=== design 1 ===
Figure 1. Routed clock nets over the placement (design 1).
Scale bar: 20 um.
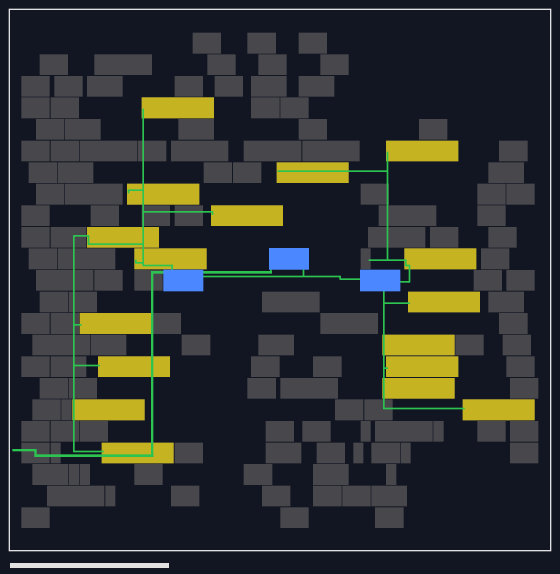

[config.mk]
export PLATFORM = sky130hd
export DESIGN_NAME = rca_adder
export DESIGN_NICKNAME = d
export VERILOG_FILES = /design/src/rtl/rca_adder_pkg.sv /design/src/rtl/rca_adder_full_adder.sv /design/src/rtl/rca_adder.sv
export SDC_FILE = /design/constraint.sdc
export NUM_CORES = 1
export LEC_CHECK = 0
export CAP_MARGIN = 20
export CELL_PAD_IN_SITES_DETAIL_PLACEMENT = 0
export CELL_PAD_IN_SITES_GLOBAL_PLACEMENT = 1
export CORE_UTILIZATION = 28
export CTS_CLUSTER_DIAMETER = 50
export DETAILED_ROUTE_END_ITERATION = 6
export PLACE_DENSITY = 0.85
export SLEW_MARGIN = 10
export SYNTH_ARGS = -nofsm -noshare
export SYNTH_HDL_FRONTEND = slang
export SYNTH_SLANG_ARGS = --single-unit
[constraint.sdc]
create_clock -name clk -period 23.4 [get_ports clk]
set_input_delay 5.85 -clock clk [delete_from_list [all_inputs] [get_ports clk]]
set_output_delay 5.85 -clock clk [all_outputs]
set_load 0.02 [all_outputs]
[src/rtl/rca_adder_pkg.sv]
// Shared constants for the ripple-carry adder slice.
// RCA_GATE_DELAY_EN (optional) gives every primitive gate a unit delay.
package rca_adder_pkg;

    // Operand width used when the parent does not override N.
    localparam int RCA_DEFAULT_N = 16;

    // Delay of one primitive gate in simulation time units.
`ifdef RCA_GATE_DELAY_EN
    localparam int RCA_GATE_DLY = 1;
`else
    localparam int RCA_GATE_DLY = 0;
`endif

endpackage

[src/rtl/rca_adder_full_adder.sv]
// One-bit full adder: the repeated stage of the ripple chain.
// Ports: a, b, ci in; s (sum), co (carry out), p (propagate) out.
// RCA_GATE_DELAY_EN adds a unit delay to every XOR/AND/OR gate.
module full_adder
    import rca_adder_pkg::*;
(
    input  logic a,
    input  logic b,
    input  logic ci,
    output logic s,
    output logic co,
    output logic p
);

    logic g;
    logic pc;

`ifdef RCA_GATE_DELAY_EN
    // Each gate is modelled separately so the carry path costs
    // two gate delays per stage (AND then OR).
    assign #(RCA_GATE_DLY) p  = a ^ b;
    assign #(RCA_GATE_DLY) g  = a & b;
    assign #(RCA_GATE_DLY) s  = p ^ ci;
    assign #(RCA_GATE_DLY) pc = p & ci;
    assign #(RCA_GATE_DLY) co = g | pc;
`else
    assign p  = a ^ b;
    assign g  = a & b;
    assign s  = p ^ ci;
    assign pc = p & ci;
    assign co = g | pc;
`endif

endmodule

[src/rtl/rca_adder.sv]
// N-bit ripple-carry adder with combinational S/Cout/P and a
// registered copy of {Cout, S}.
// Ports: clk, rst_n (async, active-low); A, B, Cin in;
//        S, Cout, P combinational out; S_q, Cout_q registered out.
// Macro: RCA_GATE_DELAY_EN enables unit gate delays in full_adder.
module rca_adder
    import rca_adder_pkg::*;
#(
    parameter int N = RCA_DEFAULT_N
) (
    input  logic         clk,
    input  logic         rst_n,
    input  logic [N-1:0] A,
    input  logic [N-1:0] B,
    input  logic         Cin,
    output logic [N-1:0] S,
    output logic         Cout,
    output logic [N-1:0] P,
    output logic [N-1:0] S_q,
    output logic         Cout_q
);

    // c[i] is the carry into stage i; c[N] is the final carry out.
    logic [N:0]   c;
    logic [N-1:0] s_d;
    logic         cout_d;

    assign c[0] = Cin;

    for (genvar i = 0; i < N; i++) begin : g_fa
        full_adder u_fa (
            .a  (A[i]),
            .b  (B[i]),
            .ci (c[i]),
            .s  (S[i]),
            .co (c[i+1]),
            .p  (P[i])
        );
    end

    assign Cout = c[N];

    always_comb begin
        s_d    = S;
        cout_d = c[N];
    end

    // Reset clears only the register; the adder itself stays live.
    always_ff @(posedge clk or negedge rst_n) begin
        if (!rst_n) begin
            S_q    <= '0;
            Cout_q <= 1'b0;
        end else begin
            S_q    <= s_d;
            Cout_q <= cout_d;
        end
    end

endmodule

=== design 2 ===
<file path="src/rtl/uart_rx.sv">
// 8N1 UART receiver: two-flop input synchronizer, mid-bit sampling FSM and a
// ready/read handshake with sticky overrun and one-cycle framing-error pulse.
module uart_rx #(
    parameter int CLKS_PER_BIT = 16,
    parameter int HALF_BIT     = CLKS_PER_BIT / 2
) (
    input  logic       clk_i,
    input  logic       reset_i,
    input  logic       serial_in_i,
    input  logic       read_i,
    output logic [7:0] data_o,
    output logic       byte_ready_o,
    output logic       framing_err_o,
    output logic       overrun_o,
    output logic       busy_o
);

    localparam int CW = $clog2(CLKS_PER_BIT);
    localparam logic [CW-1:0] HALF_LAST = CW'(HALF_BIT - 1);
    localparam logic [CW-1:0] BIT_LAST  = CW'(CLKS_PER_BIT - 1);
    localparam logic [CW-1:0] BAUD_ZERO = CW'(0);
    localparam logic [CW-1:0] BAUD_ONE  = CW'(1);

    typedef enum logic [2:0] {
        IDLE  = 3'd0,
        START = 3'd1,
        DATA  = 3'd2,
        STOP  = 3'd3,
        BREAK = 3'd4
    } state_t;

    state_t          state_r;
    logic [1:0]      sync_r;
    logic            rx_s;
    logic [CW-1:0]   baud_r;
    logic [2:0]      bit_r;
    logic [7:0]      shift_r;
    logic [7:0]      data_r;
    logic            ready_r;
    logic            ferr_r;
    logic            ovr_r;
    logic            busy_r;

    assign rx_s          = sync_r[1];
    assign data_o        = data_r;
    assign byte_ready_o  = ready_r;
    assign framing_err_o = ferr_r;
    assign overrun_o     = ovr_r;
    assign busy_o        = busy_r;

    // Two-flop synchronizer on the asynchronous line, idling high.
    always_ff @(posedge clk_i) begin
        if (!reset_i) begin
            sync_r <= 2'b11;
        end else begin
            sync_r <= {sync_r[0], serial_in_i};
        end
    end

    // Receive FSM, baud/bit counters, shift register and host-side outputs.
    always_ff @(posedge clk_i) begin
        if (!reset_i) begin
            state_r <= IDLE;
            baud_r  <= BAUD_ZERO;
            bit_r   <= 3'd0;
            shift_r <= 8'h00;
            data_r  <= 8'h00;
            ready_r <= 1'b0;
            ferr_r  <= 1'b0;
            ovr_r   <= 1'b0;
            busy_r  <= 1'b0;
        end else begin
            ferr_r <= 1'b0;
            // A host read consumes the byte; a stop-bit load below may override it.
            if (read_i && ready_r) begin
                ready_r <= 1'b0;
                ovr_r   <= 1'b0;
            end
            case (state_r)
                IDLE: begin
                    baud_r <= BAUD_ZERO;
                    bit_r  <= 3'd0;
                    if (!rx_s) begin
                        state_r <= START;
                        busy_r  <= 1'b1;
                    end
                end
                START: begin
                    if (baud_r == HALF_LAST) begin
                        baud_r <= BAUD_ZERO;
                        if (!rx_s) begin
                            state_r <= DATA;
                        end else begin
                            state_r <= IDLE;
                            busy_r  <= 1'b0;
                        end
                    end else begin
                        baud_r <= baud_r + BAUD_ONE;
                    end
                end
                DATA: begin
                    if (baud_r == BIT_LAST) begin
                        baud_r  <= BAUD_ZERO;
                        shift_r <= {rx_s, shift_r[7:1]};
                        bit_r   <= bit_r + 3'd1;
                        if (bit_r == 3'd7) begin
                            state_r <= STOP;
                        end
                    end else begin
                        baud_r <= baud_r + BAUD_ONE;
                    end
                end
                STOP: begin
                    if (baud_r == BIT_LAST) begin
                        baud_r <= BAUD_ZERO;
                        if (rx_s) begin
                            data_r  <= shift_r;
                            ready_r <= 1'b1;
                            ovr_r   <= ready_r && !read_i;
                            state_r <= IDLE;
                            busy_r  <= 1'b0;
                        end else begin
                            ferr_r  <= 1'b1;
                            state_r <= BREAK;
                        end
                    end else begin
                        baud_r <= baud_r + BAUD_ONE;
                    end
                end
                BREAK: begin
                    baud_r <= BAUD_ZERO;
                    if (rx_s) begin
                        state_r <= IDLE;
                        busy_r  <= 1'b0;
                    end
                end
                default: begin
                    state_r <= IDLE;
                    baud_r  <= BAUD_ZERO;
                    busy_r  <= 1'b0;
                end
            endcase
        end
    end

endmodule

</file>
<file path="config.mk">
export PLATFORM = sky130hd
export DESIGN_NAME = uart_rx
export DESIGN_NICKNAME = d
export VERILOG_FILES = /design/src/rtl/uart_rx.sv
export SDC_FILE = /design/constraint.sdc
export NUM_CORES = 1
export LEC_CHECK = 0
export CAP_MARGIN = 20
export CELL_PAD_IN_SITES_DETAIL_PLACEMENT = 0
export CELL_PAD_IN_SITES_GLOBAL_PLACEMENT = 1
export CORE_ASPECT_RATIO = 0.75
export CORE_MARGIN = 5
export CORE_UTILIZATION = 42
export DETAILED_ROUTE_END_ITERATION = 10
export HOLD_SLACK_MARGIN = 0.15
export PLACE_DENSITY_LB_ADDON = 0.25
export SLEW_MARGIN = 0
export SYNTH_ARGS = -nofsm -noshare
export SYNTH_HDL_FRONTEND = slang
export SYNTH_SLANG_ARGS = --single-unit
</file>
<file path="constraint.sdc">
create_clock -name clk_i -period 1.7 [get_ports clk_i]
set_clock_uncertainty 0.1 [all_clocks]
set_input_delay 0.34 -clock clk_i [delete_from_list [all_inputs] [get_ports clk_i]]
set_output_delay 0.34 -clock clk_i [all_outputs]
set_load 0.005 [all_outputs]
</file>
=== design 3 ===
==> src/rtl/seq_mult_param.sv <==
// Shift-add sequential multiplier, W x W -> 2W, one multiplier bit per clock.
// Signed or unsigned per operation, chosen with start. The product is held
// in r until the next operation completes.
// Optional build macro SEQ_MULT_EARLY_DONE_EN: finish as soon as no multiplier
// bits remain, instead of always taking W cycles.
module seq_mult_param #(
    parameter int unsigned W = 8
) (
    input  logic            clk,
    input  logic            rst,
    input  logic            start,
    input  logic [W-1:0]    a,
    input  logic [W-1:0]    b,
    input  logic            is_signed,
    output logic            busy,
    output logic            done,
    output logic [2*W-1:0]  r
);

    localparam int unsigned CW = $clog2(W + 1);
    localparam int unsigned PW = 2 * W;

    typedef enum logic [1:0] {
        IDLE = 2'd0,
        RUN  = 2'd1,
        DONE = 2'd2
    } state_t;

    state_t          state;
    state_t          state_nxt;
    logic            load;
    logic            last;
    logic            early;

    logic            sign;
    logic [PW-1:0]   acc;
    logic [PW-1:0]   mag_a;
    logic [W-1:0]    mag_b;
    logic [CW-1:0]   cnt;

    logic [W-1:0]    abs_a;
    logic [W-1:0]    abs_b;
    logic [PW-1:0]   acc_sum;
    logic [PW-1:0]   prod;

    // Operand magnitudes; the most negative value maps to 2^(W-1), which still fits
    always_comb begin
        abs_a = a;
        abs_b = b;
        if (is_signed && a[W-1]) abs_a = ~a + W'(1);
        if (is_signed && b[W-1]) abs_b = ~b + W'(1);
    end

    // One shift-add step and the sign-corrected product it would produce
    always_comb begin
        acc_sum = acc;
        if (mag_b[0]) acc_sum = acc + mag_a;
        prod = acc_sum;
        if (sign) prod = ~acc_sum + PW'(1);
    end

`ifdef SEQ_MULT_EARLY_DONE_EN
    // No multiplier bits left after this step: the remaining steps would add nothing
    assign early = ((mag_b >> 1) == '0);
`else
    assign early = 1'b0;
`endif

    // Next-state logic and load/finish strobes
    always_comb begin
        state_nxt = state;
        load      = 1'b0;
        last      = 1'b0;
        case (state)
            IDLE: begin
                if (start) begin
                    state_nxt = RUN;
                    load      = 1'b1;
                end
            end
            RUN: begin
                if (cnt == CW'(1) || early) begin
                    state_nxt = DONE;
                    last      = 1'b1;
                end
            end
            DONE: begin
                if (start) begin
                    state_nxt = RUN;
                    load      = 1'b1;
                end else begin
                    state_nxt = IDLE;
                end
            end
            default: state_nxt = IDLE;
        endcase
    end

    // State, registered status outputs and datapath
    always_ff @(posedge clk) begin
        if (rst) begin
            state <= IDLE;
            busy  <= 1'b0;
            done  <= 1'b0;
            r     <= '0;
            sign  <= 1'b0;
            acc   <= '0;
            mag_a <= '0;
            mag_b <= '0;
            cnt   <= '0;
        end else begin
            state <= state_nxt;
            busy  <= (state_nxt == RUN);
            done  <= (state_nxt == DONE);
            if (load) begin
                sign  <= is_signed & (a[W-1] ^ b[W-1]);
                mag_a <= PW'(abs_a);
                mag_b <= abs_b;
                acc   <= '0;
                cnt   <= CW'(W);
            end else if (state == RUN) begin
                acc   <= acc_sum;
                mag_a <= mag_a << 1;
                mag_b <= mag_b >> 1;
                cnt   <= cnt - CW'(1);
            end
            if (last) r <= prod;
        end
    end

endmodule

==> config.mk <==
export PLATFORM = sky130hd
export DESIGN_NAME = seq_mult_param
export DESIGN_NICKNAME = d
export VERILOG_FILES = /design/src/rtl/seq_mult_param.sv
export SDC_FILE = /design/constraint.sdc
export NUM_CORES = 1
export LEC_CHECK = 0
export CAP_MARGIN = 20
export CORE_UTILIZATION = 55
export CTS_BUF_LIST = sky130_fd_sc_hd__clkbuf_16
export DETAILED_ROUTE_END_ITERATION = 6
export PLACE_DENSITY = 0.86
export SLEW_MARGIN = 20
export SYNTH_ARGS = -nofsm -noshare
export SYNTH_HDL_FRONTEND = slang
export SYNTH_SLANG_ARGS = --single-unit
==> constraint.sdc <==
create_clock -name clk -period 3.88 [get_ports clk]
set_clock_uncertainty 0.15 [all_clocks]
set_input_delay 0.388 -clock clk [delete_from_list [all_inputs] [get_ports clk]]
set_output_delay 0.388 -clock clk [all_outputs]
set_load 0.01 [all_outputs]
=== design 4 ===
**src/rtl/neuron_pkg.sv**
```systemverilog
// Shared types and constants for the neuron datapath: operand widths,
// frame geometry and the input loader state encoding.
package neuron_pkg;

    localparam int N_IN   = 8;
    localparam int W_DATA = 8;
    localparam int W_CNT  = 16;
    localparam int W_IDX  = $clog2(N_IN);

    typedef logic [W_DATA-1:0]  operand_t;
    typedef operand_t [N_IN-1:0] operand_arr_t;

    typedef enum logic [0:0] {
        FILL = 1'b0,
        FULL = 1'b1
    } loader_state_t;

    localparam logic [W_IDX-1:0] IDX_LAST = W_IDX'(N_IN - 1);

    // True when the write index points at the final slot of a frame.
    function automatic logic is_last_idx(input logic [W_IDX-1:0] idx);
        return (idx == IDX_LAST);
    endfunction

endpackage

```
**src/rtl/neuron_in_loader_if.sv**
```systemverilog
// Byte-stream valid/ready handshake feeding the neuron input loader.
// DIN_READY never depends on DIN_VALID, so the producer must not gate valid on ready.
interface neuron_in_loader_if;
    import neuron_pkg::*;

    operand_t DIN;
    logic     DIN_VALID;
    logic     DIN_LAST;
    logic     DIN_READY;

    modport master (
        output DIN,
        output DIN_VALID,
        output DIN_LAST,
        input  DIN_READY
    );

    modport slave (
        input  DIN,
        input  DIN_VALID,
        input  DIN_LAST,
        output DIN_READY
    );

endinterface

```
**src/rtl/neuron_in_fillbuf.sv**
```systemverilog
// Indexed fill buffer for one frame: writes land at the running index, and
// full flags the write that completes the frame.
module neuron_in_fillbuf
    import neuron_pkg::*;
(
    input  logic             clk,
    input  logic             rst_n,
    input  logic             wr_en,
    input  logic             clr,
    input  operand_t         wr_data,
    output operand_arr_t     fill,
    output logic [W_IDX-1:0] idx,
    output logic             full
);

    operand_arr_t     fill_r;
    logic [W_IDX-1:0] idx_r;

    // Buffer storage and write index; clr abandons a partial frame.
    always_ff @(posedge clk or negedge rst_n) begin
        if (!rst_n) begin
            fill_r <= '0;
            idx_r  <= '0;
        end else if (clr) begin
            idx_r <= '0;
        end else if (wr_en) begin
            fill_r[idx_r] <= wr_data;
            if (is_last_idx(idx_r)) begin
                idx_r <= '0;
            end else begin
                idx_r <= idx_r + W_IDX'(1);
            end
        end
    end

    assign fill = fill_r;
    assign idx  = idx_r;
    assign full = wr_en && is_last_idx(idx_r);

endmodule

```
**src/rtl/neuron_in_loader.sv**
```systemverilog
// Double-buffered frame loader: streams bytes into the fill buffer and, on
// UPDATE, commits the completed frame onto the registered operands D0..D7.
module neuron_in_loader
    import neuron_pkg::*;
(
    input  logic                CK1,
    input  logic                RSTN,
    neuron_in_loader_if.slave   din_if,
    input  logic                UPDATE,
    output operand_t            D0,
    output operand_t            D1,
    output operand_t            D2,
    output operand_t            D3,
    output operand_t            D4,
    output operand_t            D5,
    output operand_t            D6,
    output operand_t            D7,
    output logic                D_VALID,
    output logic                ERR,
    output logic [W_CNT-1:0]    FRAME_CNT
);

    loader_state_t    state_r;
    loader_state_t    state_nxt_s;
    operand_arr_t     d_r;
    operand_arr_t     fill_s;
    logic [W_IDX-1:0] idx_s;
    logic             d_valid_r;
    logic             err_r;
    logic [W_CNT-1:0] frame_cnt_r;
    logic             ready_s;
    logic             accept_s;
    logic             drop_s;
    logic             wr_en_s;
    logic             len_err_s;
    logic             full_s;
    logic             commit_s;

    // Handshake qualification and frame-length checks on the accepted byte.
    always_comb begin
        ready_s   = 1'b1;
        accept_s  = 1'b0;
        drop_s    = 1'b0;
        wr_en_s   = 1'b0;
        len_err_s = 1'b0;
        if (state_r == FULL) begin
            ready_s = UPDATE;
        end else begin
            ready_s = 1'b1;
        end
        accept_s  = din_if.DIN_VALID && ready_s;
        drop_s    = accept_s && din_if.DIN_LAST && !is_last_idx(idx_s);
        wr_en_s   = accept_s && !drop_s;
        len_err_s = drop_s || (wr_en_s && is_last_idx(idx_s) && !din_if.DIN_LAST);
    end

    neuron_in_fillbuf u_fillbuf (
        .clk     (CK1),
        .rst_n   (RSTN),
        .wr_en   (wr_en_s),
        .clr     (drop_s),
        .wr_data (din_if.DIN),
        .fill    (fill_s),
        .idx     (idx_s),
        .full    (full_s)
    );

    // Next-state and commit decode; a byte accepted during commit restarts filling.
    always_comb begin
        state_nxt_s = state_r;
        commit_s    = 1'b0;
        case (state_r)
            FILL: begin
                if (full_s) begin
                    state_nxt_s = FULL;
                end else begin
                    state_nxt_s = FILL;
                end
            end
            FULL: begin
                commit_s = UPDATE;
                if (UPDATE) begin
                    state_nxt_s = FILL;
                end else begin
                    state_nxt_s = FULL;
                end
            end
            default: begin
                state_nxt_s = FILL;
            end
        endcase
    end

    // State register.
    always_ff @(posedge CK1 or negedge RSTN) begin
        if (!RSTN) begin
            state_r <= FILL;
        end else begin
            state_r <= state_nxt_s;
        end
    end

    // Committed operands, commit pulse, sticky error and frame counter.
    always_ff @(posedge CK1 or negedge RSTN) begin
        if (!RSTN) begin
            d_r         <= '0;
            d_valid_r   <= 1'b0;
            err_r       <= 1'b0;
            frame_cnt_r <= '0;
        end else begin
            d_valid_r <= commit_s;
            if (commit_s) begin
                d_r         <= fill_s;
                frame_cnt_r <= frame_cnt_r + W_CNT'(1);
            end
            if (len_err_s) begin
                err_r <= 1'b1;
            end
        end
    end

    assign din_if.DIN_READY = ready_s;
    assign D0        = d_r[0];
    assign D1        = d_r[1];
    assign D2        = d_r[2];
    assign D3        = d_r[3];
    assign D4        = d_r[4];
    assign D5        = d_r[5];
    assign D6        = d_r[6];
    assign D7        = d_r[7];
    assign D_VALID   = d_valid_r;
    assign ERR       = err_r;
    assign FRAME_CNT = frame_cnt_r;

endmodule

```
**src/flat_wrapper.sv**
```systemverilog
// flat-port wrapper written by rule: the top's interface ports become plain ports
module neuron_in_loader_flat import neuron_pkg::*;
  (CK1, RSTN, UPDATE, D0, D1, D2, D3, D4, D5, D6, D7, D_VALID, ERR, FRAME_CNT, din_if_DIN, din_if_DIN_VALID, din_if_DIN_LAST, din_if_DIN_READY);
  neuron_in_loader_if din_if_i ();
  input  logic CK1;
  input  logic RSTN;
  input  logic UPDATE;
  output operand_t D0;
  output operand_t D1;
  output operand_t D2;
  output operand_t D3;
  output operand_t D4;
  output operand_t D5;
  output operand_t D6;
  output operand_t D7;
  output logic D_VALID;
  output logic ERR;
  output logic [W_CNT-1:0] FRAME_CNT;
  input wire logic [$bits(din_if_i.DIN)-1:0] din_if_DIN;
  input wire logic [$bits(din_if_i.DIN_VALID)-1:0] din_if_DIN_VALID;
  input wire logic [$bits(din_if_i.DIN_LAST)-1:0] din_if_DIN_LAST;
  output wire logic [$bits(din_if_i.DIN_READY)-1:0] din_if_DIN_READY;
  assign din_if_i.DIN = din_if_DIN;
  assign din_if_i.DIN_VALID = din_if_DIN_VALID;
  assign din_if_i.DIN_LAST = din_if_DIN_LAST;
  assign din_if_DIN_READY = din_if_i.DIN_READY;
  neuron_in_loader u_core (.CK1(CK1), .RSTN(RSTN), .din_if(din_if_i), .UPDATE(UPDATE), .D0(D0), .D1(D1), .D2(D2), .D3(D3), .D4(D4), .D5(D5), .D6(D6), .D7(D7), .D_VALID(D_VALID), .ERR(ERR), .FRAME_CNT(FRAME_CNT));
endmodule
```
**config.mk**
```make
export PLATFORM = sky130hd
export DESIGN_NAME = neuron_in_loader_flat
export DESIGN_NICKNAME = d
export VERILOG_FILES = /design/src/rtl/neuron_pkg.sv /design/src/rtl/neuron_in_loader_if.sv /design/src/rtl/neuron_in_fillbuf.sv /design/src/rtl/neuron_in_loader.sv /design/src/flat_wrapper.sv
export SDC_FILE = /design/constraint.sdc
export NUM_CORES = 1
export LEC_CHECK = 0
export ABC_AREA = 1
export CORE_UTILIZATION = 40
export CTS_BUF_LIST = sky130_fd_sc_hd__clkbuf_8
export DETAILED_ROUTE_END_ITERATION = 10
export GPL_ROUTABILITY_DRIVEN = 1
export SLEW_MARGIN = 15
export SYNTH_ARGS = -nofsm -noshare
export SYNTH_HDL_FRONTEND = slang
export SYNTH_SLANG_ARGS = --single-unit
```
**constraint.sdc**
```tcl
create_clock -name CK1 -period 2.3 [get_ports CK1]
set_clock_uncertainty 0.1 [all_clocks]
set_input_delay 0.46 -clock CK1 [delete_from_list [all_inputs] [get_ports CK1]]
set_output_delay 0.46 -clock CK1 [all_outputs]
set_load 0.1 [all_outputs]
```
Figure 2. Nets reached from selected ports (design 2).
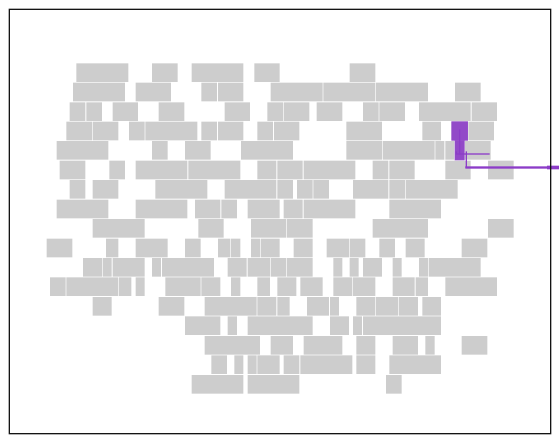
legend:
  purple:
    port: `read_i`
    direction: input
    edge: right
    end_cells: 2
    buffers: 1
    wire: 21.8 um

==> flow_summary.ini, design 2 <==
; yosys + openroad results
[critical_path]
worst-path-stages = 6
crit_path_max_fanout = 5
endpoint = shift_r[5]
reg2reg_to = shift_r[5]

[power]
ir_drop_mv = 0.498
switchingPower_mw = 0.302

[synth]
yosys_area_um2 = 1350
syn_inst = 134

[final_layout]
diodes = 0
final_cell_area_um2 = 1760

[global_routing]
use_met1 = 0.182

[clocking]
cts_hold_buf = 0
clock_tree.root_cell = clkbuf_8
clk_pin_slew_ns = 0.07

[status]
status = finished clean

[routing]
wl_um = 2660
m1WireLength_um = 1360
met3_wirelength_um = 168

[timing]
worst_slew_pin_slew_ns = 0.361
## design 2: logic make-up (layout without fill, tap and decap cells)
| group | after synthesis | in the layout | synth area share |
|---|---|---|---|
| fa+ha+maj | 3 | 3 | 0.0279 |
| simple gates | 55 | 55 | 0.222 |
| buf+inv | 8 | 35 | 0.0353 |
| xor+xnor | 4 | 4 | 0.0260 |
| flops | 32 | 32 | 0.475 |
| mux | 18 | 18 | 0.134 |
| compound gates | 14 | 14 | 0.0799 |
## design 2: synth_stat cells, drive strengths merged, types with 3 or more instances
| cell | number |
|---|---|
| clkbuf | 3 |
| nand3 | 4 |
| nor2b | 18 |
| buf | 5 |
| dfxtp | 32 |
| nand2 | 11 |
| and2 | 3 |
| a21boi | 3 |
| ha | 3 |
| nand2b | 4 |
| mux2i | 18 |
| nor2 | 8 |
## design 2: cell type report
type | instances | share of cell area
multi-input cells | 94 | 0.391
flip-flops and latches | 32 | 0.366
repair buffers | 27 | 0.144
clock buffers | 7 | 0.0548
well taps | 38 | 0.0270
clock inverters | 1 | 0.0171
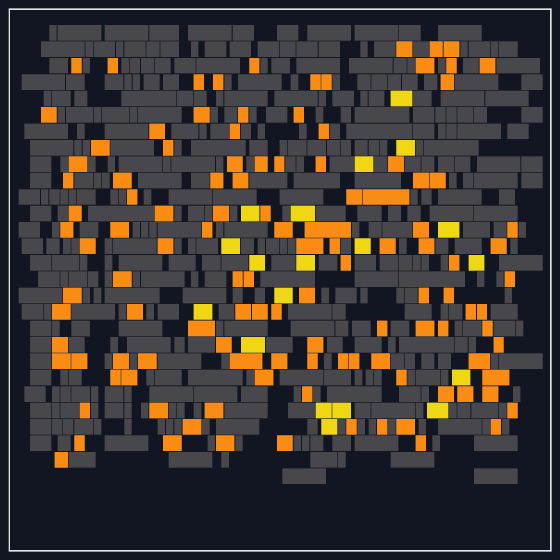
Figure 3: design 3, gate-type map.
legend:
  yellow:
    family: AND-OR and OR-AND gates
    cells: 19
  orange:
    family: inverting AOI/OAI gates
    cells: 117
    where: all over the die

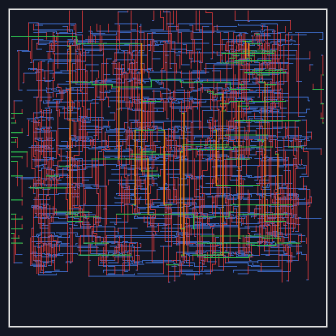
Figure 4: design 3, metal layers overlaid.
legend:
  red:
    layer: met2
    wire_length: 5040 um
  green:
    layer: met3
    wire_length: 626 um
  orange:
    layer: met4
    wire_length: 396 um
  blue:
    layer: met1
    wire_length: 4410 um

==> flow_summary.ini, design 3 <==
; yosys + openroad results
[placed_design]
hpwl_um = 7250
gp_congestion = 0.898
portBuffers = 37

[final_layout]
nClkBuffers = 9
clk_share = 0.0678
layout-drive-gt1-share = 0.0904
fin_cells = 652
buf_share = 0.0825

[status]
status = finished clean

[synth]
syn-cell-area_um2 = 4210
ys.flop_type = dfxtp_1
synth_area_per_cell_um2 = 7.98
synth.area.top_cells = dfxtp_1 31%, nand2_1 7.2%, ha_1 5.9%
ys_seq_elements = 65

[clocking]
clkLatencyLatePin_ns = 0.33
cts_tree = built
postCtsSetupBuffers = 0
clock_path_buffers = 2

[floorplan]
io_pins = 38
row_count = 31

[timing]
max_freq_ghz = 0.293

[critical_path]
critPathArrivalTime_ns = 3.54
startpoint_type = register

[routing]
vias_per_cell = 6.22
ant_nets = 0

[run]
drv_cap = 0
-- design 3: layer usage --
| layer | routed length, um | global-route usage | vias to the layer above |
|---|---|---|---|
| met5 | 0 | 0 | - |
| met4 | 396 | 0.144 | 0 |
| met3 | 626 | 0.0702 | 33 |
| met2 | 5040 | 0.471 | 156 |
| met1 | 4410 | 0.333 | 1893 |
| li1 | - | - | 1971 |
-- design 3: state kept, by name, indices dropped and copies added (netlist names) --
signal / count
acc: 16
mag_a: 16
busy: 1
done: 1
r: 16
mag_b: 8
sign: 1
state: 2
cnt: 4
-- design 3: cell families (layout without fill, tap and decap cells) --
group,after synthesis,count (layout),share of synthesized area
xor gates and xnor gates,24,24,0.0500
DFF,65,65,0.309
AOI/OAI and AO/OA,136,136,0.237
buffers and inverters,45,71,0.0455
muxes,9,9,0.0226
and+or+nand+nor,227,227,0.271
adders and majority gates,21,21,0.0642
-- design 3: critical path: cells and delay by family (launching register included) --
family | cells | cell delay, ns
fa+ha+maj | 2 | 0.70
compound gates | 2 | 0.53
flops | 1 | 0.32
simple gates | 6 | 1.66
-- design 3: power by group --
group,switching (mW),internal (mW)
sequential,0.0294,0.701
clock,0.296,0.621
combinational,0.245,0.154
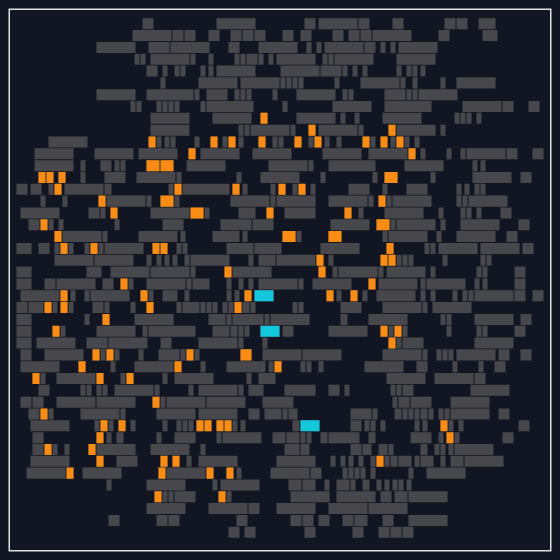
Figure 5: design 4, gate-type map.
legend:
  cyan:
    family: adder and majority cells
    cells: 3
  orange:
    family: inverting AOI/OAI gates
    cells: 96

==> flow_summary.ini, design 4 <==
; yosys + openroad results
[clocking]
clock_sinks = 150
postCtsSetupBuffers = 0
cts_buffers = 17

[routing]
vias_per_cell = 4.78
drc = 0

[synth]
ys_cells = 621
top_cell = nand2_1
syn_inst = 621
mux_share = 0

[power]
power_density_nw_per_um2 = 1610

[placed_design]
portBuffers = 95
hpwl_um = 9000

[final_layout]
logic_gates = 398
nClkBuffers = 19

[critical_path]
startpoint = u_core.u_fillbuf.idx[0]

[status]
status = finished clean
[design 4: metrics by stage]
stage / instances / setup WS [ns] / total power, mW / cell area [um^2] / hold WS, ns
global route: 916 / 0.213 / 12.5 / 7390 / 0.400
CTS: 916 / 0.324 / 12.0 / 7390 / 0.385
finish: 916 / 0.350 / 11.9 / 7390 / 0.375
global placement: 886 / 0.231 / 9.55 / 6910 / 0.347
floorplan: 621 / 0.242 / 8.35 / 5970 / 0.0644
detailed placement: 886 / 0.187 / 9.64 / 6910 / 0.346
[design 4: critical path, stage by stage, from the launching register on]
cell and delay [ns]:
dfrtp_1 0.47, ha_1 0.19, ha_1 0.15, inv_2 0.06
nand2_1 0.12, inv_2 0.08, nor2_8 0.23, nand3_4 0.22
nand2_1 0.14, o21ai_2 0.06
[design 4: where the power goes]
part	total (mW)	internal (mW)	switching, mW	leakage [nW]
Clock	2.37	1.43	0.938	0.233
Sequential	4.05	3.54	0.510	1.90
Combinational	5.50	1.11	4.39	1.71
Total	11.9	6.08	5.84	3.84
[design 4: layer usage]
metal | part of all wire | global-route usage
met5 | 0 | 0
met4 | 0.017 | 0.0702
met1 | 0.46 | 0.239
met2 | 0.47 | 0.280
met3 | 0.053 | 0.0543
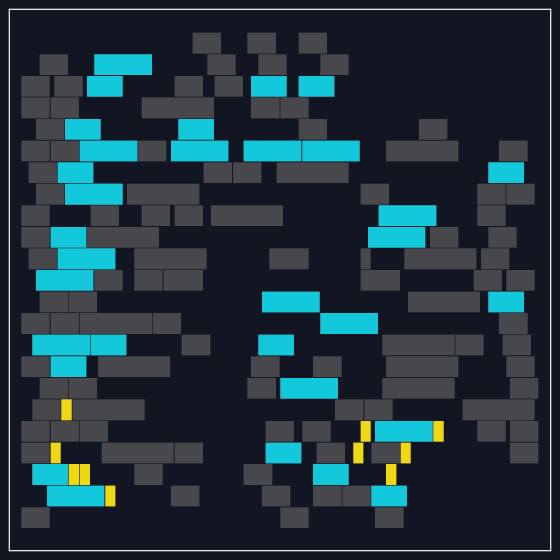
Figure 6: design 1, gate-type map.
legend:
  yellow:
    family: inverters
    cells: 10
  cyan:
    family: adder and majority cells
    cells: 32
    where: all over the die

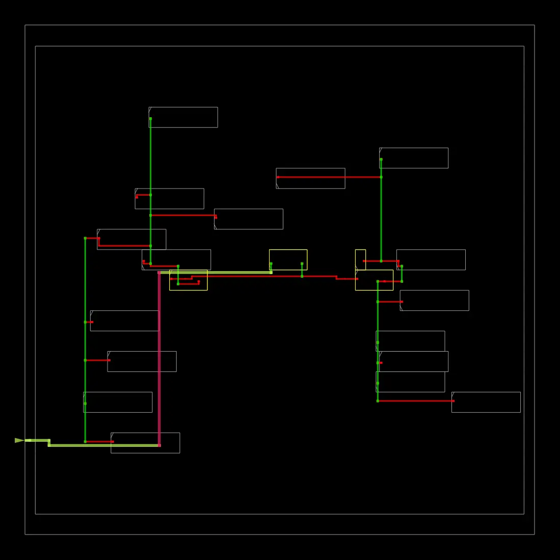
Figure 7: design 1, clock nets.
clock sinks: 17
clock buf count: 4
clock group total power: 0.0210 mW
seq_cells: 17

## Picture notes: Figure 1
legend:
  blue:
    item: cells driving clock nets
    count: 3
  green:
    item: clock wires
    length: 239 um
  yellow:
    item: flip-flops
    count: 17
routed clock nets: 4

==> flow_summary.ini, design 1 <==
; yosys + openroad results
[critical_path]
required_ns = 17.55
critPathArrivalTime_ns = 13.22
endpoint = S[15]

[power]
comb_power_share = 0.533
power_frac_seq = 0.296
switchingPower_mw = 0.0428
p_leak_nw = 0.845

[final_layout]
buf_share = 0.435
num-nonclk-buffers = 84
logic_gates = 32

[synth]
largest_area_cell = dfrtp_1
ys_seq_frac = 0.348
fa_ha_area_frac = 0.425
mux_share = 0
compound_area_frac = 0
yosys-top-cells-count = 32 x buf_4, 17 x dfrtp_1, 16 x fa_1, 16 x ha_1, 10 x inv_1

[placed_design]
dp_cells = 193
portBuffers = 84

[floorplan]
floorplan.tapcells = 50
row_count = 23
dieArea_um2 = 4640

[timing]
final_max_slew_viol_count = 0
fin_setup_tns_ns = 0

[status]
status = finished clean

[run]
drv_cap = 0
-- design 1: routing by layer --
| layer | vias to the layer above | routed length, um | global-route usage |
|---|---|---|---|
| met3 | 2 | 339 | 0.0717 |
| met1 | 368 | 752 | 0.103 |
| met5 | - | 0 | 0 |
| li1 | 347 | - | - |
| met2 | 55 | 1330 | 0.223 |
| met4 | 0 | 23 | 0.0391 |
-- design 1: state kept, by name, summed over array words and instances, names as in the netlist --
register	cells
S_q	16
Cout_q	1
-- design 1: worst max-delay path, stage by stage --
cell             delay, ns
clkdlybuf4s50_1       0.42
inv_1                 0.09
fa_1                  0.16
inv_1                 0.05
fa_1                  0.37
fa_1                  0.39
fa_1                  0.42
fa_1                  0.39
fa_1                  0.39
fa_1                  0.38
fa_1                  0.38
fa_1                  0.39
fa_1                  0.40
fa_1                  0.40
fa_1                  0.40
fa_1                  0.39
fa_1                  0.39
fa_1                  0.38
inv_1                 0.08
fa_1                  0.40
inv_1                 0.08
clkdlybuf4s50_1       0.61
-- design 1: layout by cell type (no fill, tap or decap), drive strengths merged --
master / count
clkdlybuf4s50: 84
fa: 16
clkbuf: 4
dfrtp: 17
ha: 16
inv: 10

=== design 5 ===
Figure 8. Routed clock nets over the placement (design 5).
Scale bar: 20 um.
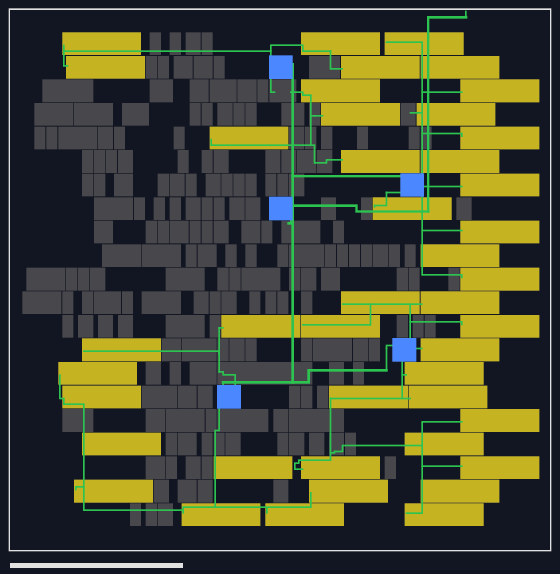

--- config.mk ---
export PLATFORM = sky130hd
export DESIGN_NAME = fft_butterfly_sequencer_flat
export DESIGN_NICKNAME = d
export VERILOG_FILES = /design/src/rtl/fft_butterfly_sequencer_if.sv /design/src/rtl/fft_butterfly_sequencer.sv /design/src/flat_wrapper.sv
export SDC_FILE = /design/constraint.sdc
export NUM_CORES = 1
export LEC_CHECK = 0
export ABC_AREA = 1
export CORE_UTILIZATION = 60
export DETAILED_ROUTE_END_ITERATION = 16
export DONT_BUFFER_PORTS = 1
export PLACE_DENSITY = 0.79
export SLEW_MARGIN = 20
export SYNTH_ARGS = -nofsm -noshare
export SYNTH_HDL_FRONTEND = slang
export SYNTH_SLANG_ARGS = --single-unit
--- constraint.sdc ---
create_clock -name clk -period 4.08 [get_ports clk]
set_input_delay 0.816 -clock clk [delete_from_list [all_inputs] [get_ports clk]]
set_output_delay 0.816 -clock clk [all_outputs]
set_load 0.005 [all_outputs]
--- src/rtl/fft_butterfly_sequencer_if.sv ---
// Bus between the FFT butterfly sequencer and its consumers: the top-level
// control, sample RAM, twiddle ROM and butterfly adder.
//   start/busy/done          : transform handshake with top-level control
//   rd_valid/rd_addr_a/b     : sample RAM read request and address pair
//   tw_addr                  : twiddle ROM address for the issued butterfly
//   en/en_modify             : butterfly adder enable and last-stage modifier
//   stage                    : stage currently issuing (0 when idle)
//   wr_en/wr_addr_a/b        : sample RAM write-back strobe and address pair
//   hold (FFT_SEQ_HOLD_EN)   : freeze request, present only with that macro
interface fft_butterfly_sequencer_if #(
  parameter int unsigned SIZE  = 4,
  parameter int unsigned STG_W = 3
);
  logic                start;
  logic                busy;
  logic                done;
  logic                rd_valid;
  logic [SIZE-1:0]     rd_addr_a;
  logic [SIZE-1:0]     rd_addr_b;
  logic [SIZE-2:0]     tw_addr;
  logic                en;
  logic                en_modify;
  logic [STG_W-1:0]    stage;
  logic                wr_en;
  logic [SIZE-1:0]     wr_addr_a;
  logic [SIZE-1:0]     wr_addr_b;
`ifdef FFT_SEQ_HOLD_EN
  logic                hold;
`endif

  // Sequencer side.
  modport master (
    input  start,
`ifdef FFT_SEQ_HOLD_EN
    input  hold,
`endif
    output busy, done, rd_valid, rd_addr_a, rd_addr_b, tw_addr,
    output en, en_modify, stage, wr_en, wr_addr_a, wr_addr_b
  );

  // Control / memory / datapath side.
  modport slave (
    output start,
`ifdef FFT_SEQ_HOLD_EN
    output hold,
`endif
    input  busy, done, rd_valid, rd_addr_a, rd_addr_b, tw_addr,
    input  en, en_modify, stage, wr_en, wr_addr_a, wr_addr_b
  );
endinterface

--- src/rtl/fft_butterfly_sequencer.sv ---
// Sequences a shared radix-2 butterfly datapath through all SIZE stages of an
// in-place DIT FFT of N = 2^SIZE points, one butterfly per clock, with BF_LAT
// bubble cycles between stages so the previous stage's writes land first.
// Ports:
//   clk, rst_n : clock (rising edge), asynchronous active-low reset
//   bus        : fft_butterfly_sequencer_if.master (see interface header)
// Optional feature: define FFT_SEQ_HOLD_EN to add bus.hold, which freezes the
// FSM, counters and delay lines and masks rd_valid/en/wr_en/done while high.
module fft_butterfly_sequencer #(
  parameter int unsigned SIZE   = 4,
  parameter int unsigned BF_LAT = 2,
  parameter int unsigned STG_W  = 3
) (
  input  logic clk,
  input  logic rst_n,
  fft_butterfly_sequencer_if.master bus
);

  localparam int unsigned K_W   = SIZE - 1;
  localparam int unsigned TW_W  = SIZE - 1;
  localparam int unsigned HALF  = 1 << (SIZE - 1);
  localparam int unsigned CNT_W = (BF_LAT > 1) ? $clog2(BF_LAT) : 1;

  typedef enum logic [2:0] {
    S_IDLE,
    S_ISSUE,
    S_BUBBLE,
    S_DRAIN,
    S_DONE
  } state_t;

  state_t             state_q;
  logic [STG_W-1:0]   stage_q;
  logic [K_W-1:0]     k_q;
  logic [CNT_W-1:0]   cnt_q;
  logic               busy_q;
  logic               done_q;
  logic               rd_valid_q;
  logic [SIZE-1:0]    rd_addr_a_q;
  logic [SIZE-1:0]    rd_addr_b_q;
  logic [TW_W-1:0]    tw_addr_q;
  logic               en_q;
  logic               en_modify_q;
  logic [BF_LAT-1:0]  v_pipe;
  logic [SIZE-1:0]    a_pipe [BF_LAT];
  logic [SIZE-1:0]    b_pipe [BF_LAT];
  logic               hold_w;

`ifdef FFT_SEQ_HOLD_EN
  assign hold_w = bus.hold;
`else
  assign hold_w = 1'b0;
`endif

  // Upper address: insert a 0 bit at position s-1 of k.
  function automatic logic [SIZE-1:0] addr_a_of(input logic [STG_W-1:0] s,
                                                input logic [K_W-1:0]   kk);
    int unsigned sh;
    int unsigned pos;
    sh  = 32'(s) - 32'd1;
    pos = 32'(kk) & ((32'd1 << sh) - 32'd1);
    return SIZE'(((32'(kk) >> sh) << (sh + 32'd1)) | pos);
  endfunction

  // Lower address sits one span above the upper one.
  function automatic logic [SIZE-1:0] addr_b_of(input logic [STG_W-1:0] s,
                                                input logic [K_W-1:0]   kk);
    return addr_a_of(s, kk) | SIZE'(32'd1 << (32'(s) - 32'd1));
  endfunction

  // Twiddle index: position within the group scaled to the N/2 ROM.
  function automatic logic [TW_W-1:0] tw_of(input logic [STG_W-1:0] s,
                                            input logic [K_W-1:0]   kk);
    int unsigned sh;
    int unsigned pos;
    sh  = 32'(s) - 32'd1;
    pos = 32'(kk) & ((32'd1 << sh) - 32'd1);
    return TW_W'(pos << (SIZE - 1 - sh));
  endfunction

  // Sequencer FSM, issue registers and write-back delay lines.
  always_ff @(posedge clk or negedge rst_n) begin
    if (!rst_n) begin
      state_q     <= S_IDLE;
      stage_q     <= '0;
      k_q         <= '0;
      cnt_q       <= '0;
      busy_q      <= 1'b0;
      done_q      <= 1'b0;
      rd_valid_q  <= 1'b0;
      rd_addr_a_q <= '0;
      rd_addr_b_q <= '0;
      tw_addr_q   <= '0;
      en_q        <= 1'b0;
      en_modify_q <= 1'b0;
      v_pipe      <= '0;
      for (int i = 0; i < BF_LAT; i++) begin
        a_pipe[i] <= '0;
        b_pipe[i] <= '0;
      end
    end else if (!hold_w) begin
      en_q        <= rd_valid_q;
      en_modify_q <= rd_valid_q && (stage_q == STG_W'(SIZE));
      v_pipe[0]   <= rd_valid_q;
      a_pipe[0]   <= rd_addr_a_q;
      b_pipe[0]   <= rd_addr_b_q;
      for (int i = 1; i < BF_LAT; i++) begin
        v_pipe[i] <= v_pipe[i-1];
        a_pipe[i] <= a_pipe[i-1];
        b_pipe[i] <= b_pipe[i-1];
      end
      done_q <= 1'b0;

      case (state_q)
        S_IDLE: begin
          if (bus.start) begin
            state_q     <= S_ISSUE;
            stage_q     <= STG_W'(1);
            k_q         <= '0;
            busy_q      <= 1'b1;
            rd_valid_q  <= 1'b1;
            rd_addr_a_q <= addr_a_of(STG_W'(1), '0);
            rd_addr_b_q <= addr_b_of(STG_W'(1), '0);
            tw_addr_q   <= tw_of(STG_W'(1), '0);
          end
        end
        S_ISSUE: begin
          if (k_q == K_W'(HALF - 1)) begin
            rd_valid_q <= 1'b0;
            cnt_q      <= '0;
            state_q    <= (stage_q == STG_W'(SIZE)) ? S_DRAIN : S_BUBBLE;
          end else begin
            k_q         <= k_q + K_W'(1);
            rd_addr_a_q <= addr_a_of(stage_q, k_q + K_W'(1));
            rd_addr_b_q <= addr_b_of(stage_q, k_q + K_W'(1));
            tw_addr_q   <= tw_of(stage_q, k_q + K_W'(1));
          end
        end
        S_BUBBLE: begin
          if (cnt_q == CNT_W'(BF_LAT - 1)) begin
            state_q     <= S_ISSUE;
            stage_q     <= stage_q + STG_W'(1);
            k_q         <= '0;
            rd_valid_q  <= 1'b1;
            rd_addr_a_q <= addr_a_of(stage_q + STG_W'(1), '0);
            rd_addr_b_q <= addr_b_of(stage_q + STG_W'(1), '0);
            tw_addr_q   <= tw_of(stage_q + STG_W'(1), '0);
          end else begin
            cnt_q <= cnt_q + CNT_W'(1);
          end
        end
        S_DRAIN: begin
          // Last write-back appears during the final drain cycle.
          if (cnt_q == CNT_W'(BF_LAT - 1)) begin
            state_q <= S_DONE;
            done_q  <= 1'b1;
            busy_q  <= 1'b0;
          end else begin
            cnt_q <= cnt_q + CNT_W'(1);
          end
        end
        S_DONE: begin
          state_q <= S_IDLE;
          stage_q <= '0;
        end
        default: state_q <= S_IDLE;
      endcase
    end
  end

  // Strobes are masked while held; the registers behind them stay intact.
  assign bus.busy      = busy_q;
  assign bus.done      = done_q & ~hold_w;
  assign bus.rd_valid  = rd_valid_q & ~hold_w;
  assign bus.rd_addr_a = rd_addr_a_q;
  assign bus.rd_addr_b = rd_addr_b_q;
  assign bus.tw_addr   = tw_addr_q;
  assign bus.en        = en_q & ~hold_w;
  assign bus.en_modify = en_modify_q & ~hold_w;
  assign bus.stage     = stage_q;
  assign bus.wr_en     = v_pipe[BF_LAT-1] & ~hold_w;
  assign bus.wr_addr_a = a_pipe[BF_LAT-1];
  assign bus.wr_addr_b = b_pipe[BF_LAT-1];

endmodule
--- src/flat_wrapper.sv ---
// flat-port wrapper written by rule: the top's interface ports become plain ports
module fft_butterfly_sequencer_flat 
#(
  parameter int unsigned SIZE   = 4,
  parameter int unsigned BF_LAT = 2,
  parameter int unsigned STG_W  = 3
)
  (clk, rst_n, bus_start, bus_busy, bus_done, bus_rd_valid, bus_rd_addr_a, bus_rd_addr_b, bus_tw_addr, bus_en, bus_en_modify, bus_stage, bus_wr_en, bus_wr_addr_a, bus_wr_addr_b);
  fft_butterfly_sequencer_if #(.SIZE(SIZE), .STG_W(STG_W)) bus_i ();
  input  logic clk;
  input  logic rst_n;
  input wire logic [$bits(bus_i.start)-1:0] bus_start;
  output wire logic [$bits(bus_i.busy)-1:0] bus_busy;
  output wire logic [$bits(bus_i.done)-1:0] bus_done;
  output wire logic [$bits(bus_i.rd_valid)-1:0] bus_rd_valid;
  output wire logic [$bits(bus_i.rd_addr_a)-1:0] bus_rd_addr_a;
  output wire logic [$bits(bus_i.rd_addr_b)-1:0] bus_rd_addr_b;
  output wire logic [$bits(bus_i.tw_addr)-1:0] bus_tw_addr;
  output wire logic [$bits(bus_i.en)-1:0] bus_en;
  output wire logic [$bits(bus_i.en_modify)-1:0] bus_en_modify;
  output wire logic [$bits(bus_i.stage)-1:0] bus_stage;
  output wire logic [$bits(bus_i.wr_en)-1:0] bus_wr_en;
  output wire logic [$bits(bus_i.wr_addr_a)-1:0] bus_wr_addr_a;
  output wire logic [$bits(bus_i.wr_addr_b)-1:0] bus_wr_addr_b;
  assign bus_i.start = bus_start;
  assign bus_busy = bus_i.busy;
  assign bus_done = bus_i.done;
  assign bus_rd_valid = bus_i.rd_valid;
  assign bus_rd_addr_a = bus_i.rd_addr_a;
  assign bus_rd_addr_b = bus_i.rd_addr_b;
  assign bus_tw_addr = bus_i.tw_addr;
  assign bus_en = bus_i.en;
  assign bus_en_modify = bus_i.en_modify;
  assign bus_stage = bus_i.stage;
  assign bus_wr_en = bus_i.wr_en;
  assign bus_wr_addr_a = bus_i.wr_addr_a;
  assign bus_wr_addr_b = bus_i.wr_addr_b;
  fft_butterfly_sequencer #(.SIZE(SIZE), .BF_LAT(BF_LAT), .STG_W(STG_W)) u_core (.clk(clk), .rst_n(rst_n), .bus(bus_i));
endmodule
=== design 6 ===
--- config.mk ---
export PLATFORM = sky130hd
export DESIGN_NAME = int_to_bf16
export DESIGN_NICKNAME = d
export VERILOG_FILES = /design/src/rtl/int_to_bf16.sv
export SDC_FILE = /design/constraint.sdc
export NUM_CORES = 1
export LEC_CHECK = 0
export CAP_MARGIN = 10
export CORE_ASPECT_RATIO = 2
export CORE_MARGIN = 2
export CORE_UTILIZATION = 50
export CTS_CLUSTER_DIAMETER = 200
export DETAILED_ROUTE_END_ITERATION = 12
export PLACE_DENSITY_LB_ADDON = 0.12
export SKIP_LAST_GASP = 1
export SYNTH_ARGS = -nofsm -noshare
export SYNTH_HDL_FRONTEND = slang
export SYNTH_SLANG_ARGS = --single-unit
--- constraint.sdc ---
create_clock -name clk -period 4.13 [get_ports clk]
set_input_delay 0.826 -clock clk [delete_from_list [all_inputs] [get_ports clk]]
set_output_delay 0.826 -clock clk [all_outputs]
set_load 0.03 [all_outputs]
--- src/rtl/int_to_bf16.sv ---
// int_to_bf16: two-stage signed integer to bfloat16 converter (RNE) with valid/ready flow control
module lzc #(
  parameter int W = 16
) (
  input  logic [W-1:0]             a,
  output logic [$clog2(W+1)-1:0]   cnt
);
  localparam int lw = $clog2(W + 1);
  // Highest set bit wins; an all-zero input reports W
  always_comb begin
    cnt = lw'(W);
    for (int i = 0; i < W; i++) cnt = a[i] ? lw'(W - 1 - i) : cnt;
  end
endmodule

module int_to_bf16 #(
  parameter int IN_W = 16
) (
  input  logic            clk,
  input  logic            nreset,
  input  logic            valid_i,
  input  logic [IN_W-1:0] data_i,
  output logic            ready_o,
  output logic            valid_o,
  output logic [15:0]     data_o,
  input  logic            ready_i
);
  localparam int lw = $clog2(IN_W + 1);
  localparam logic [IN_W-2:0] sticky_mask = (IN_W-1)'((64'd1 << (IN_W - 9)) - 64'd1);
  logic            v1, v2, sgn1, z1, in_xfer, ld2, guard, sticky, rnd;
  logic [IN_W-1:0] mag1;
  logic [IN_W-2:0] norm;
  logic [lw-1:0]   lz;
  logic [6:0]      man;
  logic [7:0]      man8, exp;
  logic [15:0]     res;
  assign ready_o = nreset & (!v1 | !v2 | ready_i);
  assign valid_o = v2;
  assign in_xfer = valid_i & ready_o;
  assign ld2     = v1 & (!v2 | ready_i);
  lzc #(.W(IN_W)) u_lzc (.a(mag1), .cnt(lz));
  // Normalize, round to nearest even, and pack; the leading one is implicit so it is dropped
  always_comb begin
    norm   = (IN_W-1)'(mag1 << lz);
    man    = norm[IN_W-2 -: 7];
    guard  = norm[IN_W-9];
    sticky = |(norm & sticky_mask);
    rnd    = guard & (sticky | man[0]);
    man8   = {1'b0, man} + 8'(rnd);
    exp    = 8'(126 + IN_W) - 8'(lz) + 8'(man8[7]);
    res    = z1 ? 16'h0000 : {sgn1, exp, man8[6:0]};
  end
  // Stage-1 payload: sign, magnitude (most negative input maps to 2^(IN_W-1)) and zero flag
  always_ff @(posedge clk)
    if (in_xfer) begin
      sgn1 <= data_i[IN_W-1];
      mag1 <= data_i[IN_W-1] ? -data_i : data_i;
      z1   <= data_i == '0;
    end
  // Pipeline occupancy and registered result; reset discards anything in flight
  always_ff @(posedge clk)
    if (!nreset) begin
      v1     <= 1'b0;
      v2     <= 1'b0;
      data_o <= 16'h0000;
    end else begin
      v1 <= in_xfer ? 1'b1 : (ld2 ? 1'b0 : v1);
      v2 <= ld2 ? 1'b1 : (ready_i ? 1'b0 : v2);
      if (ld2) data_o <= res;
    end
endmodule

Figure 9. Gate-type map (design 5).
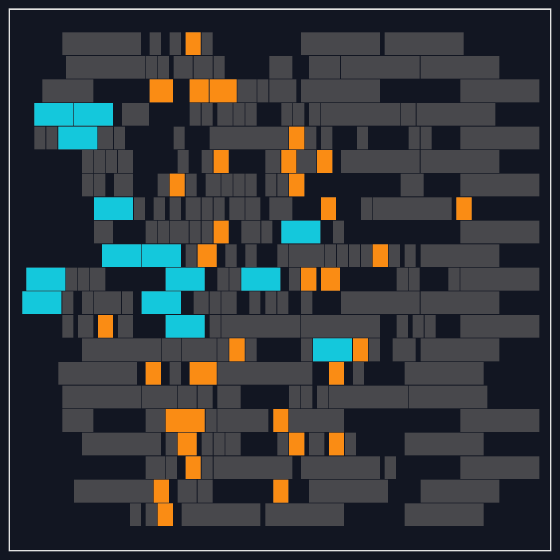
legend:
  cyan:
    family: adder and majority cells
    cells: 14
  orange:
    family: inverting AOI/OAI gates
    cells: 32

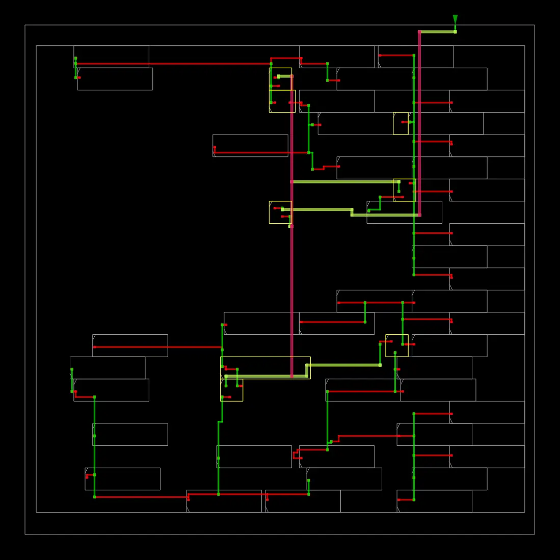
Figure 10: design 5, clock nets.
TritonCTS buffer count: 5
seq_cells: 43
clock sinks: 43
Late-Pin Clk Latency: 0.35 ns
clock group total power: 0.266 mW

Notes on Figure 8 above:
legend:
  blue:
    item: cells driving clock nets
    count: 5
  yellow:
    item: flip-flops
    count: 43
  green:
    item: clock wires
    length: 444 um
flops lie: all over the die

==> flow_summary.ini, design 5 <==
; yosys + openroad results
[status]
status = finished clean

[clocking]
clock_path_buffers = 2

[power]
p_clk_frac = 0.154

[critical_path]
crit_top_cell = nand2_1
worstSetupPathType = register to register
worst-path-stages = 15
cp_slowest_stage_delay_ns = 0.63

[timing]
hold-worst-slack_ns = 0.133
hold_violations = 0

[final_layout]
buf_share = 0
logic_gates = 157
final_cell_area_um2 = 2240
final_cell_mix = 57 x nand2_1, 43 x dfrtp_1, 21 x inv_1, 15 x nor2_1, 14 x ha_1

[min_path]
hold_path_class = input port to async pin

[synth]
synthArstFlopShare = 1.00
syn_inst = 240

[routing]
wl_um = 4000

[placed_design]
portBuffers = 0

[global_routing]
grt.total_usage = 0.239
grt_max_degree = 44
-- design 5: per-layer routing --
metal | wire (um) | part of all wire | up-vias | global-route usage
li1 | - | - | 764 | -
met3 | 310 | 0.078 | 10 | 0.0657
met2 | 1730 | 0.43 | 65 | 0.342
met1 | 1860 | 0.47 | 718 | 0.337
met5 | 0 | 0 | - | 0
met4 | 92 | 0.023 | 0 | 0.110
-- design 5: worst min-delay path by stage --
stage	from	endpoint	slack, ns	cells past startpoint
after global placement	u_core.b_pipe[4]	u_core.bus.wr_addr_b[0]	0.33	0
after CTS	rst_n	u_core.v_pipe[1]	0.12	0
final	rst_n	u_core.v_pipe[0]	0.13	0
after detailed placement	u_core.a_pipe[5]	u_core.bus.wr_addr_a[1]	0.33	0
after global routing	rst_n	u_core.v_pipe[0]	0.10	0
after floorplan	u_core.a_pipe[4]	u_core.bus.wr_addr_a[0]	0.33	0
-- design 5: registers in the layout (all words and copies together) (netlist names), 4 cells and up --
register,flops
u_core.a_pipe,4
u_core.b_pipe,4
u_core.bus.rd_addr_a,4
u_core.bus.rd_addr_b,4
u_core.bus.wr_addr_a,4
u_core.bus.wr_addr_b,4
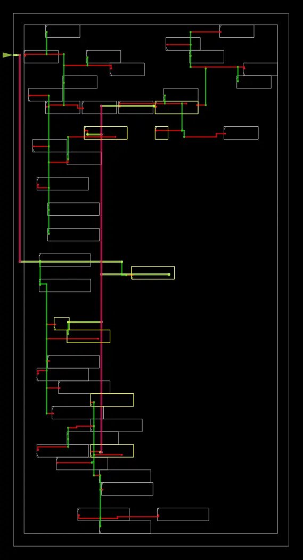
Figure 11: design 6, clock nets.
TritonCTS buffer count: 5
seq_cells: 36

==> flow_summary.ini, design 6 <==
; yosys + openroad results
[synth]
yosys_area_um2 = 3020
edf_count = 18
synth.area.top_cells = edfxtp_1 18%, dfxtp_1 12%, o21ai_0 4.5%
syn-cell-area_um2 = 3020

[final_layout]
finish.utilization = 0.617
layout-drive-gt1-share = 0.125
buf_share = 0.143

[timing]
fin_setup_tns_ns = 0
fin_ws_ns = 0.312
min_period_ns = 3.82
max_freq_ghz = 0.262

[critical_path]
reg2reg_to = data_o[10]
rr_worst_depth = 13
rrSetupSlack_ns = 0.31
crit_path_max_fanout = 11
crit_top_cell = nor3_1

[placed_design]
dp_cells = 456

[power]
top_power_group = sequential cells
power_density_nw_per_um2 = 307
switchingPower_mw = 0.341

[clocking]
clock_tree.root_cell = clkbuf_16
clkLatencyLatePin_ns = 0.29

[status]
status = finished clean
## design 6: worst min path at each step
stage	to	slack [ns]	startpoint
3_5_place_dp	data_o[14]	0.46	data_o[14]
4_1_cts	data_o[14]	0.47	data_o[14]
3_3_place_gp	data_o[6]	0.45	data_o[6]
6_report	data_o[6]	0.46	data_o[6]
2_1_floorplan	valid_o	0.48	v1
5_1_grt	data_o[14]	0.48	data_o[14]
## design 6: worst register-to-register path, cell delays in order (launching register included)
cell      delay [ns]
edfxtp_1        0.56
nor3_1          0.36
o21ai_1         0.23
and4_1          0.25
nor3_1          0.46
o311ai_0        0.31
nor4_2          0.48
and3b_1         0.24
nand2b_1        0.12
ha_1            0.22
nand3_1         0.10
xor2_1          0.16
a22oi_1         0.15
nor2b_1         0.06
## design 6: kinds of logic (layout without fill, tap and decap cells)
group                    after synthesis  after routing  share of synthesized area
AND/OR/NAND/NOR                      138            138                      0.270
AND-OR/OR-AND                        124            124                      0.283
buffers and inverters                 39             76                     0.0637
flip-flops                            36             36                      0.298
XOR/XNOR                              18             18                     0.0521
multiplexers                           5              5                     0.0166
adder cells (fa/ha/maj)                4              4                     0.0166

==> gallery <==
Nets reached from selected ports.
Plate I
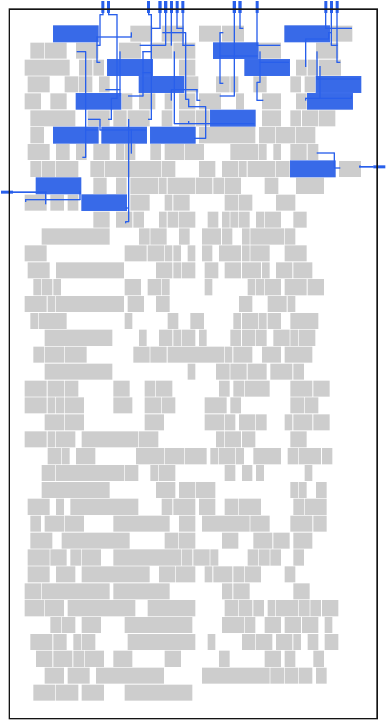
Plate II
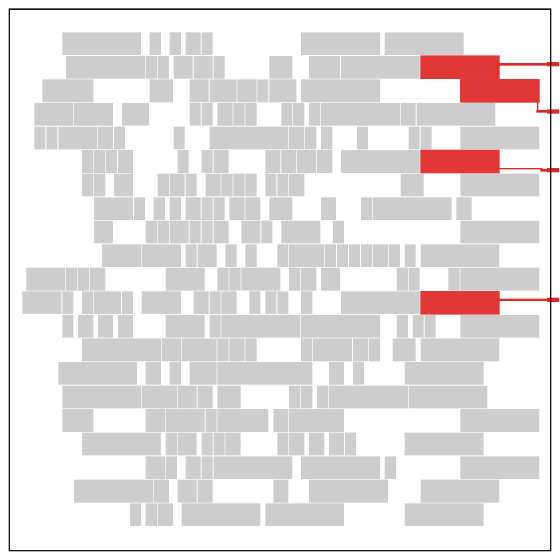
- most cells: Plate I
Plate I -> design 6
Plate II -> design 5

Key to Plate I:
legend:
  blue:
    port: `data_o`
    direction: output
    edge: 14 top, 1 left, 1 right
    end_cells: 16
    buffers: 16
    wire: 358 um


=== design 7 ===
Figure 12. Gate-type map (design 7).
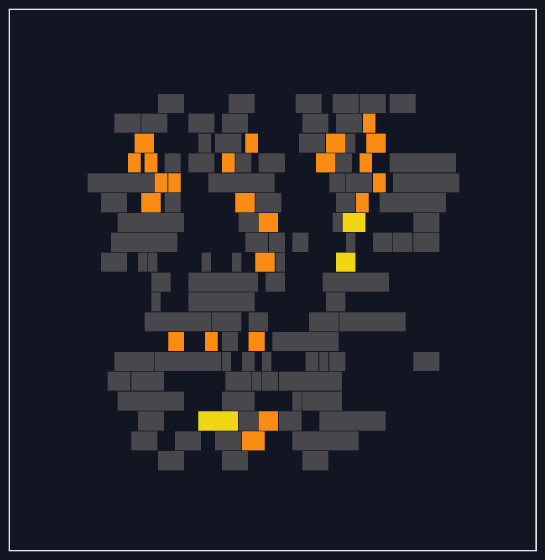

[src/rtl/wb_arb_pkg.sv]
// Shared types and default widths for the register-file write-port arbiter.
package wb_arb_pkg;

    localparam int unsigned ADDR_W_DEF = 5;
    localparam int unsigned CNT_W_DEF  = 8;

    typedef enum logic [1:0] {
        IDLE = 2'd0,
        WR_A = 2'd1,
        WR_B = 2'd2
    } state_t;

endpackage

[src/rtl/wb_rr_pick.sv]
// Two-way round-robin choice between the ALU and load requesters.
module wb_rr_pick (
    input  logic a_valid,
    input  logic b_valid,
    input  logic last_b,
    output logic grant_a_c,
    output logic grant_b_c
);

    // On a tie the requester not granted last wins.
    always_comb begin
        grant_a_c = a_valid & (~b_valid | last_b);
        grant_b_c = b_valid & (~a_valid | ~last_b);
    end

endmodule

[src/rtl/wb_port_arbiter.sv]
// Arbitrates ALU and load write-backs onto a single register-file write port.
module wb_port_arbiter
    import wb_arb_pkg::*;
#(
    parameter int unsigned ADDR_W = ADDR_W_DEF,
    parameter int unsigned CNT_W  = CNT_W_DEF
) (
    input  logic              clk,
    input  logic              rst_n,
    input  logic              a_valid,
    input  logic [ADDR_W-1:0] a_addr,
    output logic              a_ready,
    input  logic              b_valid,
    input  logic [ADDR_W-1:0] b_addr,
    output logic              b_ready,
    input  logic              rf_stall,
    output logic              MUXsel2,
    output logic              we,
    output logic [ADDR_W-1:0] waddr,
    output logic [CNT_W-1:0]  conflict_cnt
);

    state_t state;
    logic   last_b;
    logic   grant_a_c;
    logic   grant_b_c;

    wb_rr_pick u_pick (
        .a_valid   (a_valid),
        .b_valid   (b_valid),
        .last_b    (last_b),
        .grant_a_c (grant_a_c),
        .grant_b_c (grant_b_c)
    );

    // Grant decision, captured address and conflict counter; all frozen by rf_stall.
    always_ff @(posedge clk or negedge rst_n) begin
        if (!rst_n) begin
            state        <= IDLE;
            last_b       <= 1'b1;
            MUXsel2      <= 1'b0;
            waddr        <= '0;
            conflict_cnt <= '0;
        end else if (!rf_stall) begin
            if (grant_a_c) begin
                state   <= WR_A;
                waddr   <= a_addr;
                MUXsel2 <= 1'b0;
                last_b  <= 1'b0;
            end else if (grant_b_c) begin
                state   <= WR_B;
                waddr   <= b_addr;
                MUXsel2 <= 1'b1;
                last_b  <= 1'b1;
            end else begin
                state <= IDLE;
            end
            if (a_valid && b_valid && (conflict_cnt != {CNT_W{1'b1}})) begin
                conflict_cnt <= conflict_cnt + CNT_W'(1);
            end
        end
    end

    // Stall must suppress the write in the very cycle it is raised, so it gates the state decode directly.
    always_comb begin
        a_ready = 1'b0;
        b_ready = 1'b0;
        we      = 1'b0;
        if (!rf_stall) begin
            a_ready = (state == WR_A);
            b_ready = (state == WR_B);
            we      = (state != IDLE) && (waddr != '0);
        end
    end

endmodule

[config.mk]
export PLATFORM = sky130hd
export DESIGN_NAME = wb_port_arbiter
export DESIGN_NICKNAME = d
export VERILOG_FILES = /design/src/rtl/wb_arb_pkg.sv /design/src/rtl/wb_rr_pick.sv /design/src/rtl/wb_port_arbiter.sv
export SDC_FILE = /design/constraint.sdc
export NUM_CORES = 1
export LEC_CHECK = 0
export ABC_CLOCK_PERIOD_IN_PS = 3600
export CORE_AREA = 10 10 62 64
export CTS_CLUSTER_DIAMETER = 50
export DETAILED_ROUTE_END_ITERATION = 6
export DIE_AREA = 0 0 72 74
export SKIP_CTS_REPAIR_TIMING = 1
export SLEW_MARGIN = 20
export SYNTH_ARGS = -nofsm -noshare
export SYNTH_HDL_FRONTEND = slang
export SYNTH_HIERARCHICAL = 1
export SYNTH_SLANG_ARGS = --single-unit
[constraint.sdc]
create_clock -name clk -period 3.6 [get_ports clk]
set_clock_uncertainty 0.1 [all_clocks]
set_input_delay 0.9 -clock clk [delete_from_list [all_inputs] [get_ports clk]]
set_output_delay 0.9 -clock clk [all_outputs]
set_load 0.02 [all_outputs]
=== design 8 ===
**config.mk**
```make
export PLATFORM = sky130hd
export DESIGN_NAME = ahb_slave_if_param_flat
export DESIGN_NICKNAME = d
export VERILOG_FILES = /design/src/rtl/ahb_slave_if_param_if.sv /design/src/rtl/ahb_slave_if_param.sv /design/src/flat_wrapper.sv
export SDC_FILE = /design/constraint.sdc
export NUM_CORES = 1
export LEC_CHECK = 0
export ABC_AREA = 1
export CORE_ASPECT_RATIO = 0.5
export CORE_MARGIN = 3
export CORE_UTILIZATION = 40
export CTS_CLUSTER_DIAMETER = 80
export DETAILED_ROUTE_END_ITERATION = 12
export MAX_ROUTING_LAYER = met4
export PLACE_DENSITY = 0.76
export SETUP_SLACK_MARGIN = 0.4
export SLEW_MARGIN = 0
export SYNTH_ARGS = -nofsm -noshare
export SYNTH_HDL_FRONTEND = slang
export SYNTH_SLANG_ARGS = --single-unit
export TNS_END_PERCENT = 10
```
**constraint.sdc**
```tcl
create_clock -name Hclk -period 1.3 [get_ports Hclk]
set_input_delay 0.195 -clock Hclk [delete_from_list [all_inputs] [get_ports Hclk]]
set_output_delay 0.195 -clock Hclk [all_outputs]
set_load 0.05 [all_outputs]
```
**src/rtl/ahb_slave_if_param_if.sv**
```systemverilog
// AHB slave-side bundle between the interconnect and the bridge front-end.
// Carries the address/data phase inputs, pipeline taps and response.
interface ahb_slave_if_param_if #(
  parameter int ADDR_W  = 32,
  parameter int DATA_W  = 32,
  parameter int NUM_SEL = 3
);
  logic              Hwrite;
  logic              Hreadyin;
  logic [1:0]        Htrans;
  logic [2:0]        Hsize;
  logic [ADDR_W-1:0] Haddr;
  logic [DATA_W-1:0] Hwdata;
  logic [DATA_W-1:0] Prdata;
  logic              Pready;
  logic              valid;
  logic [NUM_SEL-1:0] tempselx;
  logic [ADDR_W-1:0] Haddr1;
  logic [ADDR_W-1:0] Haddr2;
  logic [DATA_W-1:0] Hwdata1;
  logic [DATA_W-1:0] Hwdata2;
  logic              Hwritereg;
  logic [2:0]        Hsizereg;
  logic [DATA_W-1:0] Hrdata;
  logic              Hreadyout;
  logic [1:0]        Hresp;

  modport slave (
    input  Hwrite, Hreadyin, Htrans, Hsize,
    input  Haddr, Hwdata, Prdata, Pready,
    output valid, tempselx, Haddr1, Haddr2,
    output Hwdata1, Hwdata2, Hwritereg,
    output Hsizereg, Hrdata, Hreadyout, Hresp
  );

  modport master (
    output Hwrite, Hreadyin, Htrans, Hsize,
    output Haddr, Hwdata, Prdata, Pready,
    input  valid, tempselx, Haddr1, Haddr2,
    input  Hwdata1, Hwdata2, Hwritereg,
    input  Hsizereg, Hrdata, Hreadyout, Hresp
  );
endinterface

```
**src/rtl/ahb_slave_if_param.sv**
```systemverilog
// Parametrised AHB slave front-end: region decode, address/data pipeline
// toward the APB bridge FSM, and the two-cycle ERROR response.
module ahb_slave_if_param #(
  parameter int ADDR_W      = 32,
  parameter int DATA_W      = 32,
  parameter int NUM_SEL     = 3,
  parameter logic [ADDR_W-1:0] BASE_ADDR = 32'h8000_0000,
  parameter int REGION_LOG2 = 26
) (
  input logic Hclk,
  input logic Hresetn,
  ahb_slave_if_param_if.slave bus
);

  localparam int AW1   = ADDR_W + 1;
  localparam int IW    = AW1 - REGION_LOG2;
  localparam int MAXSZ = $clog2(DATA_W / 8);
  localparam logic [ADDR_W:0] LO   = {1'b0, BASE_ADDR};
  localparam logic [ADDR_W:0] SPAN = AW1'(NUM_SEL) << REGION_LOG2;
  localparam logic [ADDR_W:0] HI   = LO + SPAN;

  typedef enum logic [1:0] {
    S_IDLE,
    S_ERR1,
    S_ERR2
  } state_t;

  state_t state, state_nx;

  logic [ADDR_W:0] a_ext;
  logic [ADDR_W:0] off;
  logic [IW-1:0]   idx;
  logic            mapped;
  logic            legal;
  logic            active;

  // Widened compare: the top bound can't wrap, low addresses can't alias.
  assign a_ext  = {1'b0, bus.Haddr};
  assign mapped = (a_ext >= LO) && (a_ext < HI);
  assign off    = a_ext - LO;
  assign idx    = IW'(off >> REGION_LOG2);
  assign legal  = bus.Hsize <= 3'(MAXSZ);
  assign active = bus.Hreadyin && bus.Htrans[1];

  assign bus.valid = Hresetn && active && mapped &&
                     legal && (state != S_ERR1);
  assign bus.Hrdata = bus.Prdata;

  always_comb begin
    bus.tempselx = '0;
    for (int k = 0; k < NUM_SEL; k++)
      bus.tempselx[k] = Hresetn && mapped &&
                        (idx == IW'(k));
  end

  always_ff @(posedge Hclk or negedge Hresetn) begin
    if (!Hresetn) begin
      bus.Haddr1    <= '0;
      bus.Haddr2    <= '0;
      bus.Hwdata1   <= '0;
      bus.Hwdata2   <= '0;
      bus.Hwritereg <= 1'b0;
      bus.Hsizereg  <= 3'b000;
    end else if (bus.Hreadyin) begin
      bus.Haddr1    <= bus.Haddr;
      bus.Haddr2    <= bus.Haddr1;
      bus.Hwdata1   <= bus.Hwdata;
      bus.Hwdata2   <= bus.Hwdata1;
      bus.Hwritereg <= bus.Hwrite;
      bus.Hsizereg  <= bus.Hsize;
    end
  end

  always_ff @(posedge Hclk or negedge Hresetn) begin
    if (!Hresetn) state <= S_IDLE;
    else          state <= state_nx;
  end

  always_comb begin
    state_nx      = state;
    bus.Hreadyout = 1'b1;
    bus.Hresp     = 2'b00;
    unique case (state)
      S_IDLE: begin
        bus.Hreadyout = bus.Pready || !Hresetn;
        if (active && (!mapped || !legal))
          state_nx = S_ERR1;
      end
      S_ERR1: begin
        bus.Hreadyout = 1'b0;
        bus.Hresp     = 2'b01;
        state_nx      = S_ERR2;
      end
      S_ERR2: begin
        bus.Hresp = 2'b01;
        state_nx  = S_IDLE;
      end
      default: state_nx = S_IDLE;
    endcase
  end

endmodule

```
**src/flat_wrapper.sv**
```systemverilog
// flat-port wrapper written by rule: the top's interface ports become plain ports
module ahb_slave_if_param_flat 
#(
  parameter int ADDR_W      = 32,
  parameter int DATA_W      = 32,
  parameter int NUM_SEL     = 3,
  parameter logic [ADDR_W-1:0] BASE_ADDR = 32'h8000_0000,
  parameter int REGION_LOG2 = 26
)
  (Hclk, Hresetn, bus_Hwrite, bus_Hreadyin, bus_Htrans, bus_Hsize, bus_Haddr, bus_Hwdata, bus_Prdata, bus_Pready, bus_valid, bus_tempselx, bus_Haddr1, bus_Haddr2, bus_Hwdata1, bus_Hwdata2, bus_Hwritereg, bus_Hsizereg, bus_Hrdata, bus_Hreadyout, bus_Hresp);
  ahb_slave_if_param_if #(.ADDR_W(ADDR_W), .DATA_W(DATA_W), .NUM_SEL(NUM_SEL)) bus_i ();
  input logic Hclk;
  input logic Hresetn;
  input wire logic [$bits(bus_i.Hwrite)-1:0] bus_Hwrite;
  input wire logic [$bits(bus_i.Hreadyin)-1:0] bus_Hreadyin;
  input wire logic [$bits(bus_i.Htrans)-1:0] bus_Htrans;
  input wire logic [$bits(bus_i.Hsize)-1:0] bus_Hsize;
  input wire logic [$bits(bus_i.Haddr)-1:0] bus_Haddr;
  input wire logic [$bits(bus_i.Hwdata)-1:0] bus_Hwdata;
  input wire logic [$bits(bus_i.Prdata)-1:0] bus_Prdata;
  input wire logic [$bits(bus_i.Pready)-1:0] bus_Pready;
  output wire logic [$bits(bus_i.valid)-1:0] bus_valid;
  output wire logic [$bits(bus_i.tempselx)-1:0] bus_tempselx;
  output wire logic [$bits(bus_i.Haddr1)-1:0] bus_Haddr1;
  output wire logic [$bits(bus_i.Haddr2)-1:0] bus_Haddr2;
  output wire logic [$bits(bus_i.Hwdata1)-1:0] bus_Hwdata1;
  output wire logic [$bits(bus_i.Hwdata2)-1:0] bus_Hwdata2;
  output wire logic [$bits(bus_i.Hwritereg)-1:0] bus_Hwritereg;
  output wire logic [$bits(bus_i.Hsizereg)-1:0] bus_Hsizereg;
  output wire logic [$bits(bus_i.Hrdata)-1:0] bus_Hrdata;
  output wire logic [$bits(bus_i.Hreadyout)-1:0] bus_Hreadyout;
  output wire logic [$bits(bus_i.Hresp)-1:0] bus_Hresp;
  assign bus_i.Hwrite = bus_Hwrite;
  assign bus_i.Hreadyin = bus_Hreadyin;
  assign bus_i.Htrans = bus_Htrans;
  assign bus_i.Hsize = bus_Hsize;
  assign bus_i.Haddr = bus_Haddr;
  assign bus_i.Hwdata = bus_Hwdata;
  assign bus_i.Prdata = bus_Prdata;
  assign bus_i.Pready = bus_Pready;
  assign bus_valid = bus_i.valid;
  assign bus_tempselx = bus_i.tempselx;
  assign bus_Haddr1 = bus_i.Haddr1;
  assign bus_Haddr2 = bus_i.Haddr2;
  assign bus_Hwdata1 = bus_i.Hwdata1;
  assign bus_Hwdata2 = bus_i.Hwdata2;
  assign bus_Hwritereg = bus_i.Hwritereg;
  assign bus_Hsizereg = bus_i.Hsizereg;
  assign bus_Hrdata = bus_i.Hrdata;
  assign bus_Hreadyout = bus_i.Hreadyout;
  assign bus_Hresp = bus_i.Hresp;
  ahb_slave_if_param #(.ADDR_W(ADDR_W), .DATA_W(DATA_W), .NUM_SEL(NUM_SEL), .BASE_ADDR(BASE_ADDR), .REGION_LOG2(REGION_LOG2)) u_core (.Hclk(Hclk), .Hresetn(Hresetn), .bus(bus_i));
endmodule
```
=== design 9 ===
File: config.mk
export PLATFORM = sky130hd
export DESIGN_NAME = fetch_unit
export DESIGN_NICKNAME = d
export VERILOG_FILES = /design/src/rtl/fetch_unit.sv
export SDC_FILE = /design/constraint.sdc
export NUM_CORES = 1
export LEC_CHECK = 0
export ABC_AREA = 1
export CORE_MARGIN = 2
export CORE_UTILIZATION = 50
export CTS_CLUSTER_DIAMETER = 100
export DETAILED_ROUTE_END_ITERATION = 10
export PLACE_DENSITY = 0.85
export SETUP_SLACK_MARGIN = 0.1
export SYNTH_ARGS = -nofsm -noshare
export SYNTH_HDL_FRONTEND = slang
export SYNTH_SLANG_ARGS = --single-unit
File: constraint.sdc
create_clock -name clk -period 15.98 [get_ports clk]
set_input_delay 3.995 -clock clk [delete_from_list [all_inputs] [get_ports clk]]
set_output_delay 3.995 -clock clk [all_outputs]
set_load 0.1 [all_outputs]
File: src/rtl/fetch_unit.sv
// rtl/fetch_unit.sv - instruction fetch stage: PC owner, single outstanding imem read, IF/ID register
// Optional performance counters are enabled by defining FETCH_PERF_CNT_EN.
module fetch_unit #(
    parameter logic [31:0] RESET_PC = 32'h0000_0000,
    parameter logic [31:0] PC_STEP  = 32'd4
) (
    input  logic        clk,
    input  logic        rst,
    output logic        imem_req_valid,
    output logic [31:0] imem_req_addr,
    input  logic        imem_req_ready,
    input  logic        imem_resp_valid,
    input  logic [31:0] imem_resp_data,
    input  logic        jump,
    input  logic [31:0] jump_target,
    input  logic        pc_src,
    input  logic [31:0] branch_target,
    input  logic        stall,
    output logic        if_valid,
    output logic [31:0] if_instr,
    output logic [31:0] if_pc,
    output logic [31:0] if_pc_plus4,
    output logic [5:0]  opcode,
    output logic [5:0]  funct
`ifdef FETCH_PERF_CNT_EN
    ,
    output logic [31:0] perf_fetch_cnt,
    output logic [31:0] perf_kill_cnt
`endif
);

    typedef enum logic [1:0] {S_REQ, S_WAIT, S_HOLD} state_t;

    state_t      state_q;
    logic [31:0] pc_q;
    logic [31:0] pc_inflight_q;
    logic [31:0] hold_instr_q;
    logic        req_valid_q;
    logic        kill_q;
    logic        if_valid_q;
    logic [31:0] if_instr_q;
    logic [31:0] if_pc_q;
    logic [31:0] if_pc_plus4_q;

    logic        redirect_d;
    logic [31:0] redirect_pc_d;
    logic        req_fire_d;
    logic        resp_live_d;
    logic        resp_drop_d;
    logic        hold_drop_d;
    logic        load_d;
    logic [31:0] load_instr_d;

    assign redirect_d    = jump | pc_src;
    assign redirect_pc_d = (jump ? jump_target : branch_target) & 32'hFFFF_FFFC;
    assign req_fire_d    = (state_q == S_REQ) & req_valid_q & imem_req_ready;
    // A response that meets a redirect in the same cycle is already wrong-path.
    assign resp_live_d   = (state_q == S_WAIT) & imem_resp_valid & ~kill_q & ~redirect_d;
    assign resp_drop_d   = (state_q == S_WAIT) & imem_resp_valid & (kill_q | redirect_d);
    assign hold_drop_d   = (state_q == S_HOLD) & redirect_d;
    assign load_d        = ~stall & (resp_live_d | ((state_q == S_HOLD) & ~redirect_d));
    assign load_instr_d  = (state_q == S_HOLD) ? hold_instr_q : imem_resp_data;

    always_ff @(posedge clk or posedge rst) begin
        if (rst) begin
            state_q       <= S_REQ;
            pc_q          <= RESET_PC;
            pc_inflight_q <= 32'h0;
            hold_instr_q  <= 32'h0;
            req_valid_q   <= 1'b0;
            kill_q        <= 1'b0;
        end else begin
            case (state_q)
                S_REQ: begin
                    if (req_fire_d) begin
                        state_q       <= S_WAIT;
                        req_valid_q   <= 1'b0;
                        pc_inflight_q <= pc_q;
                        kill_q        <= redirect_d;
                    end else begin
                        req_valid_q   <= 1'b1;
                    end
                end
                S_WAIT: begin
                    if (imem_resp_valid) begin
                        kill_q <= 1'b0;
                        if (resp_live_d && stall) begin
                            state_q      <= S_HOLD;
                            hold_instr_q <= imem_resp_data;
                            req_valid_q  <= 1'b0;
                        end else begin
                            state_q      <= S_REQ;
                            req_valid_q  <= 1'b1;
                        end
                    end else if (redirect_d) begin
                        kill_q <= 1'b1;
                    end
                end
                S_HOLD: begin
                    if (redirect_d || !stall) begin
                        state_q     <= S_REQ;
                        req_valid_q <= 1'b1;
                    end
                end
                default: begin
                    state_q     <= S_REQ;
                    req_valid_q <= 1'b1;
                end
            endcase
            if (redirect_d) begin
                pc_q <= redirect_pc_d;
            end else if (req_fire_d) begin
                pc_q <= pc_q + PC_STEP;
            end
        end
    end

    // Flush beats stall; stall only freezes what is already in IF/ID.
    always_ff @(posedge clk or posedge rst) begin
        if (rst) begin
            if_valid_q    <= 1'b0;
            if_instr_q    <= 32'h0;
            if_pc_q       <= 32'h0;
            if_pc_plus4_q <= 32'h0;
        end else if (redirect_d) begin
            if_valid_q    <= 1'b0;
        end else if (load_d) begin
            if_valid_q    <= 1'b1;
            if_instr_q    <= load_instr_d;
            if_pc_q       <= pc_inflight_q;
            if_pc_plus4_q <= pc_inflight_q + PC_STEP;
        end else if (!stall) begin
            if_valid_q    <= 1'b0;
        end
    end

`ifdef FETCH_PERF_CNT_EN
    logic [31:0] perf_fetch_q;
    logic [31:0] perf_kill_q;

    always_ff @(posedge clk or posedge rst) begin
        if (rst) begin
            perf_fetch_q <= 32'h0;
            perf_kill_q  <= 32'h0;
        end else begin
            if (load_d) begin
                perf_fetch_q <= perf_fetch_q + 32'd1;
            end
            if (resp_drop_d || hold_drop_d) begin
                perf_kill_q <= perf_kill_q + 32'd1;
            end
        end
    end

    assign perf_fetch_cnt = perf_fetch_q;
    assign perf_kill_cnt  = perf_kill_q;
`endif

    assign imem_req_valid = req_valid_q;
    assign imem_req_addr  = pc_q;
    assign if_valid       = if_valid_q;
    assign if_instr       = if_instr_q;
    assign if_pc          = if_pc_q;
    assign if_pc_plus4    = if_pc_plus4_q;
    assign opcode         = if_instr_q[31:26];
    assign funct          = if_instr_q[5:0];

endmodule
=== design 10 ===
**src/rtl/ext_data_seq.sv**
```systemverilog
`default_nettype none
// ============================================================================
// Module   : ext_data_seq
// Purpose  : Program/stimulus sequencer for the RISCV16bit core ext_data bus.
//            Plays words from a loadable internal memory onto ext_data using
//            a valid/ready handshake. Supports single-pass, loop and
//            single-step playback. Also keeps an unsigned min/max/count of
//            the results the core returns on OutR.
// Ports    : clk, rst                        - clock, sync active-high reset
//            load_we/load_addr/load_data     - program write port (IDLE only)
//            length, mode, start             - playback setup, sampled on start
//            abort, step                     - playback control
//            ext_data, ext_valid, ext_ready  - word handshake towards the core
//            result_in, result_valid         - result stream from the core
//            res_min, res_max, res_count     - result statistics since start
//            busy, done                      - status
// Revision : 1.0 - initial release
// ============================================================================
module ext_data_seq #(
    parameter int DATA_W = 16,
    parameter int DEPTH  = 16,
    parameter int ADDR_W = 4
) (
    input  logic              clk,
    input  logic              rst,
    input  logic              load_we,
    input  logic [ADDR_W-1:0] load_addr,
    input  logic [DATA_W-1:0] load_data,
    input  logic [ADDR_W:0]   length,
    input  logic [1:0]        mode,
    input  logic              start,
    input  logic              abort,
    input  logic              step,
    output logic [DATA_W-1:0] ext_data,
    output logic              ext_valid,
    input  logic              ext_ready,
    input  logic [DATA_W-1:0] result_in,
    input  logic              result_valid,
    output logic [DATA_W-1:0] res_min,
    output logic [DATA_W-1:0] res_max,
    output logic [7:0]        res_count,
    output logic              busy,
    output logic              done
);

    typedef enum logic [2:0] {
        S_IDLE      = 3'd0,
        S_FETCH     = 3'd1,
        S_PRESENT   = 3'd2,
        S_WAIT_STEP = 3'd3,
        S_FINISH    = 3'd4
    } state_t;

    localparam logic [1:0] MODE_SINGLE = 2'b00;
    localparam logic [1:0] MODE_LOOP   = 2'b01;
    localparam logic [1:0] MODE_STEP   = 2'b10;

    state_t              state_q, state_d;
    logic [ADDR_W-1:0]   index_q, index_d;
    logic [ADDR_W:0]     len_q, len_d;
    logic [1:0]          mode_q, mode_d;
    logic [DATA_W-1:0]   ext_data_q, ext_data_d;
    logic [DATA_W-1:0]   res_min_q, res_min_d;
    logic [DATA_W-1:0]   res_max_q, res_max_d;
    logic [7:0]          res_count_q, res_count_d;

    logic [DATA_W-1:0]   mem [DEPTH];

    logic                start_go;
    logic                last_word;

    assign start_go  = (state_q == S_IDLE) && start;
    // Compare at ADDR_W+1 bits so length == DEPTH is handled without overflow.
    assign last_word = ({1'b0, index_q} == (len_q - (ADDR_W + 1)'(1)));

    // ------------------------------------------------------------------
    // Next-state / datapath
    // ------------------------------------------------------------------
    always_comb begin
        state_d    = state_q;
        index_d    = index_q;
        len_d      = len_q;
        mode_d     = mode_q;
        ext_data_d = ext_data_q;

        case (state_q)
            S_IDLE: begin
                if (start) begin
                    len_d   = length;
                    // Reserved encoding 11 behaves as single-pass.
                    mode_d  = (mode == 2'b11) ? MODE_SINGLE : mode;
                    index_d = '0;
                    if (length == '0) begin
                        state_d = S_FINISH;
                    end else if (mode == MODE_STEP) begin
                        state_d = S_WAIT_STEP;
                    end else begin
                        state_d = S_FETCH;
                    end
                end
            end
            S_FETCH: begin
                ext_data_d = mem[index_q];
                state_d    = S_PRESENT;
            end
            S_PRESENT: begin
                if (ext_ready) begin
                    if (last_word) begin
                        index_d = '0;
                        state_d = (mode_q == MODE_LOOP) ? S_FETCH : S_FINISH;
                    end else begin
                        index_d = index_q + ADDR_W'(1);
                        state_d = (mode_q == MODE_STEP) ? S_WAIT_STEP : S_FETCH;
                    end
                end
            end
            S_WAIT_STEP: begin
                if (step) begin
                    state_d = S_FETCH;
                end
            end
            S_FINISH: begin
                state_d = S_IDLE;
            end
            default: begin
                state_d = S_IDLE;
            end
        endcase

        // Abort overrides accept/step in every active state.
        if (abort && (state_q != S_IDLE)) begin
            state_d = S_IDLE;
            index_d = index_q;
        end
    end

    // ------------------------------------------------------------------
    // Result statistics: a start clears them and drops any coincident sample
    // ------------------------------------------------------------------
    always_comb begin
        res_min_d   = res_min_q;
        res_max_d   = res_max_q;
        res_count_d = res_count_q;
        if (start_go) begin
            res_min_d   = '1;
            res_max_d   = '0;
            res_count_d = '0;
        end else if (result_valid) begin
            if (result_in < res_min_q) begin
                res_min_d = result_in;
            end
            if (result_in > res_max_q) begin
                res_max_d = result_in;
            end
            if (res_count_q != 8'hFF) begin
                res_count_d = res_count_q + 8'd1;
            end
        end
    end

    always_ff @(posedge clk) begin
        if (rst) begin
            state_q     <= S_IDLE;
            index_q     <= '0;
            len_q       <= '0;
            mode_q      <= MODE_SINGLE;
            ext_data_q  <= '0;
            res_min_q   <= '1;
            res_max_q   <= '0;
            res_count_q <= '0;
        end else begin
            state_q     <= state_d;
            index_q     <= index_d;
            len_q       <= len_d;
            mode_q      <= mode_d;
            ext_data_q  <= ext_data_d;
            res_min_q   <= res_min_d;
            res_max_q   <= res_max_d;
            res_count_q <= res_count_d;
        end
    end

    // Program memory has no reset; writes are only honoured while idle.
    always_ff @(posedge clk) begin
        if (!rst && load_we && (state_q == S_IDLE)) begin
            mem[load_addr] <= load_data;
        end
    end

    assign ext_data  = ext_data_q;
    assign ext_valid = (state_q == S_PRESENT);
    assign busy      = (state_q != S_IDLE);
    assign done      = (state_q == S_FINISH);
    assign res_min   = res_min_q;
    assign res_max   = res_max_q;
    assign res_count = res_count_q;

endmodule
`default_nettype wire

```
**config.mk**
```make
export PLATFORM = sky130hd
export DESIGN_NAME = ext_data_seq
export DESIGN_NICKNAME = d
export VERILOG_FILES = /design/src/rtl/ext_data_seq.sv
export SDC_FILE = /design/constraint.sdc
export NUM_CORES = 1
export LEC_CHECK = 0
export ABC_AREA = 1
export CAP_MARGIN = 20
export CORE_ASPECT_RATIO = 1.25
export CORE_MARGIN = 4
export CORE_UTILIZATION = 40
export CTS_CLUSTER_DIAMETER = 50
export DETAILED_ROUTE_END_ITERATION = 8
export PLACE_DENSITY = 0.62
export SLEW_MARGIN = 20
export SYNTH_ARGS = -nofsm -noshare
export SYNTH_HDL_FRONTEND = slang
export SYNTH_SLANG_ARGS = --single-unit
```
**constraint.sdc**
```tcl
create_clock -name clk -period 3.3 [get_ports clk]
set_clock_uncertainty 0.1 [all_clocks]
set_input_delay 0.495 -clock clk [delete_from_list [all_inputs] [get_ports clk]]
set_output_delay 0.495 -clock clk [all_outputs]
set_load 0.01 [all_outputs]
```
Figure 13. Clock nets (design 9).
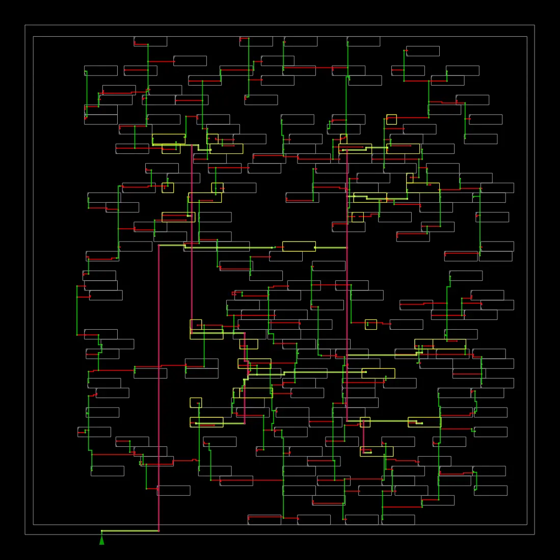
Late-Pin Clk Latency: 0.44 ns
clock buf count: 20
TritonCTS buffer count: 17

==> flow_summary.ini, design 9 <==
; yosys + openroad results
[synth]
logic_family = simple AND/OR/NAND/NOR gates
yosys_area_um2 = 9510
fa_ha_area_frac = 0.00263
ys.flop_type = dfrtp_1
synthArstFlopShare = 1.00
ys_seq_frac = 0.497
top_cell = nand2_1

[placed_design]
gp_congestion = 0.895
portBuffers = 234

[final_layout]
fin_nets = 1547
finish.utilization = 0.663

[global_routing]
first_global_vias = 8266

[power]
p_seq_mw = 0.830

[floorplan]
dieArea_um2 = 20100
coreArea_um2 = 18700
chipHeight_um = 142

[critical_path]
worstSetupPathType = input port to register
worst-path-stages = 11
cp_slowest_stage_delay_ns = 0.65

[min_path]
hold_path_depth = 2

[run]
drv_cap = 0
warning_count = 32

[routing]
wl_met2_um = 11600

[timing]
skew_ns = 0.0110
min_period_ns = 6.78
relSlewSlack = 0.254
max_freq_ghz = 0.147
finalSetupViolations = 0

[status]
status = finished clean
## design 9: sequential cells by signal, summed over array words and instances, names as in the netlist, 2 cells and up
signal and count:
hold_instr_q 32, state_q 2, imem_req_addr 30, if_instr 32
pc_inflight_q 30, if_pc 30, if_pc_plus4 30
## design 9: cell type report
| type | count | area, um^2 | share of cell area |
|---|---|---|---|
| inverters | 88 | 338 | 0.0272 |
| repair buffers | 242 | 2400 | 0.194 |
| well taps | 234 | 293 | 0.0236 |
| clock inverters | 12 | 91.3 | 0.00737 |
| multi-input cells | 904 | 4080 | 0.329 |
| clock buffers | 20 | 467 | 0.0376 |
| flip-flops and latches | 189 | 4730 | 0.381 |
## design 9: metrics by stage
step	hold slack, ns	setup WS (ns)	power [mW]	cell area, um^2	instances
after floorplan	0.442	6.84	2.05	9530	1255
after detailed placement	0.459	8.72	2.44	11800	1657
after CTS	0.475	9.19	2.84	12400	1689
after global placement	0.453	8.85	2.41	11800	1657
final	0.471	9.20	2.83	12400	1689
after global routing	0.492	8.88	2.95	12400	1689
## design 9: per-layer routing
layer / vias to the layer above / GRT usage
met4: 0 / 0.115
met5: - / 0
met3: 66 / 0.0452
met2: 296 / 0.394
li1: 4344 / -
met1: 4190 / 0.360
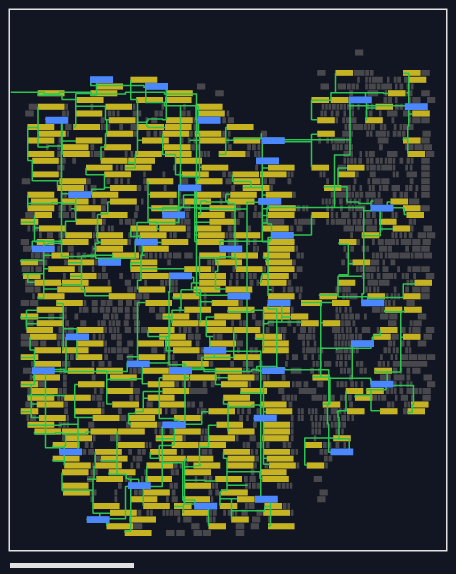
Figure 14: design 10, routed clock nets over the placement.
Scale bar: 50 um.
legend:
  green:
    item: clock wires
    length: 4020 um
  yellow:
    item: flip-flops
    count: 326
  blue:
    item: cells driving clock nets
    count: 38
flops lie: all over the die

==> flow_summary.ini, design 10 <==
; yosys + openroad results
[status]
status = finished clean

[clocking]
cts_resized = 0
clock_sinks = 326

[floorplan]
dieArea_um2 = 38000
chipHeight_um = 217
coreArea_um2 = 34500

[synth]
ys.flop_type = edfxtp_1
yosys-top-cells-count = 261 x nor2_1, 256 x edfxtp_1, 134 x o21ai_0
syn_nets = 1423
synth_warnings = 0

[timing]
min_period_ns = 2.86
fin_setup_tns_ns = 0

[placed_design]
portBuffers = 109

[min_path]
hold_path_class = register to register

[global_routing]
use_met1 = 0.244

[critical_path]
worst-path-stages = 8
worstSetupPathType = register to register
## design 10: cell families (layout without fill, tap and decap cells)
logic type	count (synthesis)	in the layout
flops	326	326
compound gates	257	257
fa+ha+maj	34	34
xor+xnor	6	6
simple gates	533	533
buf+inv	182	335
## design 10: worst paths after layout
path                                  from         end  slack, ns
worst max-delay path            state_q[2]  mem[14][7]       0.44
worst min-delay path              len_q[4]    len_q[4]       0.37
worst max register to register  state_q[2]  mem[14][7]       0.44
worst min register to register    len_q[4]    len_q[4]       0.37
## design 10: stage by stage
step | hold slack [ns] | power (mW) | instance area [um^2]
after floorplan | 0.344 | 7.21 | 14000
after global placement | 0.361 | 8.32 | 15800
after CTS | 0.377 | 12.3 | 16900
final | 0.371 | 12.2 | 16900
after global routing | 0.404 | 12.9 | 16900
after detailed placement | 0.368 | 8.37 | 15800
## design 10: area by class of cell
cell class              instances  area, um^2
well taps                     468         586
clock inverters                19         141
multi-input cells             830        4190
fillers                      3137       17600
clock buffers                  49        1010
flip-flops and latches        326        9090
repair buffers                156        1480
inverters                     111         417
## design 10: where the power goes
part | switching [mW] | internal (mW)
Combinational | 2.12 | 1.25
Clock | 1.63 | 2.26
Sequential | 0.225 | 4.68
Total | 3.98 | 8.19
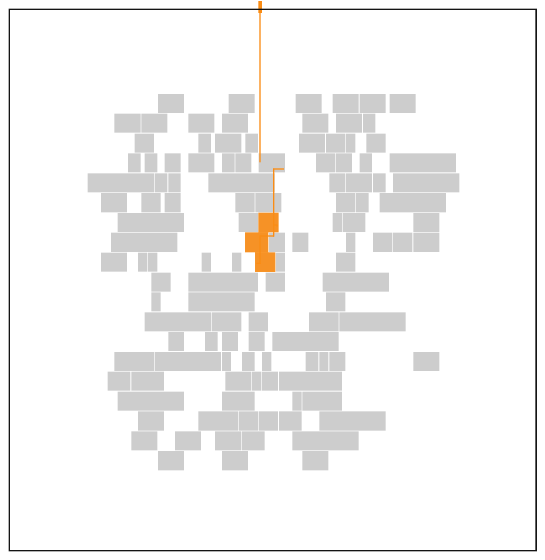
Figure 15: design 7, nets reached from selected ports.
legend:
  orange:
    port: `a_valid`
    direction: input
    edge: top
    end_cells: 3
    buffers: 1
    wire: 37.8 um

About Figure 12:
legend:
  yellow:
    family: AND-OR and OR-AND gates
    cells: 3
  orange:
    family: inverting AOI/OAI gates
    cells: 23

==> flow_summary.ini, design 7 <==
; yosys + openroad results
[final_layout]
fin_cells = 151
largest_register = conflict_cnt
comb_area_share = 0.357
logic_gates = 65
largest_reg_flops = 8
final_cell_area_um2 = 1280
final_common_cell = clkdlybuf4s50_1

[routing]
vias_per_cell = 5.12
ant_nets = 0

[power]
comb_power_share = 0.416
power_density_nw_per_um2 = 549

[timing]
fin_ws_ns = 0.329

[synth]
top_cell = dfrtp_1

[clocking]
clk_pin_slew_ns = 0.08

[status]
status = finished clean

[critical_path]
r2r-start = last_b
reg2reg_to = waddr[3]
## design 7: layer usage
| metal | wire length [um] | global-route usage |
|---|---|---|
| met5 | 0 | 0 |
| met2 | 1270 | 0.161 |
| met3 | 89 | 0.0306 |
| met4 | 40 | 0.0516 |
| met1 | 1030 | 0.102 |
## design 7: cells by family (layout without fill, tap and decap cells)
kind of cell | count (synthesis) | count (layout) | share of synthesized area
compound gates | 26 | 26 | 0.193
xor+xnor | 2 | 2 | 0.0193
fa+ha+maj | 1 | 1 | 0.0138
buf+inv | 5 | 38 | 0.0289
flops | 17 | 17 | 0.470
mux | 4 | 4 | 0.0579
simple gates | 32 | 32 | 0.218
## design 7: critical path: stages
cell and delay, ns:
clkdlybuf4s50_1 0.49, nor3b_1 0.24, clkdlybuf4s50_1 0.64
## design 7: power groups by stage
| stage | clock network, mW | registers (mW) | logic, mW |
|---|---|---|---|
| after global routing | 0.117 | 0.316 | 0.317 |
| after floorplan | 0 | 0.350 | 0.108 |
| final | 0.101 | 0.309 | 0.292 |
| after detailed placement | 0 | 0.311 | 0.297 |
| after CTS | 0.107 | 0.308 | 0.297 |
| after global placement | 0 | 0.308 | 0.294 |
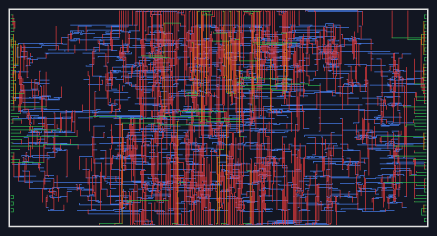
Figure 16: design 8, metal layers overlaid.
legend:
  blue:
    layer: met1
    wire_length: 6260 um
  red:
    layer: met2
    wire_length: 9160 um
  green:
    layer: met3
    wire_length: 828 um
  orange:
    layer: met4
    wire_length: 796 um

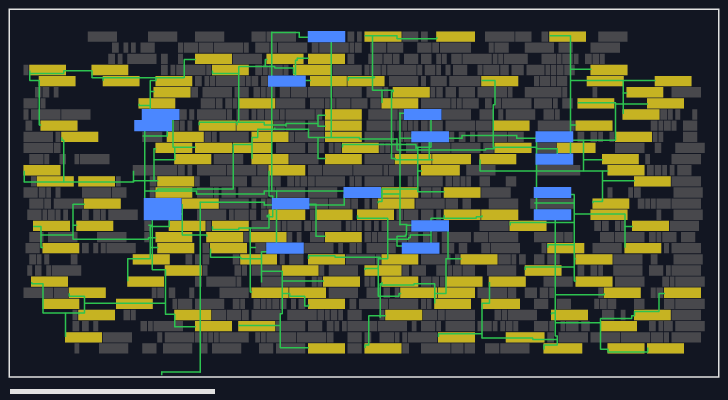
Figure 17: design 8, routed clock nets over the placement.
Scale bar: 50 um.
legend:
  blue:
    item: cells driving clock nets
    count: 17
  green:
    item: clock wires
    length: 1840 um
  yellow:
    item: flip-flops
    count: 134
flops lie: all over the die

==> flow_summary.ini, design 8 <==
; yosys + openroad results
[status]
status = finished with violations
violations = setup timing

[critical_path]
worst-path-stages = 5
cp_slowest_stage_delay_ns = 0.44
rr_worst_depth = 6
startpoint_type = register
startpoint = u_core.state[0]

[power]
pg_clk_mw = 5.24
power_frac_seq = 0.328

[timing]
worst_slew_pin_slew_ns = 0.523
finalSetupViolations = 3
fin_ws_ns = -0.326
hold_violations = 0
skew_ns = 0.0108

[global_routing]
grt.total_usage = 0.225

[synth]
yosys-top-cells-count = 134 x dfrtp_1, 78 x nand2_1, 75 x inv_1
edf_count = 0
syn_nets = 673
ys_types = 20
ys_seq_elements = 134
top_cell = dfrtp_1

[floorplan]
fp.dieW_um = 173
row_count = 29

[min_path]
min_from = bus_Haddr[28]

[clocking]
cts_hold_buf = 1
clock_tree.root_cell = clkbuf_16
clock_path_buffers = 2

[final_layout]
fin_cells = 962
fin_nets = 873
final_cell_area_um2 = 9870
==> design 8: logic make-up (layout without fill, tap and decap cells) <==
kind of cell             after synthesis  in the layout  synth area share
AND-OR/OR-AND                        131            131             0.125
adder cells (fa/ha/maj)                4              4           0.00899
buffers and inverters                137            350             0.148
flip-flops                           134            134             0.602
multiplexers                           3              3           0.00606
other                                  1              1          0.000673
AND/OR/NAND/NOR                      153            153             0.109
==> design 8: placed cells by master (no fill, tap or decap), drive strengths merged <==
cell	instances
a21oi	65
buf	175
bufinv	4
clkbuf	23
clkdlybuf4s15	1
clkdlybuf4s50	64
clkinv	2
clkinvlp	5
conb	1
dfrtp	134
dlymetal6s4s	1
ha	4
inv	75
mux2	3
nand2	78
nand3	3
nor2	70
nor4	2
o21ai	66
==> design 8: per-layer routing <==
layer / track usage / vias up / part of all wire / routed length (um)
li1: - / 2130 / - / -
met1: 0.233 / 2219 / 0.37 / 6260
met2: 0.408 / 156 / 0.54 / 9160
met3: 0.0475 / 73 / 0.049 / 828
met4: 0.133 / 0 / 0.047 / 796
met5: - / - / 0 / 0

=== design 11 ===
Figure 18. Nets reached from selected ports (design 11).
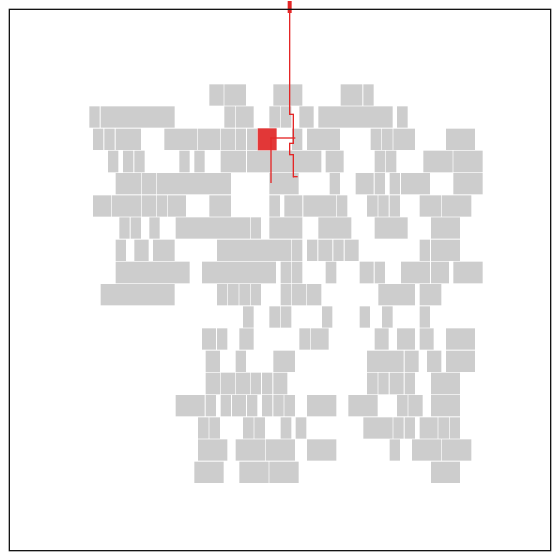

===== config.mk =====
export PLATFORM = sky130hd
export DESIGN_NAME = mc_controller
export DESIGN_NICKNAME = d
export VERILOG_FILES = /design/src/rtl/mc_controller_pkg.sv /design/src/rtl/mc_controller_alu_decoder.sv /design/src/rtl/mc_controller.sv
export SDC_FILE = /design/constraint.sdc
export NUM_CORES = 1
export LEC_CHECK = 0
export ABC_AREA = 1
export CAP_MARGIN = 20
export CORE_MARGIN = 8
export CORE_UTILIZATION = 35
export DETAILED_ROUTE_END_ITERATION = 8
export PLACE_DENSITY = 0.65
export SYNTH_ARGS = -nofsm -noshare
export SYNTH_HDL_FRONTEND = slang
export SYNTH_SLANG_ARGS = --single-unit

===== constraint.sdc =====
create_clock -name clk -period 3.9 [get_ports clk]
set_input_delay 0.78 -clock clk [delete_from_list [all_inputs] [get_ports clk]]
set_output_delay 0.78 -clock clk [all_outputs]
set_load 0.02 [all_outputs]

===== src/rtl/mc_controller_pkg.sv =====
// Shared definitions for the multicycle controller: FSM states, opcode/funct
// fields and ALU control codes (the ALU uses the same codes).
package mc_controller_pkg;

   typedef enum logic [3:0] {
      S_FETCH,
      S_DECODE,
      S_MEMADR,
      S_MEMRD,
      S_MEMWB,
      S_MEMWR,
      S_EXECUTE,
      S_ALUWB,
      S_BRANCH,
      S_ADDIEXEC,
      S_ADDIWB,
      S_JUMP
   } state_t;

   localparam logic [5:0] OP_RTYPE = 6'b000000;
   localparam logic [5:0] OP_LW    = 6'b100011;
   localparam logic [5:0] OP_SW    = 6'b101011;
   localparam logic [5:0] OP_BEQ   = 6'b000100;
   localparam logic [5:0] OP_ADDI  = 6'b001000;
   localparam logic [5:0] OP_J     = 6'b000010;

   localparam logic [5:0] F_ADD = 6'b100000;
   localparam logic [5:0] F_SUB = 6'b100010;
   localparam logic [5:0] F_AND = 6'b100100;
   localparam logic [5:0] F_OR  = 6'b100101;
   localparam logic [5:0] F_SLT = 6'b101010;

   localparam logic [2:0] ALU_ADD = 3'b010;
   localparam logic [2:0] ALU_SUB = 3'b110;
   localparam logic [2:0] ALU_AND = 3'b000;
   localparam logic [2:0] ALU_OR  = 3'b001;
   localparam logic [2:0] ALU_SLT = 3'b111;

   localparam logic [1:0] ALUOP_ADD   = 2'b00;
   localparam logic [1:0] ALUOP_SUB   = 2'b01;
   localparam logic [1:0] ALUOP_FUNCT = 2'b10;

endpackage


===== src/rtl/mc_controller_alu_decoder.sv =====
// ALU control decoder: maps the FSM's alu_op and the R-type funct field to an
// ALU function code, flagging whether the funct field was recognised.
module alu_decoder
   import mc_controller_pkg::*;
(
   input  logic [1:0] alu_op,
   input  logic [5:0] funct,
   output logic [2:0] alu_control,
   output logic       funct_legal
);

   always_comb begin
      alu_control = ALU_ADD;
      funct_legal = 1'b0;
      case (alu_op)
         ALUOP_SUB: alu_control = ALU_SUB;
         ALUOP_FUNCT: begin
            funct_legal = 1'b1;
            case (funct)
               F_ADD:   alu_control = ALU_ADD;
               F_SUB:   alu_control = ALU_SUB;
               F_AND:   alu_control = ALU_AND;
               F_OR:    alu_control = ALU_OR;
               F_SLT:   alu_control = ALU_SLT;
               default: begin
                  alu_control = ALU_ADD;
                  funct_legal = 1'b0;
               end
            endcase
         end
         default: alu_control = ALU_ADD;
      endcase
   end

endmodule


===== src/rtl/mc_controller.sv =====
// Multicycle MIPS-subset control FSM with configurable FETCH stall cycles.
// Optional overflow trap (ovf input, sticky ovf_err output) under OVF_TRAP_EN.
module mc_controller
   import mc_controller_pkg::*;
#(
   parameter int unsigned FETCH_WAIT = 0
) (
   input  logic       clk,
   input  logic       rst_n,
   input  logic [5:0] op,
   input  logic [5:0] funct,
   input  logic       zero,
`ifdef OVF_TRAP_EN
   input  logic       ovf,
   output logic       ovf_err,
`endif
   output logic [2:0] alu_control,
   output logic       alu_src_a,
   output logic [1:0] alu_src_b,
   output logic [1:0] pc_src,
   output logic       pc_en,
   output logic       iord,
   output logic       mem_write,
   output logic       ir_write,
   output logic       reg_dst,
   output logic       memto_reg,
   output logic       reg_write,
   output logic       illegal
);

   localparam logic [3:0] WAIT_INIT = 4'(FETCH_WAIT);

   state_t     state_q, state_d;
   logic [3:0] cnt_q, cnt_d;
   logic       funct_ok_q, funct_ok_d;
   logic [1:0] alu_op;
   logic       funct_legal;
   logic       wb_block;

   alu_decoder u_alu_decoder (
      .alu_op      (alu_op),
      .funct       (funct),
      .alu_control (alu_control),
      .funct_legal (funct_legal)
   );

`ifdef OVF_TRAP_EN
   logic ovf_pend_q, ovf_pend_d;
   logic ovf_err_q, ovf_err_d;
   logic ovf_hit;

   // Overflow is captured with the exec state so the writeback state already sees it
   always_comb begin
      ovf_hit = 1'b0;
      if (state_q == S_ADDIEXEC)
         ovf_hit = ovf;
      else if (state_q == S_EXECUTE)
         ovf_hit = ovf && (funct == F_ADD || funct == F_SUB);
      ovf_pend_d = ovf_pend_q;
      if (state_q == S_ADDIEXEC || state_q == S_EXECUTE)
         ovf_pend_d = ovf_hit;
      ovf_err_d = ovf_err_q | ovf_hit;
   end

   always_ff @(posedge clk or negedge rst_n) begin
      if (!rst_n) begin
         ovf_pend_q <= 1'b0;
         ovf_err_q  <= 1'b0;
      end else begin
         ovf_pend_q <= ovf_pend_d;
         ovf_err_q  <= ovf_err_d;
      end
   end

   assign wb_block = ovf_pend_q;
   assign ovf_err  = ovf_err_q;
`else
   assign wb_block = 1'b0;
`endif

   always_ff @(posedge clk or negedge rst_n) begin
      if (!rst_n) begin
         state_q    <= S_FETCH;
         cnt_q      <= WAIT_INIT;
         funct_ok_q <= 1'b0;
      end else begin
         state_q    <= state_d;
         cnt_q      <= cnt_d;
         funct_ok_q <= funct_ok_d;
      end
   end

   always_comb begin
      state_d    = state_q;
      cnt_d      = cnt_q;
      funct_ok_d = funct_ok_q;
      alu_op     = ALUOP_ADD;
      alu_src_a  = 1'b0;
      alu_src_b  = 2'b00;
      pc_src     = 2'b00;
      pc_en      = 1'b0;
      iord       = 1'b0;
      mem_write  = 1'b0;
      ir_write   = 1'b0;
      reg_dst    = 1'b0;
      memto_reg  = 1'b0;
      reg_write  = 1'b0;
      illegal    = 1'b0;
      case (state_q)
         S_FETCH: begin
            // rst_n gating keeps write enables low while reset holds FETCH
            if (cnt_q != 4'd0) begin
               cnt_d = cnt_q - 4'd1;
            end else if (rst_n) begin
               alu_src_b = 2'b01;
               ir_write  = 1'b1;
               pc_en     = 1'b1;
               cnt_d     = WAIT_INIT;
               state_d   = S_DECODE;
            end
         end
         S_DECODE: begin
            alu_src_b = 2'b11;
            case (op)
               OP_LW, OP_SW: state_d = S_MEMADR;
               OP_RTYPE:     state_d = S_EXECUTE;
               OP_BEQ:       state_d = S_BRANCH;
               OP_ADDI:      state_d = S_ADDIEXEC;
               OP_J:         state_d = S_JUMP;
               default: begin
                  illegal = 1'b1;
                  state_d = S_FETCH;
               end
            endcase
         end
         S_MEMADR: begin
            alu_src_a = 1'b1;
            alu_src_b = 2'b10;
            state_d   = (op == OP_LW) ? S_MEMRD : S_MEMWR;
         end
         S_MEMRD: begin
            iord    = 1'b1;
            state_d = S_MEMWB;
         end
         S_MEMWB: begin
            memto_reg = 1'b1;
            reg_write = 1'b1;
            state_d   = S_FETCH;
         end
         S_MEMWR: begin
            iord      = 1'b1;
            mem_write = 1'b1;
            state_d   = S_FETCH;
         end
         S_EXECUTE: begin
            alu_src_a  = 1'b1;
            alu_op     = ALUOP_FUNCT;
            funct_ok_d = funct_legal;
            state_d    = S_ALUWB;
         end
         S_ALUWB: begin
            reg_dst   = 1'b1;
            reg_write = funct_ok_q & ~wb_block;
            state_d   = S_FETCH;
         end
         S_BRANCH: begin
            alu_src_a = 1'b1;
            alu_op    = ALUOP_SUB;
            pc_src    = 2'b01;
            pc_en     = zero;
            state_d   = S_FETCH;
         end
         S_ADDIEXEC: begin
            alu_src_a = 1'b1;
            alu_src_b = 2'b10;
            state_d   = S_ADDIWB;
         end
         S_ADDIWB: begin
            reg_write = ~wb_block;
            state_d   = S_FETCH;
         end
         S_JUMP: begin
            pc_src  = 2'b10;
            pc_en   = 1'b1;
            state_d = S_FETCH;
         end
         default: state_d = S_FETCH;
      endcase
   end

endmodule

=== design 12 ===
==> src/rtl/stage_1_control.sv <==
// rtl/stage_1_control.sv - multicycle control FSM for the Stage_1 memory-to-memory datapath
module stage_1_control #(
    parameter int unsigned WAIT_LIMIT = 64
) (
    input  logic        CLK,
    input  logic        reset,
    input  logic [15:0] mem_rdata,
    input  logic        mem_ack,
    input  logic        isTrue,
    output logic        mem_req,
    output logic        mem_we,
    output logic [1:0]  mem_addr_sel,
    output logic        ld_en,
    output logic [2:0]  ld_sel,
    output logic        writepc,
    output logic        WEpc,
    output logic [1:0]  ALUsrca,
    output logic [1:0]  ALUsrcb,
    output logic [3:0]  ALUOp,
    output logic        halted,
    output logic        fault
);

    typedef enum logic [3:0] {
        S_FETCH, S_PCINC, S_OPF, S_OPINC, S_RDA, S_RDB,
        S_WRITE, S_CMP, S_BRANCH, S_HALT
    } state_t;

    localparam logic [3:0] OP_ADD  = 4'h0;
    localparam logic [3:0] OP_SUB  = 4'h1;
    localparam logic [3:0] OP_BEQ  = 4'h2;
    localparam logic [3:0] OP_JMP  = 4'h3;
    localparam logic [3:0] OP_HALT = 4'hF;

    state_t      state_q, state_d;
    logic [3:0]  op_q, op_d;
    logic [1:0]  cnt_q, cnt_d;
    logic [7:0]  timer_q, timer_d;
    logic        take_q, take_d;
    logic        fault_q, fault_d;

    logic        req_r, we_r, wepc_r, writepc_r;
    logic [1:0]  sel_r, srca_r, srcb_r;
    logic [2:0]  ld_sel_r;
    logic [3:0]  aluop_r;

    logic unused_rdata;
    assign unused_rdata = ^mem_rdata[11:0];

    always_ff @(posedge CLK or negedge reset) begin
        if (!reset) begin
            state_q <= S_FETCH;
            op_q    <= 4'h0;
            cnt_q   <= 2'd0;
            timer_q <= 8'd0;
            take_q  <= 1'b0;
            fault_q <= 1'b0;
        end else begin
            state_q <= state_d;
            op_q    <= op_d;
            cnt_q   <= cnt_d;
            timer_q <= timer_d;
            take_q  <= take_d;
            fault_q <= fault_d;
        end
    end

    always_comb begin
        state_d = state_q;
        op_d    = op_q;
        cnt_d   = cnt_q;
        take_d  = take_q;
        fault_d = fault_q;
        timer_d = (req_r && !mem_ack) ? 8'(timer_q + 8'd1) : 8'd0;
        case (state_q)
            S_FETCH: if (mem_ack) begin
                op_d    = mem_rdata[15:12];
                state_d = S_PCINC;
            end
            S_PCINC: begin
                if (op_q == OP_HALT) begin
                    state_d = S_HALT;
                end else if (op_q > OP_JMP) begin
                    state_d = S_HALT;
                    fault_d = 1'b1;
                end else begin
                    cnt_d   = (op_q == OP_JMP) ? 2'd1 : 2'd3;
                    state_d = S_OPF;
                end
            end
            S_OPF:   if (mem_ack) state_d = S_OPINC;
            S_OPINC: begin
                cnt_d = cnt_q - 2'd1;
                if (cnt_q > 2'd1)        state_d = S_OPF;
                else if (op_q == OP_JMP) state_d = S_BRANCH;
                else                     state_d = S_RDA;
            end
            S_RDA:   if (mem_ack) state_d = S_RDB;
            S_RDB:   if (mem_ack) state_d = (op_q == OP_BEQ) ? S_CMP : S_WRITE;
            S_WRITE: if (mem_ack) state_d = S_FETCH;
            S_CMP: begin
                take_d  = isTrue;
                state_d = S_BRANCH;
            end
            S_BRANCH: state_d = S_FETCH;
            S_HALT:   state_d = S_HALT;
            default:  state_d = S_FETCH;
        endcase
        // A stuck bus overrides whatever access was pending.
        if (req_r && !mem_ack && timer_d == 8'(WAIT_LIMIT)) begin
            state_d = S_HALT;
            fault_d = 1'b1;
        end
    end

    always_comb begin
        req_r     = 1'b0;
        we_r      = 1'b0;
        sel_r     = 2'd0;
        ld_sel_r  = 3'd0;
        wepc_r    = 1'b0;
        writepc_r = 1'b0;
        srca_r    = 2'd1;
        srcb_r    = 2'd1;
        aluop_r   = OP_ADD;
        case (state_q)
            S_FETCH: req_r = 1'b1;
            S_PCINC: wepc_r = 1'b1;
            S_OPF: begin
                req_r    = 1'b1;
                ld_sel_r = 3'(3'd4 - {1'b0, cnt_q});
            end
            S_OPINC: wepc_r = 1'b1;
            S_RDA: begin
                req_r    = 1'b1;
                sel_r    = 2'd1;
                ld_sel_r = 3'd4;
            end
            S_RDB: begin
                req_r    = 1'b1;
                sel_r    = 2'd2;
                ld_sel_r = 3'd5;
            end
            S_WRITE: begin
                req_r   = 1'b1;
                we_r    = 1'b1;
                sel_r   = 2'd3;
                srca_r  = 2'd0;
                srcb_r  = 2'd0;
                aluop_r = op_q;
            end
            S_CMP: begin
                srca_r  = 2'd0;
                srcb_r  = 2'd0;
                aluop_r = OP_SUB;
            end
            S_BRANCH: begin
                writepc_r = 1'b1;
                wepc_r    = (op_q == OP_JMP) ? 1'b1 : take_q;
            end
            default: ;
        endcase
        // Outputs are forced low while reset is held, independent of the clock.
        mem_req      = reset & req_r;
        mem_we       = reset & we_r;
        mem_addr_sel = reset ? sel_r : 2'd0;
        ld_en        = reset & req_r & mem_ack & ~we_r;
        ld_sel       = reset ? ld_sel_r : 3'd0;
        writepc      = reset & writepc_r;
        WEpc         = reset & wepc_r;
        ALUsrca      = reset ? srca_r : 2'd0;
        ALUsrcb      = reset ? srcb_r : 2'd0;
        ALUOp        = reset ? aluop_r : 4'd0;
        halted       = reset & (state_q == S_HALT);
        fault        = reset & fault_q;
    end

endmodule

==> config.mk <==
export PLATFORM = sky130hd
export DESIGN_NAME = stage_1_control
export DESIGN_NICKNAME = d
export VERILOG_FILES = /design/src/rtl/stage_1_control.sv
export SDC_FILE = /design/constraint.sdc
export NUM_CORES = 1
export LEC_CHECK = 0
export CAP_MARGIN = 20
export CORE_MARGIN = 2
export CORE_UTILIZATION = 24
export DETAILED_ROUTE_END_ITERATION = 8
export PLACE_DENSITY_LB_ADDON = 0.15
export SYNTH_ARGS = -nofsm -noshare
export SYNTH_HDL_FRONTEND = slang
export SYNTH_SLANG_ARGS = --single-unit
export TNS_END_PERCENT = 30
==> constraint.sdc <==
create_clock -name CLK -period 3.8 [get_ports CLK]
set_clock_uncertainty 0.15 [all_clocks]
set_input_delay 0.95 -clock CLK [delete_from_list [all_inputs] [get_ports CLK]]
set_output_delay 0.95 -clock CLK [all_outputs]
set_load 0.005 [all_outputs]

==> layout pictures side by side <==
Metal layers overlaid.
image #1
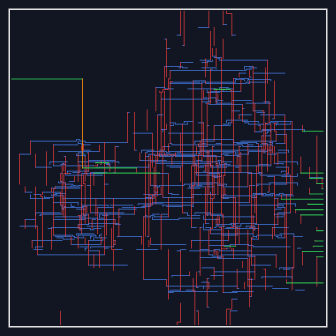
image #2
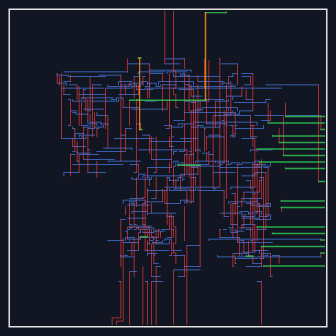
For design 11, see image #2.
For design 12, see image #1.
- most wire: image #1

Key to image #2:
legend:
  green:
    layer: met3
    wire_length: 184 um
  orange:
    layer: met4
    wire_length: 33.3 um
  red:
    layer: met2
    wire_length: 1110 um
  blue:
    layer: met1
    wire_length: 979 um

Figure 19. Routed clock nets over the placement (design 11).
Scale bar: 20 um.
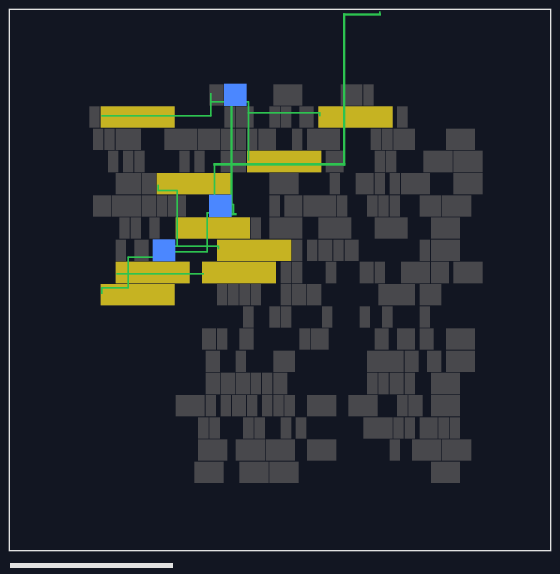
legend:
  yellow:
    item: flip-flops
    count: 9
  blue:
    item: cells driving clock nets
    count: 3
  green:
    item: clock wires
    length: 149 um
routed clock nets: 4

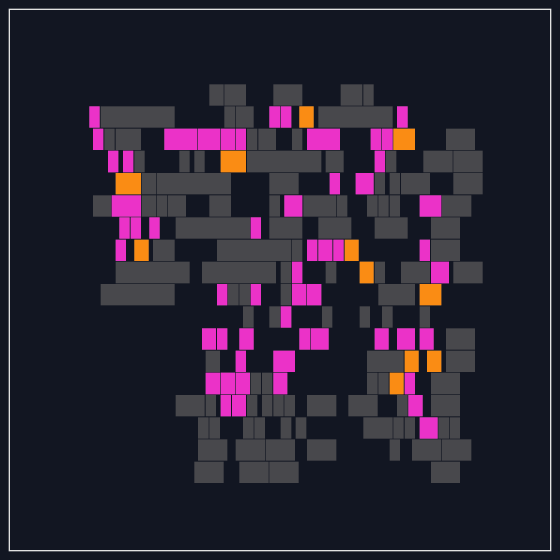
Figure 20: design 11, gate-type map.
legend:
  orange:
    family: inverting AOI/OAI gates
    cells: 11
  magenta:
    family: NAND gates
    cells: 55

Notes on Figure 18 above:
legend:
  red:
    port: `ir_write`
    direction: output
    edge: top
    end_cells: 1
    buffers: 1
    wire: 30.4 um

==> flow_summary.ini, design 11 <==
; yosys + openroad results
[final_layout]
final_cell_mix = 30 x clkdlybuf4s50_1, 29 x nand2_1, 25 x nor2_1, 23 x inv_1, 14 x nand3_1
ff_latch_area_um2 = 225
finish.utilization = 0.515

[routing]
wl_met2_um = 1110

[synth]
syn_nets = 158
synth.area.top_cells = dfrtp_1 26%, nand2_1 12%, nor2_1 11%
synth_area_per_cell_um2 = 6.25
yosys_area_um2 = 881
ys_types = 23
ys_seq_frac = 0.256

[timing]
fin_ws_ns = 0.581
final_max_slew_viol_count = 0

[critical_path]
crit_chain = clkdlybuf4s50_1 > inv_1 > nor2_1 > nand4_1 > a21boi_0 > clkdlybuf4s50_1
critPathSlowestCell = clkdlybuf4s50_1

[floorplan]
dieArea_um2 = 4380
initial_core_util = 0.362
chipHeight_um = 66.2
io_pins = 31

[status]
status = finished clean

[global_routing]
use_met2 = 0.191
busiest_layer = met2
grt_max_degree = 11

[clocking]
clock_path_buffers = 2
cts_buffers = 3
==> design 11: power by group <==
part           total [mW]  switching (mW)  internal [mW]
Combinational       0.287           0.170          0.117
Sequential          0.119          0.0151          0.104
Clock              0.0724          0.0345         0.0379
Total               0.478           0.219          0.259
==> design 11: registers in the layout, summed over array words and instances (netlist names) <==
register and count:
state_q 4, funct_ok_q 1, cnt_q 4
==> design 11: logic make-up after synthesis <==
group / after synthesis / synth area share
compound gates: 11 / 0.0767
xor+xnor: 1 / 0.00994
buf+inv: 28 / 0.125
fa+ha+maj: 2 / 0.0284
flops: 9 / 0.256
simple gates: 90 / 0.504
==> design 11: worst max path at each step <==
stage	start	to	slack [ns]
finish	funct[5]	alu_control[0]	0.58
global route	funct[5]	alu_control[0]	0.53
CTS	funct[5]	alu_control[0]	0.60
detailed placement	funct[5]	alu_control[0]	0.60
global placement	op[2]	illegal	0.70
floorplan	funct[5]	alu_control[0]	1.50
==> design 11: final cells by class <==
cell class	instances	area share
clock buffer	3	0.0180
clock inverter	1	0.00399
sequential	9	0.180
timing repair buffer	31	0.246
tap	30	0.0299
inverter	28	0.0878
multi-input combinational	104	0.435
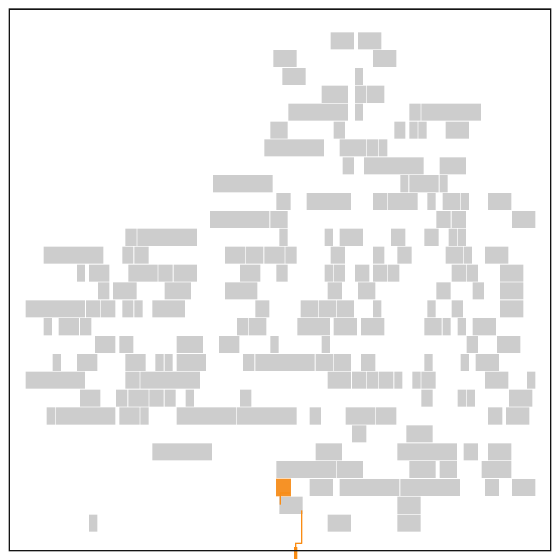
Figure 21: design 12, nets reached from selected ports.
legend:
  orange:
    port: `fault`
    direction: output
    edge: bottom
    end_cells: 1
    buffers: 1
    wire: 9.60 um

==> flow_summary.ini, design 12 <==
; yosys + openroad results
[status]
status = finished clean

[global_routing]
grt_pass1_wl_um = 6020

[clocking]
cts_buffers = 3
clock_sinks = 20
clock_tree.root_cell = clkbuf_8
htree_levels = 1

[min_path]
hold_path_class = register to register

[critical_path]
endpoint = ld_en
worst_setup_path_end_kind = output pin
critPathArrivalTime_ns = 2.18

[timing]
hold_violations = 0
fin_crit_sh = 0.863
min_period_ns = 3.28

[floorplan]
coreArea_um2 = 5920
dieArea_um2 = 6760

[power]
top_power_group = combinational logic
p_seq_mw = 0.377

[routing]
vias = 1307
wl_um = 3530

[final_layout]
largest_reg_flops = 8

[synth]
ys_seq_frac = 0.341
[design 12: layer usage]
layer | up-vias | GRT usage | wire, um
met4 | 0 | 0.0250 | 23
met2 | 25 | 0.185 | 1650
met3 | 2 | 0.0228 | 129
met1 | 618 | 0.159 | 1730
met5 | - | 0 | 0
li1 | 662 | - | -
[design 12: kinds of logic (layout without fill, tap and decap cells)]
kind of cell,Yosys count,after routing,share of synthesized area
XOR/XNOR,7,7,0.0418
AND-OR/OR-AND,36,36,0.163
adder cells (fa/ha/maj),3,3,0.0256
AND/OR/NAND/NOR,80,80,0.308
other,1,2,0.00256
flip-flops,20,20,0.341
buffers and inverters,18,39,0.0665
multiplexers,7,7,0.0520
[design 12: area by class of cell]
| type | count | share of cell area |
|---|---|---|
| Timing Repair Buffer | 32 | 0.168 |
| Clock buffer | 3 | 0.0225 |
| Sequential cell | 20 | 0.272 |
| Inverter | 4 | 0.00817 |
| Tap cell | 75 | 0.0511 |
| Multi-Input combinational cell | 135 | 0.478 |
[design 12: worst max-delay path, delay by kind of cell]
family        cells  cell delay, ns
simple gates      2            0.32
buf+inv           3            0.91


==> gallery <==
Gate-type map.
(a)
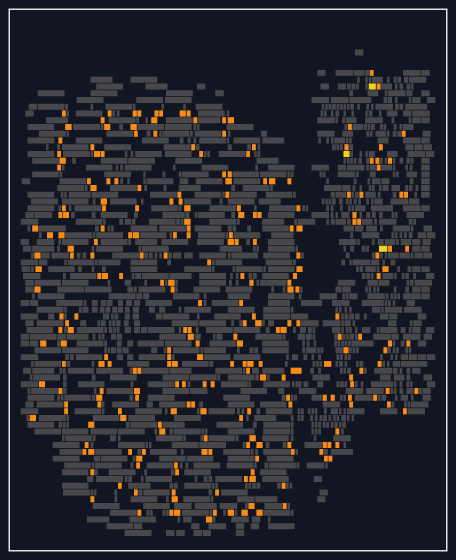
(b)
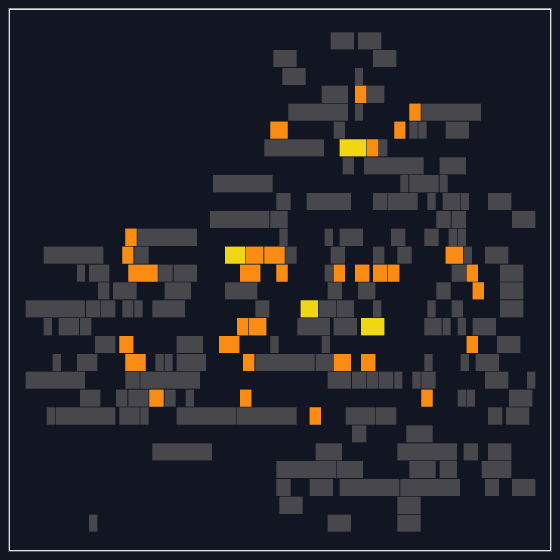
(c)
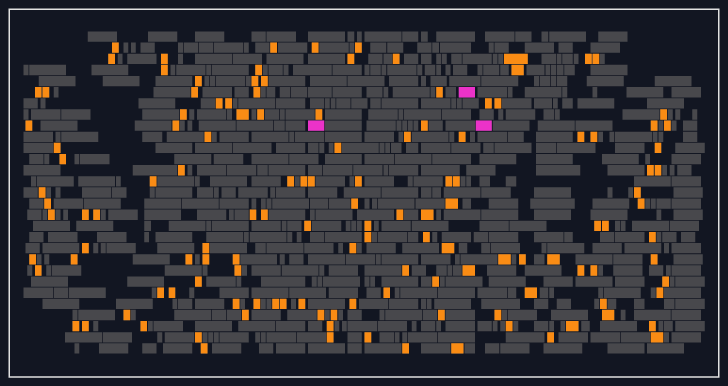
(d)
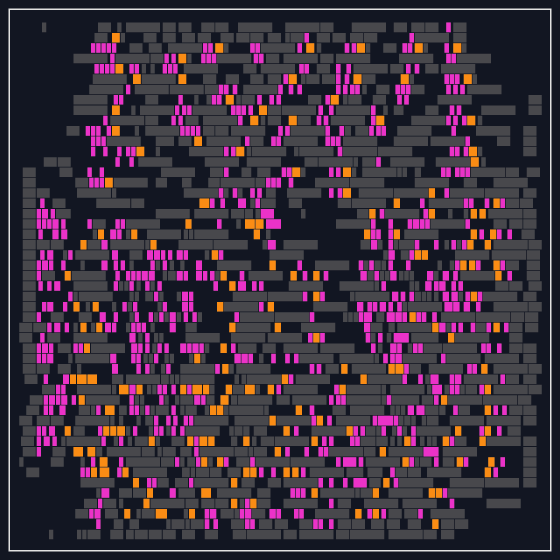
(e)
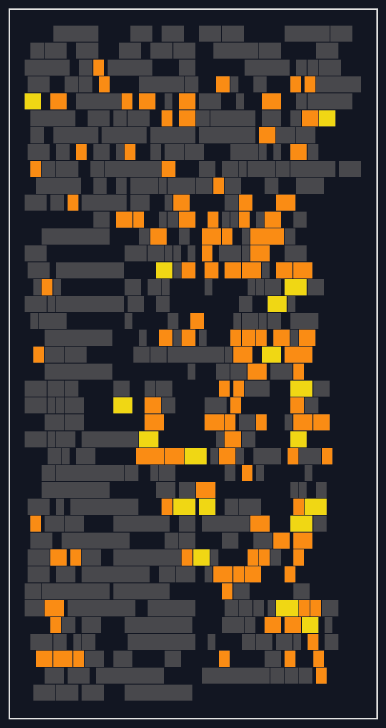
(f)
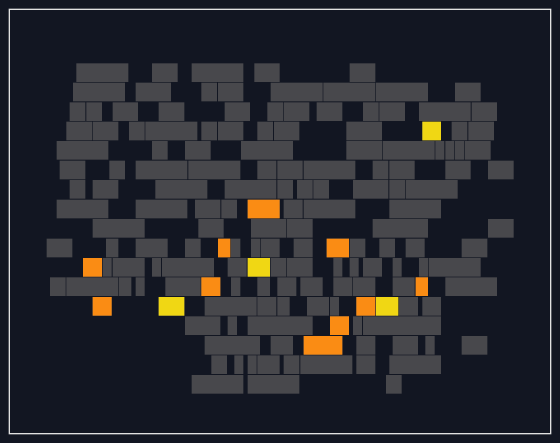
(c): design 8
(a): design 10
(e): design 6
(f): design 2
(b): design 12
(d): design 9

Key to (c):
legend:
  orange:
    family: inverting AOI/OAI gates
    cells: 131
    where: all over the die
  magenta:
    family: multiplexers
    cells: 3


==> gallery <==
Routed clock nets over the placement.
panel A
Scale bar: 50 um.
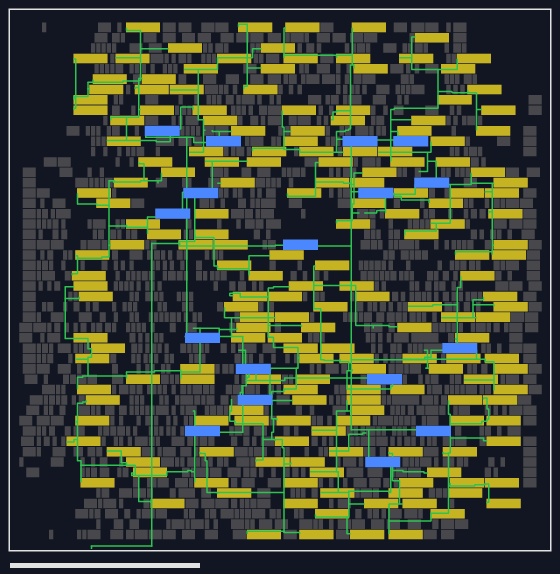
panel B
Scale bar: 20 um.
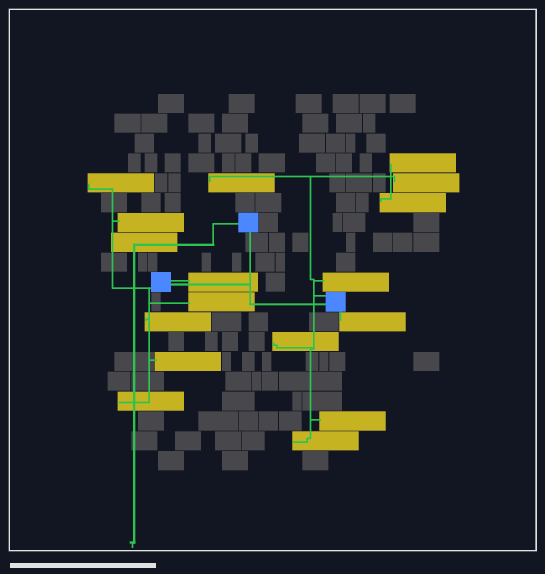
panel C
Scale bar: 20 um.
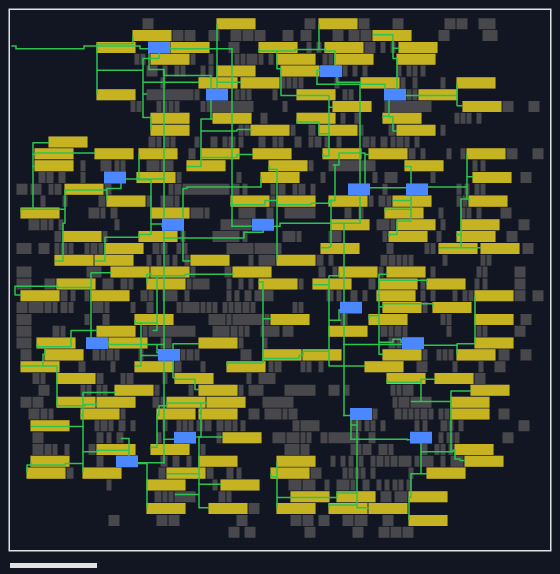
panel D
Scale bar: 20 um.
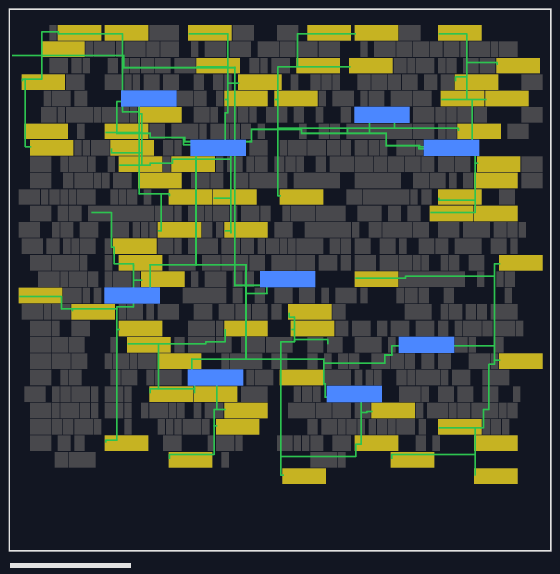
panel E
Scale bar: 20 um.
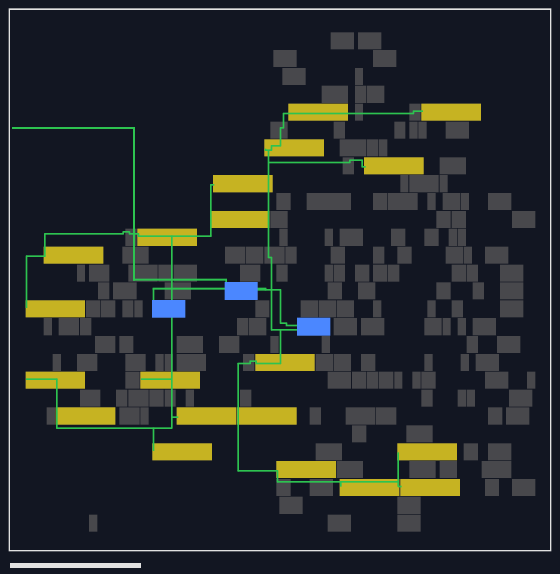
- panel A = design 9
- panel C = design 4
- panel D = design 3
- panel E = design 12
- panel B = design 7
Of these, most sequential cells: panel A
Of these, smallest die: panel B

Key to panel C:
legend:
  yellow:
    item: flip-flops
    count: 150
  green:
    item: clock wires
    length: 1760 um
  blue:
    item: cells driving clock nets
    count: 17
flops lie: all over the die
routed clock nets: 18

No activity file was given, so power comes from the tool's default toggle rates.
